=== block 1 ===
$ cat src/rtl/xalu_seq.sv
// Accumulator-based sequential ALU. Single-cycle ops finish at the accept edge.
// Multi-bit shifts and the shift-add multiply iterate behind busy/done.
module xalu_seq #(
  parameter int WIDTH = 4
) (
  input  logic             clk,
  input  logic             rst_n,
  input  logic             ena,
  input  logic             start,
  input  logic [3:0]       op,
  input  logic [WIDTH-1:0] b,
  input  logic             com,
  output logic [WIDTH-1:0] y,
  output logic [WIDTH-1:0] hi,
  output logic [4:0]       flags,
  output logic             busy,
  output logic             done
);

  localparam int CW = $clog2(WIDTH + 1);

  typedef enum logic [1:0] {S_IDLE, S_SHIFT, S_MUL} state_e;

  typedef enum logic [3:0] {
    OP_ADD, OP_ADC, OP_SUB, OP_AND, OP_OR, OP_XOR, OP_LDA, OP_CMP,
    OP_SHL1, OP_SHR1, OP_ROLC, OP_RORC, OP_SHLN, OP_SHRN, OP_MUL, OP_NOT
  } op_e;

  state_e           state;
  logic [WIDTH-1:0] acc, hreg, wk, ph, mcand;
  logic [CW-1:0]    cnt;
  logic             c_f, z_f, nz_f, n_f, eq_f, eq_p, sh_left;

  op_e              op_d;
  logic             accept;
  logic [CW-1:0]    n_sh;
  logic [WIDTH-1:0] add_b, r;
  logic [WIDTH:0]   sum, msum;
  logic             cin, c_n;
  logic [WIDTH-1:0] sh_next, m_ph, m_pl;
  logic             sh_out;

  // {N, NZ, Z} of a result word
  function automatic logic [2:0] nzz(input logic [WIDTH-1:0] v);
    return {v[WIDTH-1], &v, ~|v};
  endfunction

  assign op_d   = op_e'(op);
  assign accept = ena & start & ~busy;
  assign y      = com ? ~acc : acc;
  assign hi     = hreg;
  assign flags  = {eq_f, n_f, nz_f, z_f, c_f};

  // NOTE: every always_comb output gets a default first so no latch is inferred.
  always_comb begin
    n_sh  = ({1'b0, b} >= (WIDTH + 1)'(WIDTH)) ? CW'(WIDTH) : CW'(b);
    add_b = (op_d == OP_SUB || op_d == OP_CMP) ? ~b : b;
    cin   = 1'b0;
    if (op_d == OP_ADC) cin = c_f;
    if (op_d == OP_SUB || op_d == OP_CMP) cin = 1'b1;
    sum   = {1'b0, acc} + {1'b0, add_b} + {{WIDTH{1'b0}}, cin};
    r     = acc;
    c_n   = c_f;
    case (op_d)
      OP_ADD, OP_ADC, OP_SUB, OP_CMP: begin
        r   = sum[WIDTH-1:0];
        c_n = sum[WIDTH];
      end
      OP_AND:  r = acc & b;
      OP_OR:   r = acc | b;
      OP_XOR:  r = acc ^ b;
      OP_LDA:  r = b;
      OP_SHL1: begin r = {acc[WIDTH-2:0], 1'b0}; c_n = acc[WIDTH-1]; end
      OP_SHR1: begin r = {1'b0, acc[WIDTH-1:1]}; c_n = acc[0]; end
      OP_ROLC: begin r = {acc[WIDTH-2:0], c_f};  c_n = acc[WIDTH-1]; end
      OP_RORC: begin r = {c_f, acc[WIDTH-1:1]};  c_n = acc[0]; end
      OP_NOT:  r = ~acc;
      default: r = acc;
    endcase

    sh_next = sh_left ? {wk[WIDTH-2:0], 1'b0} : {1'b0, wk[WIDTH-1:1]};
    sh_out  = sh_left ? wk[WIDTH-1] : wk[0];

    // Shift-add step: {ph, wk} holds the partial product, wk's LSBs the multiplier.
    msum = {1'b0, ph} + (wk[0] ? {1'b0, mcand} : {(WIDTH + 1){1'b0}});
    m_ph = msum[WIDTH:1];
    m_pl = {msum[0], wk[WIDTH-1:1]};
  end

  // NOTE: sequential state uses non-blocking assignments only; reset is sampled on the clock edge.
  always_ff @(posedge clk) begin
    if (!rst_n) begin
      state   <= S_IDLE;
      acc     <= '0;
      hreg    <= '0;
      wk      <= '0;
      ph      <= '0;
      mcand   <= '0;
      cnt     <= '0;
      c_f     <= 1'b0;
      z_f     <= 1'b1;
      nz_f    <= 1'b0;
      n_f     <= 1'b0;
      eq_f    <= 1'b0;
      eq_p    <= 1'b0;
      sh_left <= 1'b0;
      busy    <= 1'b0;
      done    <= 1'b0;
    end else if (ena) begin
      done <= 1'b0;
      case (state)
        S_IDLE: begin
          if (accept) begin
            eq_p <= (acc == b);
            case (op_d)
              OP_SHLN, OP_SHRN: begin
                if (n_sh == '0) begin
                  {n_f, nz_f, z_f} <= nzz(acc);
                  eq_f <= (acc == b);
                  done <= 1'b1;
                end else begin
                  state   <= S_SHIFT;
                  busy    <= 1'b1;
                  cnt     <= n_sh;
                  wk      <= acc;
                  sh_left <= (op_d == OP_SHLN);
                end
              end
              OP_MUL: begin
                state <= S_MUL;
                busy  <= 1'b1;
                cnt   <= CW'(WIDTH);
                wk    <= b;
                ph    <= '0;
                mcand <= acc;
              end
              default: begin
                if (op_d != OP_CMP) acc <= r;
                c_f <= c_n;
                {n_f, nz_f, z_f} <= nzz(r);
                eq_f <= (acc == b);
                done <= 1'b1;
              end
            endcase
          end
        end
        S_SHIFT: begin
          wk  <= sh_next;
          cnt <= cnt - 1'b1;
          if (cnt == CW'(1)) begin
            acc   <= sh_next;
            c_f   <= sh_out;
            {n_f, nz_f, z_f} <= nzz(sh_next);
            eq_f  <= eq_p;
            done  <= 1'b1;
            busy  <= 1'b0;
            state <= S_IDLE;
          end
        end
        S_MUL: begin
          ph  <= m_ph;
          wk  <= m_pl;
          cnt <= cnt - 1'b1;
          if (cnt == CW'(1)) begin
            acc   <= m_pl;
            hreg  <= m_ph;
            c_f   <= |m_ph;
            {n_f, nz_f, z_f} <= nzz(m_pl);
            eq_f  <= eq_p;
            done  <= 1'b1;
            busy  <= 1'b0;
            state <= S_IDLE;
          end
        end
        default: begin
          state <= S_IDLE;
          busy  <= 1'b0;
        end
      endcase
    end
  end

endmodule

$ cat config.mk
export PLATFORM = sky130hd
export DESIGN_NAME = xalu_seq
export DESIGN_NICKNAME = d
export VERILOG_FILES = /design/src/rtl/xalu_seq.sv
export SDC_FILE = /design/constraint.sdc
export NUM_CORES = 1
export LEC_CHECK = 0
export CORE_ASPECT_RATIO = 0.5
export CORE_UTILIZATION = 32
export DETAILED_ROUTE_END_ITERATION = 8
export HOLD_SLACK_MARGIN = 0.03
export PLACE_DENSITY = 0.48
export SETUP_SLACK_MARGIN = 0.1
export SLEW_MARGIN = 20
export SYNTH_ARGS = -nofsm -noshare
export SYNTH_HDL_FRONTEND = slang
export SYNTH_SLANG_ARGS = --single-unit
$ cat constraint.sdc
create_clock -name clk -period 4.6 [get_ports clk]
set_input_delay 0.92 -clock clk [delete_from_list [all_inputs] [get_ports clk]]
set_output_delay 0.92 -clock clk [all_outputs]
set_load 0.02 [all_outputs]
Fig. 1: block 1, clock wiring as the flow saved it
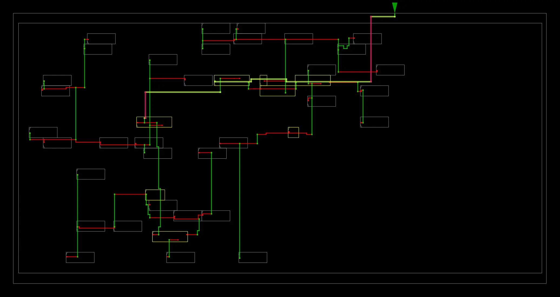
total clock network power: 345 µW
clock skew: 0.00505 ns

==> Slide: Implementation Results <==
Physical Implementation Snapshot

CTS
  • Clock sink total: 34
  • Clock tree from TritonCTS: built

Final layout
  • Total of plain and repair buffers excluding clock buffers: 34
  • Sequential cell count of the final layout: 34
  • Count of inverters not on the clock network in the layout: 19
  • Post-layout util: 38.7%
  • Top cell category: logic gates
  • Area delta synth->final: 14.6%
  • Final Instance Count excl. Fillers: just over 500
  • Area used by sequential logic in the layout: ~680 µm²
  • Top cells excl fill/tap: sky130_fd_sc_hd__nand2_1, sky130_fd_sc_hd__dfxtp_1, sky130_fd_sc_hd__clkdlybuf4s50_1

Floorplanning
  • Tap cell count: about 120
  • Die H: between 70 and 80 µm
  • Init Core Util: about a third

Pwr
  • Total power consumption of the routed design: 863 µW
  • Peak supply drop: 0.115 mV

Hold path
  • Worst min-delay path startpoint: cnt[1]

Critical path
  • CP dominant cell by count: sky130_fd_sc_hd__xnor2_1
  • Worst reg2reg endpoint: z_f
  • Count of buffer and inverter cells on the critical path: 1
  • Delay of the slowest cell on the worst path: between 0.4 and 0.5 ns
  • Standard cell with the maximum stage delay on the critical path: sky130_fd_sc_hd__clkdlybuf4s50_1
  • R2r setup slk: ~1.8 ns

Yosys
  • Flop and latch count out of synthesis: 34
  • Post-synthesis cell type with the largest combined area: sky130_fd_sc_hd__dfxtp_1
  • Synth Seq Share: a little under a quarter
  • Most instantiated cells after synthesis: sky130_fd_sc_hd__nand2_1, sky130_fd_sc_hd__dfxtp_1, sky130_fd_sc_hd__ha_1
  • Warnings from Yosys: 0
  • Async SR Flop Fraction: 0%
  • Post-synthesis cell count: roughly 380
  • Post-synth area from yosys stat: 3010 µm²
  • Leading register cell type out of synthesis: sky130_fd_sc_hd__dfxtp_1

Timing
  • Tightest hold margin: around 0.45 ns
  • Final number of hold-violating endpoints: 0
  • RSZ-0062 raised after global routing: no
  • Setup-failing EPs final: 0

Detailed routing
  • Initial DRC count: just under 300

Placement
  • Hpwl dp: about 6500 µm

Global routing
  • Total GRT Usage: a little under a fifth

Run status
  • Status: completed
Fig. 2: block 1, placed cells, one colour a class
Bar = 50 µm.
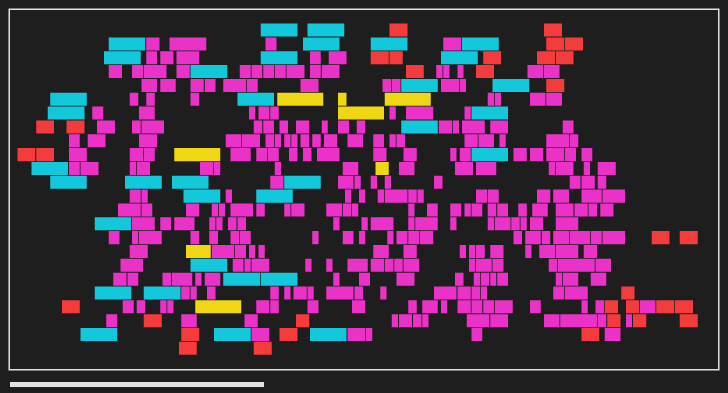
- magenta: all other logic (cells 311; share of their area 65%)
- red: other buffers and delay cells (cells 34; share of their area 9.8%)
- yellow: clock drivers and dummy loads (cells 8; share of their area 4.6%)
- cyan: flip-flops (cells 34; share of their area 21%)

## registers in the layout, indices dropped and copies added (netlist names), 2 cells and up
signal  flops
state       2
wk          4
acc         4
cnt         3
hi          4
ph          4
mcand       4
## per-layer routing
layer	vias to the layer above	track usage, %	wire length (µm)	part of all wire [%]
met2	72	28.0	3620	41
li1	1378	-	-	-
met5	-	0	0	0
met4	0	3.46	23	0.26
met1	1345	27.0	4690	53
met3	4	3.45	438	5.0
## power breakdown
group / switching [µW] / total (µW) / internal (µW)
Sequential: 13.1 / 315 / 302
Clock: 130 / 345 / 214
Combinational: 117 / 203 / 86.6
Total: 260 / 863 / 603

=== block 2 ===
Fig. 3: block 2, floorplan with the power grid
Pins as bars on the die edge. Tap cells in grey.
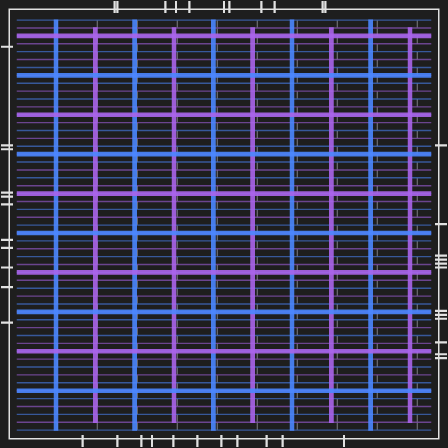
Fig. 4: block 2, logic cells by family
Bar = 50 µm.
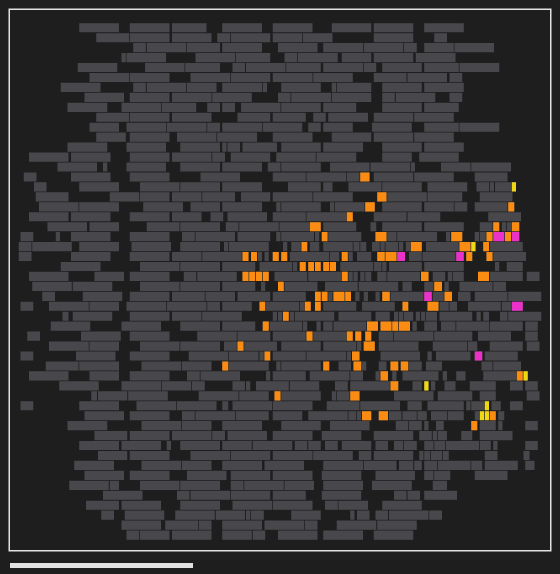
Fig. 5: block 2, clock wiring as the flow saved it
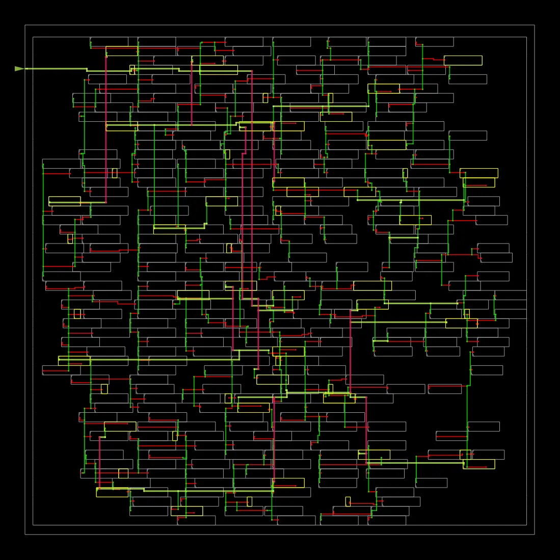
## src/rtl/audio_dac_stream.sv

```systemverilog
// ---------------------------------------------------------------------------
// audio_dac_stream
//
// Buffered I2S transmit stage for the WM8731 codec running as clock master.
// Stereo sample pairs arrive from game logic over a valid/ready handshake.
// They are queued in a small circular FIFO and then shifted out MSB-first on
// AUD_DACDAT. The codec-driven AUD_BCLK / AUD_DACLRCK set the timing, with
// the standard one-bit-clock I2S delay after each word-clock transition.
//
// Ports
//   CLOCK_50        in   system clock (50 MHz)
//   reset_n         in   asynchronous active-low reset
//   s_valid         in   sample pair offered
//   s_ready         out  FIFO can accept a pair (not full)
//   s_left          in   left sample, two's complement
//   s_right         in   right sample, two's complement
//   AUD_BCLK        in   codec bit clock, asynchronous to CLOCK_50
//   AUD_DACLRCK     in   codec DAC word clock, low = left, high = right
//   AUD_DACDAT      out  registered serial DAC data
//   fifo_level      out  number of pairs currently stored
//   underrun        out  sticky flag: FIFO was empty at a left-channel start
//   underrun_clear  in   clears underrun (a simultaneous new underrun wins)
// ---------------------------------------------------------------------------
module audio_dac_stream #(
    parameter int SAMPLE_WIDTH = 16,
    parameter int FIFO_DEPTH   = 8
) (
    input  logic                          CLOCK_50,
    input  logic                          reset_n,
    input  logic                          s_valid,
    output logic                          s_ready,
    input  logic [SAMPLE_WIDTH-1:0]       s_left,
    input  logic [SAMPLE_WIDTH-1:0]       s_right,
    input  logic                          AUD_BCLK,
    input  logic                          AUD_DACLRCK,
    output logic                          AUD_DACDAT,
    output logic [$clog2(FIFO_DEPTH):0]   fifo_level,
    output logic                          underrun,
    input  logic                          underrun_clear
);

    localparam int PTR_W = $clog2(FIFO_DEPTH);
    localparam int LVL_W = PTR_W + 1;
    localparam int CNT_W = $clog2(SAMPLE_WIDTH + 1);

    // Codec clock synchronizers; the third BCLK stage gives falling-edge detect
    logic bclk_s1_q, bclk_s2_q, bclk_s3_q;
    logic lrck_s1_q, lrck_s2_q;

    // FIFO state
    logic [2*SAMPLE_WIDTH-1:0] mem_q [FIFO_DEPTH];
    logic [PTR_W-1:0]          wr_ptr_q, wr_ptr_d;
    logic [PTR_W-1:0]          rd_ptr_q, rd_ptr_d;
    logic [LVL_W-1:0]          level_q, level_d;

    // Serializer state
    logic                      locked_q, locked_d;
    logic                      lr_prev_q, lr_prev_d;
    logic                      active_q, active_d;
    logic [CNT_W-1:0]          bit_cnt_q, bit_cnt_d;
    logic [SAMPLE_WIDTH-1:0]   shift_q, shift_d;
    logic [SAMPLE_WIDTH-1:0]   hold_q, hold_d;
    logic                      dacdat_q, dacdat_d;
    logic                      underrun_q, underrun_d;

    logic                      fall;
    logic                      lrck;
    logic                      push;
    logic                      pop;
    logic                      fifo_empty;
    logic                      underrun_set;
    logic [2*SAMPLE_WIDTH-1:0] rd_pair;

    assign fall       = bclk_s3_q & ~bclk_s2_q;
    assign lrck       = lrck_s2_q;
    assign fifo_empty = (level_q == '0);
    assign s_ready    = (level_q != LVL_W'(FIFO_DEPTH));
    assign push       = s_valid & s_ready;
    assign rd_pair    = mem_q[rd_ptr_q];

    assign AUD_DACDAT = dacdat_q;
    assign fifo_level = level_q;
    assign underrun   = underrun_q;

    // Bring BCLK and LRCK into the CLOCK_50 domain. Both pass through the same
    // number of stages, so an LRCK change made on a BCLK falling edge shows up
    // in the same cycle as the detected fall.
    always_ff @(posedge CLOCK_50 or negedge reset_n) begin
        if (!reset_n) begin
            bclk_s1_q <= 1'b0;
            bclk_s2_q <= 1'b0;
            bclk_s3_q <= 1'b0;
            lrck_s1_q <= 1'b0;
            lrck_s2_q <= 1'b0;
        end else begin
            bclk_s1_q <= AUD_BCLK;
            bclk_s2_q <= bclk_s1_q;
            bclk_s3_q <= bclk_s2_q;
            lrck_s1_q <= AUD_DACLRCK;
            lrck_s2_q <= lrck_s1_q;
        end
    end

    // FIFO storage has no reset: reset only clears the pointers and level,
    // which is enough to discard whatever it held.
    always_ff @(posedge CLOCK_50) begin
        if (push) begin
            mem_q[wr_ptr_q] <= {s_left, s_right};
        end
    end

    // Next-state logic for the FIFO bookkeeping and the serializer. Nothing in
    // the serializer moves except on a detected BCLK fall. The pop decision
    // uses the registered level, so a pair pushed in the same cycle as a left
    // start is too late to be played by it.
    always_comb begin
        wr_ptr_d     = wr_ptr_q;
        rd_ptr_d     = rd_ptr_q;
        level_d      = level_q;
        locked_d     = locked_q;
        lr_prev_d    = lr_prev_q;
        active_d     = active_q;
        bit_cnt_d    = bit_cnt_q;
        shift_d      = shift_q;
        hold_d       = hold_q;
        dacdat_d     = dacdat_q;
        pop          = 1'b0;
        underrun_set = 1'b0;

        if (fall) begin
            if (!locked_q) begin
                // First edge after reset only learns the current word-clock
                // level so a half-finished frame is never played.
                locked_d  = 1'b1;
                lr_prev_d = lrck;
            end else if (lrck != lr_prev_q) begin
                // Channel start: this edge is the I2S delay slot, data is 0.
                lr_prev_d = lrck;
                bit_cnt_d = '0;
                active_d  = 1'b1;
                dacdat_d  = 1'b0;
                if (!lrck) begin
                    if (!fifo_empty) begin
                        pop     = 1'b1;
                        shift_d = rd_pair[2*SAMPLE_WIDTH-1:SAMPLE_WIDTH];
                        hold_d  = rd_pair[SAMPLE_WIDTH-1:0];
                    end else begin
                        shift_d      = '0;
                        hold_d       = '0;
                        underrun_set = 1'b1;
                    end
                end else begin
                    shift_d = hold_q;
                end
            end else if (active_q) begin
                dacdat_d  = shift_q[SAMPLE_WIDTH-1];
                shift_d   = {shift_q[SAMPLE_WIDTH-2:0], 1'b0};
                bit_cnt_d = bit_cnt_q + CNT_W'(1);
                if (bit_cnt_q == CNT_W'(SAMPLE_WIDTH - 1)) begin
                    active_d = 1'b0;
                end
            end else begin
                dacdat_d = 1'b0;
            end
        end

        if (push) begin
            wr_ptr_d = wr_ptr_q + PTR_W'(1);
        end
        if (pop) begin
            rd_ptr_d = rd_ptr_q + PTR_W'(1);
        end
        case ({push, pop})
            2'b10:   level_d = level_q + LVL_W'(1);
            2'b01:   level_d = level_q - LVL_W'(1);
            default: level_d = level_q;
        endcase

        // A fresh underrun takes priority over a clear in the same cycle.
        if (underrun_set) begin
            underrun_d = 1'b1;
        end else if (underrun_clear) begin
            underrun_d = 1'b0;
        end else begin
            underrun_d = underrun_q;
        end
    end

    // State registers; lr_prev resets high so the lock edge is what sets it.
    always_ff @(posedge CLOCK_50 or negedge reset_n) begin
        if (!reset_n) begin
            wr_ptr_q   <= '0;
            rd_ptr_q   <= '0;
            level_q    <= '0;
            locked_q   <= 1'b0;
            lr_prev_q  <= 1'b1;
            active_q   <= 1'b0;
            bit_cnt_q  <= '0;
            shift_q    <= '0;
            hold_q     <= '0;
            dacdat_q   <= 1'b0;
            underrun_q <= 1'b0;
        end else begin
            wr_ptr_q   <= wr_ptr_d;
            rd_ptr_q   <= rd_ptr_d;
            level_q    <= level_d;
            locked_q   <= locked_d;
            lr_prev_q  <= lr_prev_d;
            active_q   <= active_d;
            bit_cnt_q  <= bit_cnt_d;
            shift_q    <= shift_d;
            hold_q     <= hold_d;
            dacdat_q   <= dacdat_d;
            underrun_q <= underrun_d;
        end
    end

endmodule
```

## config.mk

```make
export PLATFORM = sky130hd
export DESIGN_NAME = audio_dac_stream
export DESIGN_NICKNAME = d
export VERILOG_FILES = /design/src/rtl/audio_dac_stream.sv
export SDC_FILE = /design/constraint.sdc
export NUM_CORES = 1
export LEC_CHECK = 0
export CORE_MARGIN = 2
export CORE_UTILIZATION = 60
export DETAILED_ROUTE_END_ITERATION = 8
export PLACE_DENSITY = 0.82
export SLEW_MARGIN = 20
export SYNTH_ARGS = -nofsm -noshare
export SYNTH_HDL_FRONTEND = slang
export SYNTH_SLANG_ARGS = --single-unit
```

## constraint.sdc

```tcl
create_clock -name CLOCK_50 -period 8.6 [get_ports CLOCK_50]
set_input_delay 1.72 -clock CLOCK_50 [delete_from_list [all_inputs] [get_ports CLOCK_50]]
set_output_delay 1.72 -clock CLOCK_50 [all_outputs]
set_load 0.01 [all_outputs]
```

==> Slide: Implementation Results <==
Physical Implementation Snapshot

Critical path
  • Required time reported for the critical path endpoint: 6.88 ns
  • Delay of the slowest cell on the worst path: between 0.5 and 0.6 ns
  • Critical Setup Path Class: reg2out
  • Critical path launch point type: flip-flop
  • Count of buffer and inverter cells on the critical path: 1
  • Standard cell with the maximum stage delay on the critical path: sky130_fd_sc_hd__clkdlybuf4s50_1
  • Ordered cell list for the critical path: nor3_1 -> nand2_1 -> clkdlybuf4s50_1
  • Worst Reg2Reg Path Length in Cells: 9
  • Logic depth of the worst setup path including buffers: 3

Yosys
  • Warnings from Yosys: 0
  • Area share of and-or/or-and cells after synthesis: about 4.9%
  • Most common cell in the netlist: sky130_fd_sc_hd__edfxtp_1
  • Post-synthesis cell type with the largest combined area: sky130_fd_sc_hd__edfxtp_1
  • Flop and latch count out of synthesis: between 300 and 400
  • Multiplexer area fraction after synthesis: around 15%
  • Synth Seq Share: 73.6%
  • Simple share: 3.58%
  • Adder-cell area share of the yosys netlist: 0.869%
  • Cell count listed in synth_stat.txt: 661
  • Area share of xor/xnor cells in the synthesized design: 0.637%
  • Leading register cell type out of synthesis: sky130_fd_sc_hd__edfxtp_1
  • Top cells by area: sky130_fd_sc_hd__edfxtp_1, sky130_fd_sc_hd__dfrtp_1, sky130_fd_sc_hd__mux4_2, sky130_fd_sc_hd__mux2i_1, sky130_fd_sc_hd__mux4_1
  • Most instantiated cells after synthesis: sky130_fd_sc_hd__edfxtp_1, sky130_fd_sc_hd__dfrtp_1, sky130_fd_sc_hd__nand2_1
  • Post-synth area from yosys stat: around 12000 µm²
  • Number of distinct library cells after synthesis: approximately 50

Placement
  • Hpwl dp: about 13000 µm
  • Post-placement cell area: ~13000 µm²
  • Post-placement cell count: approximately 950
  • Final RePlAce weighted congestion: 0.813

Detailed routing
  • Count of nets left with antenna violations after detail routing: 0
  • Drt first pass iters: 5
  • Vias per cell: around 6.4
  • Highest metal layer with signal wires: met4
  • Per-cell routed wire length: ~24 µm

CTS
  • Resized cells post-CTS: 0
  • Number of buffers added to fix hold violations after cts: 0
  • Depth of the CTS H-tree: 1
  • Clock slew at reported path FFs: about 0.060 ns
  • Cell at the root of the clock tree: sky130_fd_sc_hd__clkbuf_16

Timing
  • Tightest hold margin: between 0.3 and 0.4 ns
  • Final period util: about two fifths
  • RSZ-0062 raised after global routing: no
  • Final worst slack: 5.01 ns

Final layout
  • Post-layout instance area: between 10000 and 15000 µm²
  • Antenna cells: 0
  • Post-layout util: between 60% and 70%
  • Flip-flop count of the largest register, all copies and words added: between 200 and 300
  • Area used by sequential logic in the layout: roughly 9100 µm²
  • Register with the most flip-flops: mem_q
  • Registers with the most flip-flops: mem_q: 256 flops, hold_q: 16 flops, shift_q: 16 flops

Flow run
  • Number of warnings the tools reported: 26
  • Max-cap violations: 0

Run status
  • Status: completed

Global routing
  • GRT Max-Usage Layer: met2
  • Number of antenna violations at the first check in global routing: 0
  • Total GRT Usage: between 20 and 25%
  • Number of global-route vias before repair: 6679
  • Met1 layer usage reported by global route: between 30% and 40%
  • Wire length of the first global-routing pass: 37500 µm

Floorplanning
  • I/O Pins: ~45
  • Cell Rows: 52
  • Init Core Util: roughly 61%
  • Core Region: between 20000 and 25000 µm²
  • Horiz. Die Dim: 148 µm

Pwr
  • Peak supply drop: about 0.2 mV

Hold path
  • Cell depth of the worst hold path: 0
About Fig. 3:
- blue: VSS
- purple: VDD
- rows: 52
- tap cells: 270
- met4 straps: 10
- met5 straps: 10

About Fig. 4:
- magenta: AND and OR gates (cells 7; where east)
- orange: inverting AOI/OAI gates (cells 79)
- yellow: inverters (cells 7)

About Fig. 5:
layout clock buffer count: 36
clk ins delay skew pair: 0.56 ns

## cell type report
cell class / count / area share [%]
timing repair buffer: 55 / 3.94
inverter: 7 / 0.186
clock inverter: 20 / 1.55
sequential: 313 / 64.5
tap: 270 / 2.39
multi-input combinational: 309 / 21.9
clock buffer: 36 / 5.62
## power by group
| part | leakage (µW) | total, µW | switching (µW) | internal [µW] |
|---|---|---|---|---|
| logic | 0.00128 | 1090 | 583 | 508 |
| registers | 0.00302 | 2100 | 170 | 1930 |
| clock network | 0.000490 | 1340 | 532 | 804 |

=== block 3 ===
$ cat config.mk
export PLATFORM = sky130hd
export DESIGN_NAME = gray_pointer_sync_rd
export DESIGN_NICKNAME = d
export VERILOG_FILES = /design/src/rtl/fifo_sync_pkg.sv /design/src/rtl/sync_chain.sv /design/src/rtl/gray_pointer_sync_rd.sv
export SDC_FILE = /design/constraint.sdc
export NUM_CORES = 1
export LEC_CHECK = 0
export CAP_MARGIN = 20
export CELL_PAD_IN_SITES_DETAIL_PLACEMENT = 1
export CELL_PAD_IN_SITES_GLOBAL_PLACEMENT = 1
export CORE_ASPECT_RATIO = 1.2
export CORE_MARGIN = 1.5
export CORE_UTILIZATION = 35
export DETAILED_ROUTE_END_ITERATION = 6
export PLACE_DENSITY_LB_ADDON = 0.1
export SYNTH_ARGS = -nofsm -noshare
export SYNTH_HDL_FRONTEND = slang
export SYNTH_SLANG_ARGS = --single-unit
export TNS_END_PERCENT = 50
$ cat constraint.sdc
create_clock -name read_clk_i -period 7.3 [get_ports read_clk_i]
set_clock_uncertainty 0.05 [all_clocks]
set_input_delay 2.19 -clock read_clk_i [delete_from_list [all_inputs] [get_ports read_clk_i]]
set_output_delay 2.19 -clock read_clk_i [all_outputs]
set_load 0.05 [all_outputs]
$ cat src/rtl/fifo_sync_pkg.sv
// Shared helpers for the asynchronous FIFO pointer synchronisers.
// Gray/binary conversions work on zero-extended values up to PTR_W_MAX bits.
package fifo_sync_pkg;

  localparam int MIN_SYNC_STAGES = 2;
  localparam int MAX_SYNC_STAGES = 4;
  localparam int PTR_W_MAX       = 32;

  // Callers zero-extend their pointer and cast the result back to width.
  function automatic logic [PTR_W_MAX-1:0] gray2bin(input logic [PTR_W_MAX-1:0] gray);
    logic [PTR_W_MAX-1:0] bin;
    bin = '0;
    for (int i = 0; i < PTR_W_MAX; i++) begin
      bin[i] = ^(gray >> i);
    end
    return bin;
  endfunction

  function automatic logic [PTR_W_MAX-1:0] bin2gray(input logic [PTR_W_MAX-1:0] bin);
    return bin ^ (bin >> 1);
  endfunction

endpackage

$ cat src/rtl/sync_chain.sv
// Generic N-stage, W-bit synchroniser flop chain with synchronous active-high reset.
// Stage 0 samples the asynchronous input; there is deliberately no logic between stages.
module sync_chain #(
  parameter int N = 2,
  parameter int W = 4
) (
  input  logic         i_clk,
  input  logic         i_srst,
  input  logic [W-1:0] i_d,
  output logic [W-1:0] o_q
);

  logic [W-1:0] r_stage [N];

  generate
    for (genvar gi = 0; gi < N; gi++) begin : g_stage
      if (gi == 0) begin : g_first
        always_ff @(posedge i_clk) begin
          if (i_srst) r_stage[gi] <= '0;
          else        r_stage[gi] <= i_d;
        end
      end else begin : g_next
        always_ff @(posedge i_clk) begin
          if (i_srst) r_stage[gi] <= '0;
          else        r_stage[gi] <= r_stage[gi-1];
        end
      end
    end
  endgenerate

  assign o_q = r_stage[N-1];

endmodule

$ cat src/rtl/gray_pointer_sync_rd.sv
// Read-domain receiver for the Gray write pointer: synchronise, convert to binary,
// derive fill/empty/almost-empty against the local read pointer, flag illegal pointers.
module gray_pointer_sync_rd
  import fifo_sync_pkg::*;
#(
  parameter int address_size       = 3,
  parameter int sync_stages        = 2,
  parameter int almost_empty_level = 1
) (
  input  logic                    read_clk_i,
  input  logic                    read_reset_i,
  input  logic [address_size:0]   write_pointer_gray_i,
  input  logic [address_size:0]   read_pointer_bin_i,
  output logic [address_size:0]   write_pointer_sync_gray_o,
  output logic [address_size:0]   write_pointer_sync_bin_o,
  output logic [address_size:0]   fill_level_o,
  output logic                    empty_o,
  output logic                    almost_empty_o,
  output logic                    pointer_advance_o,
  output logic                    pointer_error_o
);

  localparam int PTR_W = address_size + 1;
  localparam int DEPTH = 1 << address_size;

  generate
    if (sync_stages < MIN_SYNC_STAGES || sync_stages > MAX_SYNC_STAGES) begin : g_bad_stages
      $error("gray_pointer_sync_rd: sync_stages out of range");
    end
    if (almost_empty_level < 0 || almost_empty_level > DEPTH - 1) begin : g_bad_level
      $error("gray_pointer_sync_rd: almost_empty_level out of range");
    end
  endgenerate

  logic [PTR_W-1:0] w_last_gray;
  logic [PTR_W-1:0] w_last_bin;
  logic [PTR_W-1:0] w_gray_of_bin;
  logic [PTR_W-1:0] w_gray_diff;
  logic [PTR_W-1:0] w_fill_raw;
  logic             w_illegal_step;
  logic             w_overflow;

  logic [PTR_W-1:0] r_bin;
  logic             r_adv;
  logic             r_err;

  sync_chain #(
    .N (sync_stages),
    .W (PTR_W)
  ) u_sync_chain (
    .i_clk  (read_clk_i),
    .i_srst (read_reset_i),
    .i_d    (write_pointer_gray_i),
    .o_q    (w_last_gray)
  );

  assign w_last_bin    = PTR_W'(gray2bin(PTR_W_MAX'(w_last_gray)));
  assign w_gray_of_bin = PTR_W'(bin2gray(PTR_W_MAX'(r_bin)));
  assign w_gray_diff   = w_last_gray ^ w_gray_of_bin;
  // More than one differing bit: clearing the lowest set bit leaves something.
  assign w_illegal_step = (w_gray_diff & (w_gray_diff - 1'b1)) != '0;

  assign w_fill_raw = r_bin - read_pointer_bin_i;
  assign w_overflow = w_fill_raw > PTR_W'(DEPTH);

  always_ff @(posedge read_clk_i) begin
    if (read_reset_i) begin
      r_bin <= '0;
      r_adv <= 1'b0;
      r_err <= 1'b0;
    end else begin
      r_bin <= w_last_bin;
      r_adv <= (w_last_bin != r_bin);
      r_err <= r_err | w_illegal_step | w_overflow;
    end
  end

  // Flags are forced during reset independent of the live read pointer.
  assign fill_level_o   = read_reset_i ? '0 : w_fill_raw;
  assign empty_o        = (fill_level_o == '0);
  assign almost_empty_o = (fill_level_o <= PTR_W'(almost_empty_level));

  assign write_pointer_sync_gray_o = w_last_gray;
  assign write_pointer_sync_bin_o  = r_bin;
  assign pointer_advance_o         = r_adv;
  assign pointer_error_o           = r_err;

endmodule

Fig. 6: block 3, placed cells, one colour a class
Bar = 10 µm.
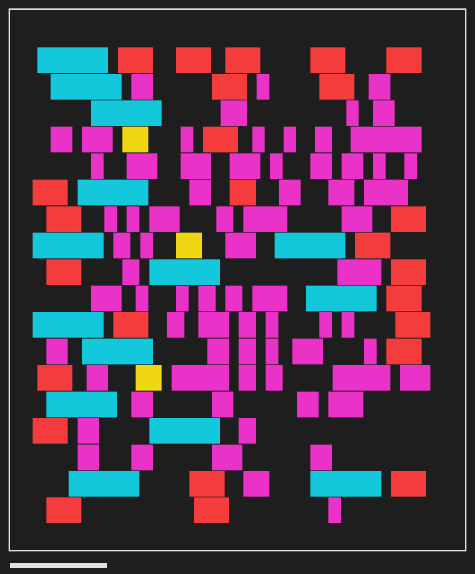
- red: other buffers and delay cells (cells 25; share of their area 24%)
- magenta: all other logic (cells 73; share of their area 47%)
- cyan: flip-flops (cells 14; share of their area 27%)
- yellow: cells driving clock nets (cells 3; share of their area 2.2%)

worst min path at each step:
stage / start / endpoint / cells past startpoint
floorplan: u_sync_chain.r_stage[0][0] / u_sync_chain.r_stage[1][0] / 1
global placement: u_sync_chain.r_stage[0][2] / u_sync_chain.r_stage[1][2] / 1
detailed placement: u_sync_chain.r_stage[0][3] / u_sync_chain.r_stage[1][3] / 1
CTS: u_sync_chain.r_stage[0][3] / u_sync_chain.r_stage[1][3] / 1
global route: u_sync_chain.r_stage[0][1] / u_sync_chain.r_stage[1][1] / 1
finish: u_sync_chain.r_stage[0][3] / u_sync_chain.r_stage[1][3] / 1
==> Slide: Implementation Results <==
Physical Implementation Snapshot

Yosys
  • Cell area after technology mapping: roughly 800 µm²
  • Post-synth EDFFs: 0
  • Async SR Flop Fraction: 0%
  • Multiplexer area fraction after synthesis: 1.25%
  • Area share of xor/xnor cells in the synthesized design: 12.8%
  • Most common cell in the netlist: sky130_fd_sc_hd__dfxtp_1
  • Post-synth area from yosys stat: roughly 800 µm²
  • Cell count listed in synth_stat.txt: 92
  • Area share of and-or/or-and cells after synthesis: a little under an eighth
  • Simple share: 25.4%

Detailed routing
  • Drt first pass iters: 2
  • Initial DRC count: 4
  • Met2 layer wire length in the routed design: between 800 and 900 µm
  • Met1 layer wirelength in the final routing: 724 µm
  • Remaining DRCs: 0
  • Count of nets left with antenna violations after detail routing: 0

Critical path
  • Worst reg2reg startpoint: write_pointer_sync_bin_o[1]
  • Required time reported for the critical path endpoint: 5.06 ns
  • Delay of the slowest cell on the worst path: approximately 0.8 ns
  • CP dominant cell by count: sky130_fd_sc_hd__clkdlybuf4s50_1
  • Critical Setup Path Class: in2out
  • Worst Reg2Reg Path Length in Cells: 6
  • Worst setup EP type: primary output
  • Dominant delay contributor by cell family on the critical path: buffers and inverters
  • Crit path capture: almost_empty_o
  • R2r setup slk: 5.30 ns

Floorplanning
  • Die outline area: between 2000 and 3000 µm²
  • Init Core Util: 37.9%
  • I/O Pins: 26

Global routing
  • Number of antenna violations at the first check in global routing: 0
  • Routing usage on met3: 3.92%

Placement
  • Worst slack, placed: around 0.36 ns
  • Post-placement cell area: around 1100 µm²
  • Final RePlAce weighted congestion: roughly 0.7
  • Hpwl dp: 1330 µm

Final layout
  • Share of final-layout standard cells stronger than drive strength 1: 6.09%
  • Clock buffer and inverter area fraction after layout: between 2 and 2.5%
  • Combinational fraction of the cell area: between 40% and 50%
  • Highest-count logic cell in the final layout: sky130_fd_sc_hd__clkdlybuf4s50_1
  • Count of fill cells added during filler insertion: 269
  • Antenna cells: 0
  • Register with the most flip-flops: u_sync_chain.r_stage
  • Post-layout util: 50.7%

Timing
  • Final Max-Slew Violation Tally: 0
  • Final period util: 95.0%
  • Slew HR: ~52%
  • Final number of hold-violating endpoints: 0
  • Tightest hold margin: around 0.4 ns

Pwr
  • Total clock network power: about 44 µW
  • Total power consumption of the routed design: about 210 µW
  • Leakage Power: about 0.00043 µW
  • Portion of total power attributed to sequential cells: approximately two fifths
  • Peak supply drop: about 0.12 mV
  • Sequential group power: 87.5 µW

CTS
  • Number of buffers added to fix hold violations after cts: 0
  • Clock slew at reported path FFs: ~0.09 ns
  • Clock tree from TritonCTS: built
  • CTS Buf Count: 3
  • Number of buffers on the longest clock path: 2

Run status
  • Status: completed

Flow run
  • Number of warnings the tools reported: 26

=== block 4 ===
## src/rtl/ex_stage_if.sv

```systemverilog
// ex_stage_if: ID/EX -> EX/MEM bus bundle for the execute stage.
//   master : upstream ID/EX side, drives the decoded instruction, sees results/stall
//   slave  : ex_stage side, consumes the instruction, drives results/stall/busy
//   inputs : iValid, iALUCtrl[3:0], iA/iB[WIDTH], iRegDest[4:0], iRegWrite
//   outputs: oResult[WIDTH], oZero, oRegDest[4:0], oRegWrite, oValid,
//            oStall (combinational), oBusy, oOverflow
interface ex_stage_if #(
  parameter int unsigned WIDTH = 32
);
  logic             iValid;
  logic [3:0]       iALUCtrl;
  logic [WIDTH-1:0] iA;
  logic [WIDTH-1:0] iB;
  logic [4:0]       iRegDest;
  logic             iRegWrite;
  logic [WIDTH-1:0] oResult;
  logic             oZero;
  logic [4:0]       oRegDest;
  logic             oRegWrite;
  logic             oValid;
  logic             oStall;
  logic             oBusy;
  logic             oOverflow;

  modport master (
    output iValid, iALUCtrl, iA, iB, iRegDest, iRegWrite,
    input  oResult, oZero, oRegDest, oRegWrite, oValid, oStall, oBusy, oOverflow
  );

  modport slave (
    input  iValid, iALUCtrl, iA, iB, iRegDest, iRegWrite,
    output oResult, oZero, oRegDest, oRegWrite, oValid, oStall, oBusy, oOverflow
  );
endinterface

```

## src/rtl/ex_stage.sv

```systemverilog
// ex_stage: execute stage with single-cycle ALU and an iterative (WIDTH-step)
// multiply/divide unit owning the HI/LO registers.
//   clock   : rising-edge clock
//   reset_n : asynchronous active-low reset
//   bus     : ex_stage_if.slave (instruction in, registered result out,
//             combinational oStall back to the ID/EX enable, oBusy)
// Optional: define EX_OVF_TRAP_EN to flag signed overflow on ADD/SUB and
// suppress the register write for that result.
module ex_stage #(
  parameter int unsigned WIDTH = 32
) (
  input  logic       clock,
  input  logic       reset_n,
  ex_stage_if.slave  bus
);
  localparam int unsigned CNT_W = $clog2(WIDTH);

  localparam logic [3:0] OP_AND   = 4'b0000;
  localparam logic [3:0] OP_OR    = 4'b0001;
  localparam logic [3:0] OP_ADD   = 4'b0010;
  localparam logic [3:0] OP_ADDU  = 4'b0011;
  localparam logic [3:0] OP_SUB   = 4'b0110;
  localparam logic [3:0] OP_SLT   = 4'b0111;
  localparam logic [3:0] OP_MULT  = 4'b1000;
  localparam logic [3:0] OP_MULTU = 4'b1001;
  localparam logic [3:0] OP_DIV   = 4'b1010;
  localparam logic [3:0] OP_DIVU  = 4'b1011;
  localparam logic [3:0] OP_NOR   = 4'b1100;
  localparam logic [3:0] OP_MFHI  = 4'b1101;
  localparam logic [3:0] OP_MFLO  = 4'b1110;

  typedef enum logic [1:0] {S_IDLE, S_BUSY, S_FIX} state_t;

  state_t             r_state;
  logic [CNT_W-1:0]   r_cnt;
  logic [2*WIDTH-1:0] r_p;       // mul: {acc, multiplier}; div: {remainder, quotient}
  logic [WIDTH-1:0]   r_m;       // mul: |A| addend; div: |B| divisor
  logic [WIDTH-1:0]   r_hi;
  logic [WIDTH-1:0]   r_lo;
  logic               r_is_div;
  logic               r_neg_q;   // operand signs differ (product/quotient sign)
  logic               r_neg_r;   // dividend negative (remainder sign)
  logic               r_div0;

  logic [WIDTH-1:0]   r_result;
  logic               r_zero;
  logic [4:0]         r_rd;
  logic               r_rw;
  logic               r_valid;
  logic               r_ovf;

  logic               w_busy, w_stall, w_accept, w_is_md, w_is_mf, w_signed;
  logic               w_a_neg, w_b_neg, w_legal, w_ovf;
  logic [WIDTH-1:0]   w_a_mag, w_b_mag, w_sum, w_diff, w_alu;
  logic [WIDTH:0]     w_shift, w_trial, w_addsum;
  logic [2*WIDTH-1:0] w_step, w_prod_neg;
  logic [WIDTH-1:0]   w_quo, w_rem;

  assign w_is_md  = (bus.iALUCtrl[3:2] == 2'b10);
  assign w_is_mf  = (bus.iALUCtrl == OP_MFHI) || (bus.iALUCtrl == OP_MFLO);
  assign w_signed = ~bus.iALUCtrl[0];
  assign w_busy   = (r_state != S_IDLE);
  assign w_stall  = bus.iValid & w_busy & (w_is_md | w_is_mf);
  assign w_accept = bus.iValid & ~w_stall;

  // Magnitudes for the iterative unit; unsigned ops never see a sign
  assign w_a_neg = w_signed & bus.iA[WIDTH-1];
  assign w_b_neg = w_signed & bus.iB[WIDTH-1];
  assign w_a_mag = w_a_neg ? (~bus.iA + WIDTH'(1)) : bus.iA;
  assign w_b_mag = w_b_neg ? (~bus.iB + WIDTH'(1)) : bus.iB;

  assign w_sum  = bus.iA + bus.iB;
  assign w_diff = bus.iA - bus.iB;

  // Single-cycle ALU result and write legality
  always_comb begin
    w_alu   = '0;
    w_legal = 1'b1;
    case (bus.iALUCtrl)
      OP_AND:            w_alu = bus.iA & bus.iB;
      OP_OR:             w_alu = bus.iA | bus.iB;
      OP_ADD, OP_ADDU:   w_alu = w_sum;
      OP_SUB:            w_alu = w_diff;
      OP_SLT:            w_alu = {{(WIDTH-1){1'b0}}, ($signed(bus.iA) < $signed(bus.iB))};
      OP_NOR:            w_alu = ~(bus.iA | bus.iB);
      OP_MFHI:           w_alu = r_hi;
      OP_MFLO:           w_alu = r_lo;
      OP_MULT, OP_MULTU,
      OP_DIV, OP_DIVU:   w_alu = '0;
      default:           w_legal = 1'b0;
    endcase
  end

`ifdef EX_OVF_TRAP_EN
  assign w_ovf = ((bus.iALUCtrl == OP_ADD) && (bus.iA[WIDTH-1] == bus.iB[WIDTH-1]) &&
                  (w_sum[WIDTH-1] != bus.iA[WIDTH-1])) ||
                 ((bus.iALUCtrl == OP_SUB) && (bus.iA[WIDTH-1] != bus.iB[WIDTH-1]) &&
                  (w_diff[WIDTH-1] != bus.iA[WIDTH-1]));
`else
  assign w_ovf = 1'b0;
`endif

  // One iteration: restoring shift-subtract for divide, shift-add for multiply
  assign w_shift  = r_p[2*WIDTH-1:WIDTH-1];
  assign w_trial  = w_shift - {1'b0, r_m};
  assign w_addsum = {1'b0, r_p[2*WIDTH-1:WIDTH]} + (r_p[0] ? {1'b0, r_m} : '0);
  assign w_step   = r_is_div ?
                    (w_trial[WIDTH] ? {w_shift[WIDTH-1:0], r_p[WIDTH-2:0], 1'b0}
                                    : {w_trial[WIDTH-1:0], r_p[WIDTH-2:0], 1'b1})
                    : {w_addsum, r_p[WIDTH-1:1]};

  assign w_prod_neg = ~r_p + (2*WIDTH)'(1);
  assign w_quo      = r_p[WIDTH-1:0];
  assign w_rem      = r_p[2*WIDTH-1:WIDTH];

  // State, HI/LO and registered outputs
  always_ff @(posedge clock or negedge reset_n) begin
    if (!reset_n) begin
      r_state  <= S_IDLE;
      r_cnt    <= '0;
      r_p      <= '0;
      r_m      <= '0;
      r_hi     <= '0;
      r_lo     <= '0;
      r_is_div <= 1'b0;
      r_neg_q  <= 1'b0;
      r_neg_r  <= 1'b0;
      r_div0   <= 1'b0;
      r_result <= '0;
      r_zero   <= 1'b0;
      r_rd     <= '0;
      r_rw     <= 1'b0;
      r_valid  <= 1'b0;
      r_ovf    <= 1'b0;
    end else begin
      case (r_state)
        S_IDLE: begin
          if (w_accept && w_is_md) begin
            r_state  <= S_BUSY;
            r_cnt    <= '0;
            r_is_div <= bus.iALUCtrl[1];
            r_neg_q  <= w_a_neg ^ w_b_neg;
            r_neg_r  <= w_a_neg;
            r_div0   <= (bus.iB == '0);
            r_m      <= bus.iALUCtrl[1] ? w_b_mag : w_a_mag;
            r_p      <= {{WIDTH{1'b0}}, (bus.iALUCtrl[1] ? w_a_mag : w_b_mag)};
          end
        end
        S_BUSY: begin
          r_p <= w_step;
          if (r_cnt == CNT_W'(WIDTH-1)) begin
            r_cnt   <= '0;
            r_state <= S_FIX;
          end else begin
            r_cnt <= r_cnt + CNT_W'(1);
          end
        end
        S_FIX: begin
          if (r_is_div) begin
            r_lo <= r_div0 ? '1 : (r_neg_q ? (~w_quo + WIDTH'(1)) : w_quo);
            r_hi <= r_neg_r ? (~w_rem + WIDTH'(1)) : w_rem;
          end else begin
            {r_hi, r_lo} <= r_neg_q ? w_prod_neg : r_p;
          end
          r_state <= S_IDLE;
        end
        default: r_state <= S_IDLE;
      endcase

      if (w_accept) begin
        r_valid  <= 1'b1;
        r_rd     <= bus.iRegDest;
        r_result <= w_alu;
        r_zero   <= (w_alu == '0);
        r_ovf    <= w_ovf;
        r_rw     <= bus.iRegWrite & w_legal & ~w_is_md & ~w_ovf;
      end else begin
        r_valid <= 1'b0;
        r_rw    <= 1'b0;
        r_ovf   <= 1'b0;
      end
    end
  end

  assign bus.oResult   = r_result;
  assign bus.oZero     = r_zero;
  assign bus.oRegDest  = r_rd;
  assign bus.oRegWrite = r_rw;
  assign bus.oValid    = r_valid;
  assign bus.oOverflow = r_ovf;
  assign bus.oStall    = w_stall;
  assign bus.oBusy     = w_busy;
endmodule

```

## src/flat_wrapper.sv

```systemverilog
// flat-port wrapper written by rule: the top's interface ports become plain ports
module ex_stage_flat 
#(
  parameter int unsigned WIDTH = 32
)
  (clock, reset_n, bus_iValid, bus_iALUCtrl, bus_iA, bus_iB, bus_iRegDest, bus_iRegWrite, bus_oResult, bus_oZero, bus_oRegDest, bus_oRegWrite, bus_oValid, bus_oStall, bus_oBusy, bus_oOverflow);
  ex_stage_if #(.WIDTH(WIDTH)) bus_i ();
  input  logic clock;
  input  logic reset_n;
  input wire logic [$bits(bus_i.iValid)-1:0] bus_iValid;
  input wire logic [$bits(bus_i.iALUCtrl)-1:0] bus_iALUCtrl;
  input wire logic [$bits(bus_i.iA)-1:0] bus_iA;
  input wire logic [$bits(bus_i.iB)-1:0] bus_iB;
  input wire logic [$bits(bus_i.iRegDest)-1:0] bus_iRegDest;
  input wire logic [$bits(bus_i.iRegWrite)-1:0] bus_iRegWrite;
  output wire logic [$bits(bus_i.oResult)-1:0] bus_oResult;
  output wire logic [$bits(bus_i.oZero)-1:0] bus_oZero;
  output wire logic [$bits(bus_i.oRegDest)-1:0] bus_oRegDest;
  output wire logic [$bits(bus_i.oRegWrite)-1:0] bus_oRegWrite;
  output wire logic [$bits(bus_i.oValid)-1:0] bus_oValid;
  output wire logic [$bits(bus_i.oStall)-1:0] bus_oStall;
  output wire logic [$bits(bus_i.oBusy)-1:0] bus_oBusy;
  output wire logic [$bits(bus_i.oOverflow)-1:0] bus_oOverflow;
  assign bus_i.iValid = bus_iValid;
  assign bus_i.iALUCtrl = bus_iALUCtrl;
  assign bus_i.iA = bus_iA;
  assign bus_i.iB = bus_iB;
  assign bus_i.iRegDest = bus_iRegDest;
  assign bus_i.iRegWrite = bus_iRegWrite;
  assign bus_oResult = bus_i.oResult;
  assign bus_oZero = bus_i.oZero;
  assign bus_oRegDest = bus_i.oRegDest;
  assign bus_oRegWrite = bus_i.oRegWrite;
  assign bus_oValid = bus_i.oValid;
  assign bus_oStall = bus_i.oStall;
  assign bus_oBusy = bus_i.oBusy;
  assign bus_oOverflow = bus_i.oOverflow;
  ex_stage #(.WIDTH(WIDTH)) u_core (.clock(clock), .reset_n(reset_n), .bus(bus_i));
endmodule
```

## config.mk

```make
export PLATFORM = sky130hd
export DESIGN_NAME = ex_stage_flat
export DESIGN_NICKNAME = d
export VERILOG_FILES = /design/src/rtl/ex_stage_if.sv /design/src/rtl/ex_stage.sv /design/src/flat_wrapper.sv
export SDC_FILE = /design/constraint.sdc
export NUM_CORES = 1
export LEC_CHECK = 0
export CAP_MARGIN = 10
export CORE_MARGIN = 2
export CORE_UTILIZATION = 35
export CTS_BUF_LIST = sky130_fd_sc_hd__clkbuf_4
export CTS_CLUSTER_SIZE = 24
export DETAILED_ROUTE_END_ITERATION = 10
export PLACE_DENSITY = 0.62
export SETUP_SLACK_MARGIN = 0.02
export SYNTH_ARGS = -nofsm -noshare
export SYNTH_HDL_FRONTEND = slang
export SYNTH_SLANG_ARGS = --single-unit
```

## constraint.sdc

```tcl
create_clock -name clock -period 4.2 [get_ports clock]
set_input_delay 0.84 -clock clock [delete_from_list [all_inputs] [get_ports clock]]
set_output_delay 0.84 -clock clock [all_outputs]
set_load 0.1 [all_outputs]
```

Fig. 7: block 4, logic cells by family
Bar = 100 µm.
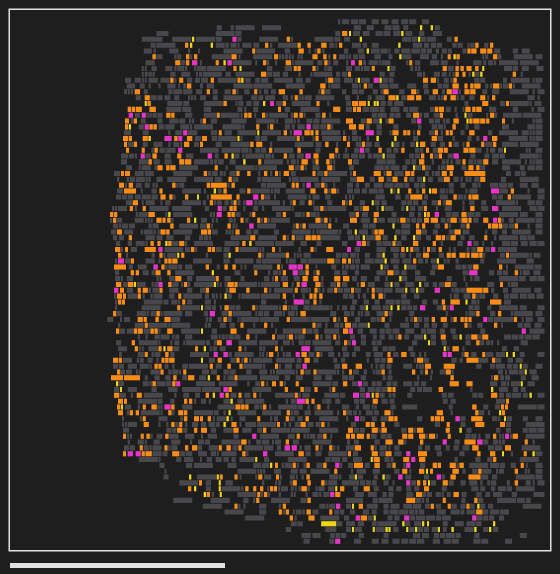
- orange: inverting AOI/OAI gates (cells 820)
- yellow: inverters (cells 149)
- magenta: AND and OR gates (cells 97)

==> Slide: Implementation Results <==
Physical Implementation Snapshot

Final layout
  • Area delta synth->final: 31.6%
  • Final Net Count: ~3600
  • Logic area: between 15000 and 20000 µm²
  • Highest-count logic cell in the final layout: sky130_fd_sc_hd__buf_4

Detailed routing
  • Count of nets left with antenna violations after detail routing: 0
  • Routed wire length on met3: 5030 µm
  • Vias per cell: ~5.6

Critical path
  • Worst Setup SP: bus_iA[15]
  • Count of buffer and inverter cells on the critical path: 3
  • Worst reg2reg endpoint: u_core.r_p[59]
  • Worst Reg2Reg Path Length in Cells: 15

CTS
  • CTS Buf Count: 58
  • Post-CTS repair timing setup buffer count: 2
  • Number of buffers added to fix hold violations after cts: 1
  • Resized cells post-CTS: 18
  • Clk ins delay skew pair: 0.85 ns
  • Number of buffers on the longest clock path: 3

Pwr
  • Combinational share of power: ~66%
  • Clk network pwr share: 11.5%
  • Internal: between 8000 and 9000 µW
  • Net Sw Frac: approximately half
  • Peak supply drop: roughly 0.31 mV
  • Power Combinational: between 10000 and 15000 µW
  • Net switching power: roughly 8000 µW

Yosys
  • Most instantiated cells after synthesis: sky130_fd_sc_hd__nand2_1, sky130_fd_sc_hd__nor2_1, sky130_fd_sc_hd__o21ai_0
  • Post-synthesis cell count: 2849
  • Post-synth area from yosys stat: about 21000 µm²
  • Flop and latch count out of synthesis: approximately 210
  • Top-area cell type share of the netlist area: approximately a quarter
  • Syn Nets: just over 3000
  • Number of distinct library cells after synthesis: around 90
  • Async SR Flop Fraction: 100%
  • Simple share: about a fifth
  • Leading register cell type out of synthesis: sky130_fd_sc_hd__dfrtp_1
  • Cell count listed in synth_stat.txt: 2849

Timing
  • Final sum of negative setup slack: 0 ns
  • Setup-failing EPs final: 0
  • Slew HR: between 30% and 40%
  • Fmax: 240 MHz

Floorplanning
  • I/O Pins: 120
  • Horiz. Die Dim: 252 µm

Run status
  • Status: completed

Global routing
  • Number of global-route vias before repair: approximately 23000

Hold path
  • Worst hold path endpoint: u_core.bus.oResult[5]

Placement
  • Post-placement cell area: 27000 µm²
  • Final RePlAce weighted congestion: approximately 1

Flow run
  • Number of warnings the tools reported: slightly above 100
Fig. 8: block 4, floorplan with the power grid
Pins as bars on the die edge. Tap cells in grey.
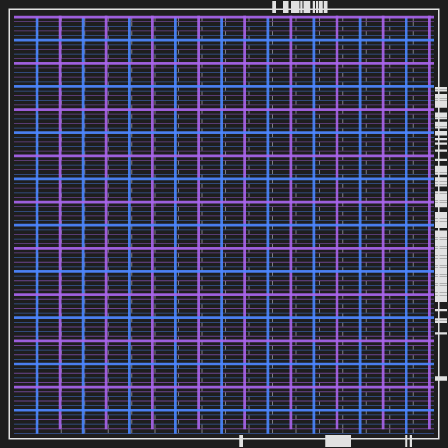
- blue: VSS
- purple: VDD
- met1 rails: 91
- tap cells: 782
- met4 straps: 18
- rows: 90

-- final cells by class --
class | instances | area share [%]
Sequential cell | 211 | 18.7
Clock inverter | 17 | 0.261
Clock buffer | 82 | 2.18
Inverter | 149 | 2.04
Timing Repair Buffer | 642 | 18.8
Tap cell | 782 | 3.46
Multi-Input combinational cell | 2316 | 54.5
Antenna cell | 5 | 0.0443
-- flip-flops by register name, summed over array words and instances, names as in the netlist, 2 cells and up --
name	flops
u_core.r_m	32
u_core.bus.oResult	32
u_core.r_state	2
u_core.r_cnt	5
u_core.r_hi	32
u_core.r_p	64
u_core.r_lo	32
u_core.bus.oRegDest	5

=== block 5 ===
Fig. 9: block 5, clock wiring as the flow saved it
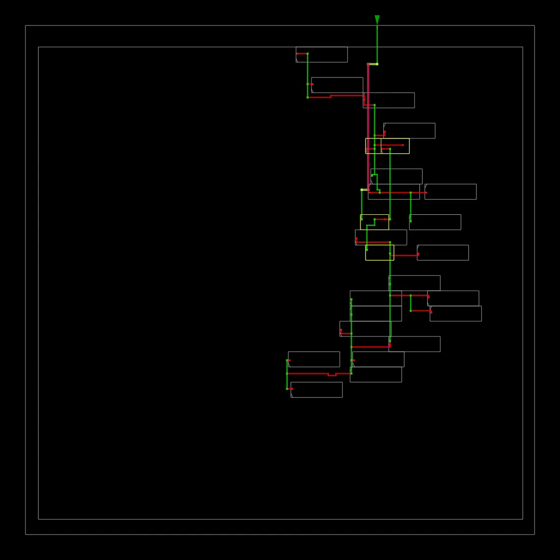
Fig. 10: block 5, placed cells, one colour a class
Bar = 20 µm.
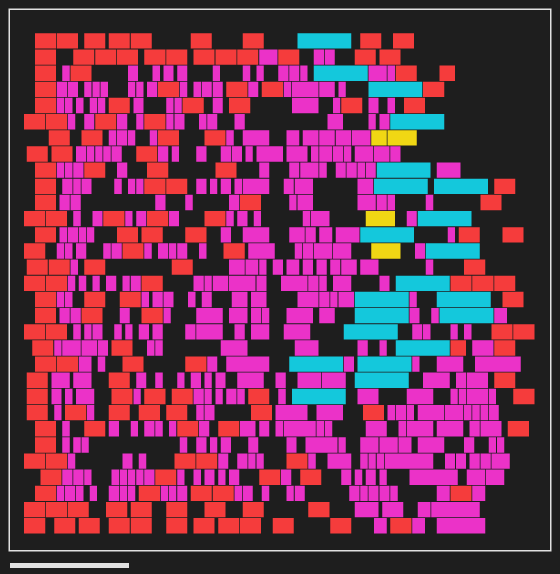
Fig. 11: block 5, floorplan with the power grid
Pins as bars on the die edge. Tap cells in grey.
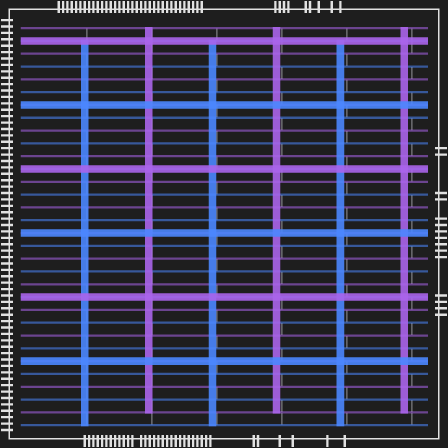
--- src/rtl/adder_arb_pkg.sv ---
// Shared types and helpers for the shared-adder round-robin arbiter.
package adder_arb_pkg;

  localparam int unsigned DEF_NUM_REQ = 4;
  localparam int unsigned DEF_DATA_W  = 16;

  typedef enum logic {
    ST_EMPTY = 1'b0,
    ST_FULL  = 1'b1
  } state_t;

  // Round-robin successor of winner w among n requesters.
  function automatic int unsigned next_ptr(input int unsigned w, input int unsigned n);
    return (w + 1) % n;
  endfunction

endpackage

--- src/rtl/adder_rr_arbiter_rr_pick.sv ---
// Combinational round-robin picker: first valid requester at or after ptr, wrapping.
module rr_pick #(
  parameter int unsigned N  = 4,
  parameter int unsigned IW = $clog2(N)
) (
  input  logic [N-1:0]  req_valid,
  input  logic [IW-1:0] ptr,
  output logic [N-1:0]  grant,
  output logic [IW-1:0] win
);

  logic        found;
  int unsigned idx;

  always_comb begin
    grant = '0;
    win   = '0;
    found = 1'b0;
    idx   = 0;
    for (int unsigned i = 0; i < N; i++) begin
      idx = (32'(ptr) + i) % N;
      if (!found && req_valid[idx]) begin
        found      = 1'b1;
        grant[idx] = 1'b1;
        win        = IW'(idx);
      end
    end
  end

endmodule

--- src/rtl/adder_rr_arbiter.sv ---
// One wrap-around adder shared by NUM_REQ requesters with round-robin grant and a
// single registered response slot. ADDER_RR_ARBITER_CARRY_EN adds rsp_carry.
module adder_rr_arbiter
  import adder_arb_pkg::*;
#(
  parameter  int unsigned NUM_REQ = DEF_NUM_REQ,
  parameter  int unsigned DATA_W  = DEF_DATA_W,
  localparam int unsigned ID_W    = $clog2(NUM_REQ)
) (
  input  logic                      clk,
  input  logic                      rst_n,
  input  logic [NUM_REQ-1:0]        req_valid,
  output logic [NUM_REQ-1:0]        req_ready,
  input  logic [NUM_REQ*DATA_W-1:0] req_a,
  input  logic [NUM_REQ*DATA_W-1:0] req_b,
  output logic                      rsp_valid,
  input  logic                      rsp_ready,
  output logic [DATA_W-1:0]         rsp_sum,
  output logic [ID_W-1:0]           rsp_id
`ifdef ADDER_RR_ARBITER_CARRY_EN
  ,
  output logic                      rsp_carry
`endif
);

  state_t              state;
  logic [ID_W-1:0]     ptr;
  logic [NUM_REQ-1:0]  grant;
  logic [ID_W-1:0]     win;
  logic                can_accept;
  logic                accept;
  logic [DATA_W-1:0]   a_w;
  logic [DATA_W-1:0]   b_w;
  logic [DATA_W-1:0]   sum_w;

  rr_pick #(
    .N  (NUM_REQ),
    .IW (ID_W)
  ) u_pick (
    .req_valid (req_valid),
    .ptr       (ptr),
    .grant     (grant),
    .win       (win)
  );

  assign rsp_valid  = (state == ST_FULL);
  assign can_accept = (state == ST_EMPTY) || (rsp_valid && rsp_ready);
  // Held low through reset so no requester sees an accept that cannot land.
  assign req_ready  = grant & {NUM_REQ{can_accept & rst_n}};
  assign accept     = |req_ready;

  // Operand mux for the winning requester.
  always_comb begin
    a_w = '0;
    b_w = '0;
    for (int unsigned i = 0; i < NUM_REQ; i++) begin
      if (ID_W'(i) == win) begin
        a_w = req_a[i*DATA_W +: DATA_W];
        b_w = req_b[i*DATA_W +: DATA_W];
      end
    end
  end

`ifdef ADDER_RR_ARBITER_CARRY_EN
  logic [DATA_W:0] sum_full;
  logic            carry_w;
  assign sum_full = {1'b0, a_w} + {1'b0, b_w};
  assign sum_w    = sum_full[DATA_W-1:0];
  assign carry_w  = sum_full[DATA_W];
`else
  assign sum_w = a_w + b_w;
`endif

  // Response slot and pointer; a drain and an accept in one cycle keep the slot full.
  always_ff @(posedge clk or negedge rst_n) begin
    if (!rst_n) begin
      state   <= ST_EMPTY;
      rsp_sum <= '0;
      rsp_id  <= '0;
      ptr     <= '0;
`ifdef ADDER_RR_ARBITER_CARRY_EN
      rsp_carry <= 1'b0;
`endif
    end else if (accept) begin
      state   <= ST_FULL;
      rsp_sum <= sum_w;
      rsp_id  <= win;
      ptr     <= ID_W'(next_ptr(32'(win), NUM_REQ));
`ifdef ADDER_RR_ARBITER_CARRY_EN
      rsp_carry <= carry_w;
`endif
    end else if (rsp_valid && rsp_ready) begin
      state <= ST_EMPTY;
    end
  end

endmodule

--- config.mk ---
export PLATFORM = sky130hd
export DESIGN_NAME = adder_rr_arbiter
export DESIGN_NICKNAME = d
export VERILOG_FILES = /design/src/rtl/adder_arb_pkg.sv /design/src/rtl/adder_rr_arbiter_rr_pick.sv /design/src/rtl/adder_rr_arbiter.sv
export SDC_FILE = /design/constraint.sdc
export NUM_CORES = 1
export LEC_CHECK = 0
export CORE_MARGIN = 2
export CORE_UTILIZATION = 40
export CTS_CLUSTER_DIAMETER = 50
export CTS_CLUSTER_SIZE = 16
export DETAILED_ROUTE_END_ITERATION = 10
export HOLD_SLACK_MARGIN = 0.05
export PLACE_DENSITY = 0.77
export SYNTH_ARGS = -nofsm -noshare
export SYNTH_HDL_FRONTEND = slang
export SYNTH_SLANG_ARGS = --single-unit
--- constraint.sdc ---
create_clock -name clk -period 11.6 [get_ports clk]
set_input_delay 1.74 -clock clk [delete_from_list [all_inputs] [get_ports clk]]
set_output_delay 1.74 -clock clk [all_outputs]
set_load 0.03 [all_outputs]
==> Slide: Implementation Results <==
Physical Implementation Snapshot

Final layout
  • Final Instance Count excl. Fillers: slightly below 700
  • Antenna cells: 0
  • Top cell category: logic gates
  • Post-layout instance area: roughly 4700 µm²
  • Count of inverters not on the clock network in the layout: 9
  • Final Net Count: about 750
  • Share of cell area taken by flip-flops and latches: between 10% and 20%
  • Top cells excl fill/tap: sky130_fd_sc_hd__clkdlybuf4s50_1, sky130_fd_sc_hd__nand2_1, sky130_fd_sc_hd__a21oi_1

Critical path
  • Logic depth of the worst setup path including buffers: 23
  • R2r setup slk: 5.64 ns
  • Worst reg2reg endpoint: rsp_sum[14]
  • CP Data Arrival Time: roughly 7 ns
  • Critical path launch point type: input pin
  • Critical Setup Path Class: in2reg
  • Crit path capture: rsp_sum[14]
  • Ordered cell list for the critical path: clkdlybuf4s50_1 -> mux2i_1 -> nand2_1 -> o21ai_0 -> a32oi_1 -> nor2_1 -> a2111o_1 -> inv_1 -> ha_2 -> nor2_1 -> a21oi_1 -> nor2_1 -> a21oi_1 -> o21ai_0 -> ha_1 -> fa_1 -> a211oi_1 -> nor2_1 -> a41o_1 -> a31oi_1 -> a221oi_1 -> o21a_1 -> o31ai_1
  • Worst Setup SP: req_valid[3]

CTS
  • Resized cells post-CTS: 0

Detailed routing
  • Final routed wirelength across all metal layers: ~9400 µm
  • Vias per cell: 5.05

Global routing
  • Routing usage on met2: 38.5%
  • GRT Max-Usage Layer: met2
  • Number of global-route vias before repair: 3265
  • Met1 layer usage reported by global route: roughly 28%

Timing
  • Final sum of negative setup slack: 0 ns
  • Transition at the pin with the smallest max-transition slack: 1.04 ns
  • Final Max-Slew Violation Tally: 0
  • Slew HR: roughly 31%
  • Setup-failing EPs final: 0
  • Tightest hold margin: around 0.49 ns

Pwr
  • Peak supply drop: 0.153 mV
  • Clk network pwr share: around 3.2%
  • Total power consumption of the routed design: approximately 1500 µW
  • Total clock network power: approximately 47 µW
  • Leakage Power: just under 0.002 µW

Placement
  • Number of port buffers: ~160
  • Post-placement cell area: ~4600 µm²
  • Post-placement cell count: 685
  • Worst slack, placed: between 4 and 5 ns

Yosys
  • Top cells by area: sky130_fd_sc_hd__dfrtp_1, sky130_fd_sc_hd__a21oi_1, sky130_fd_sc_hd__nand2_1, sky130_fd_sc_hd__ha_1, sky130_fd_sc_hd__nor2_1
  • Leading register cell type out of synthesis: sky130_fd_sc_hd__dfrtp_1
  • Cell count listed in synth_stat.txt: around 460
  • Most common cell in the netlist: sky130_fd_sc_hd__nand2_1
  • Syn Nets: 621

Flow run
  • Max-cap violations: 0

Floorplanning
  • Horiz. Die Dim: ~91 µm
  • Core Region: roughly 7300 µm²

Run status
  • Status: completed

Hold path
  • Worst min-delay path startpoint: rsp_sum[13]
Notes on Fig. 9 above:
layout clock buffer count: 3
clock skew: 0.00472 ns

Notes on Fig. 10 above:
- magenta: all other logic (cells 406; share of their area 52%)
- cyan: flip-flops (cells 21; share of their area 12%)
- yellow: clock drivers and dummy loads (cells 4; share of their area 1.1%)
- red: other buffers and delay cells (cells 159; share of their area 35%)

Notes on Fig. 11 above:
- purple: VDD
- blue: VSS
- met1 rails: 32
- rows: 31
- tap cells: 99
- met4 straps: 6

==> registers in the layout (all words and copies together), names as in the netlist <==
name / count
ptr: 2
rsp_id: 2
rsp_valid: 1
rsp_sum: 16
==> logic make-up after synthesis <==
kind of cell,count (synthesis),synth area share (%)
AND/OR/NAND/NOR,180,24.8
AND-OR/OR-AND,162,30.2
buffers and inverters,41,5.59
adder cells (fa/ha/maj),27,11.4
flip-flops,21,17.4
XOR/XNOR,15,4.35
multiplexers,13,6.22


==> notes/layouts.md <==
Pictures saved along the way, in no particular order.

Clock network drawn from the DEF.
Plate I
Bar = 20 µm.
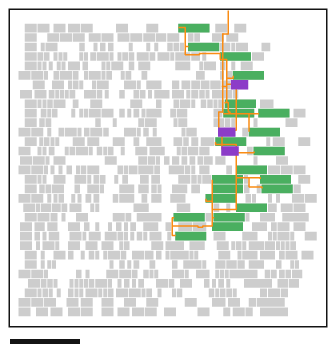
Plate II
Bar = 50 µm.
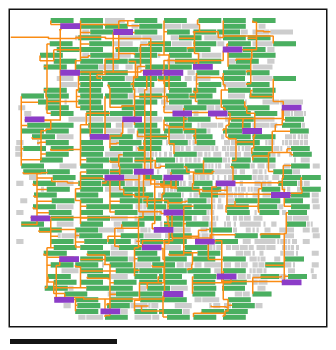
Plate III
Bar = 10 µm.
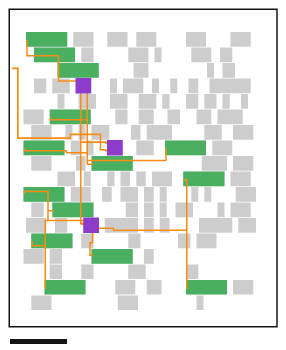
Plate IV
Bar = 100 µm.
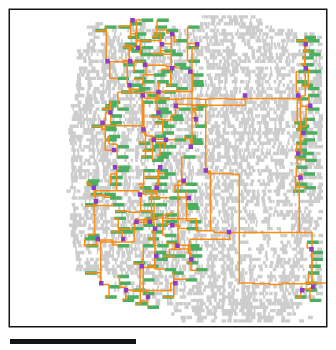
Plate V
Bar = 50 µm.
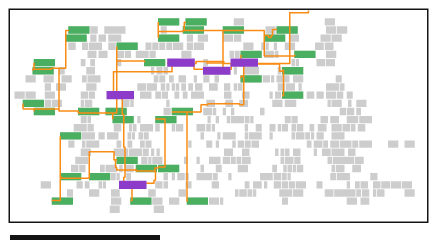
block 2 -> Plate II
block 1 -> Plate V
block 4 -> Plate IV
block 3 -> Plate III
block 5 -> Plate I
- largest die: Plate IV

Key to Plate I:
- orange: clock wires (length 214 µm)
- green: flip-flops (count 21)
- purple: cells driving clock nets (count 3)
- routed clock nets: 4


==> gallery <==
Logic cells by family.
image #1
Bar = 50 µm.
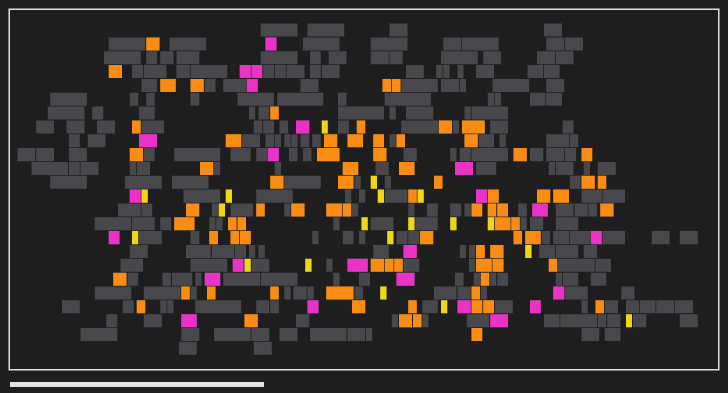
image #2
Bar = 20 µm.
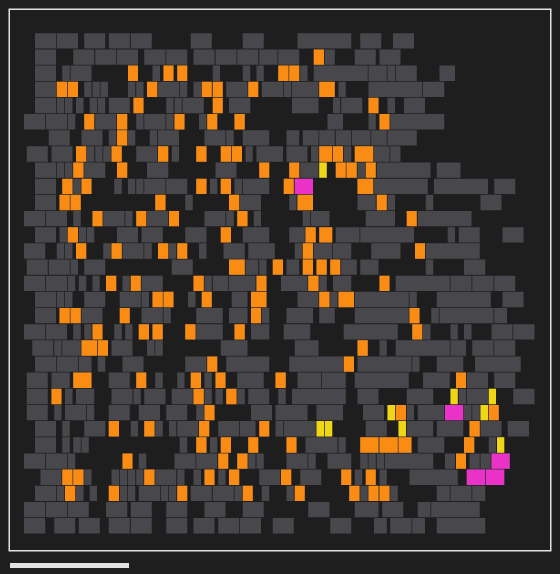
image #3
Bar = 10 µm.
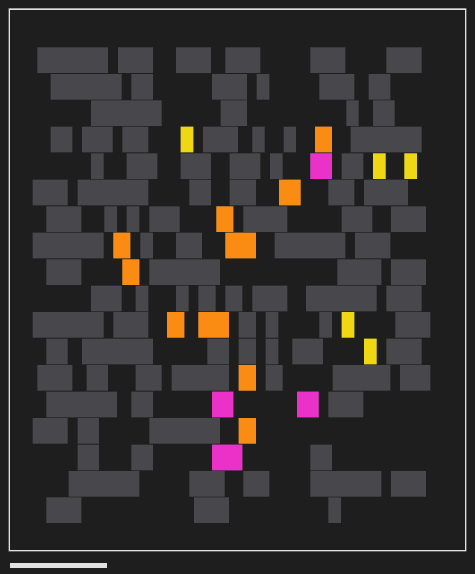
block 1: image #1
block 3: image #3
block 5: image #2
The one with the smallest die is image #3.

Key to image #3:
- orange: inverting AOI/OAI gates (cells 10; where centre)
- magenta: AND and OR gates (cells 4)
- yellow: inverters (cells 5)

Power and IR drop assume default switching activity.
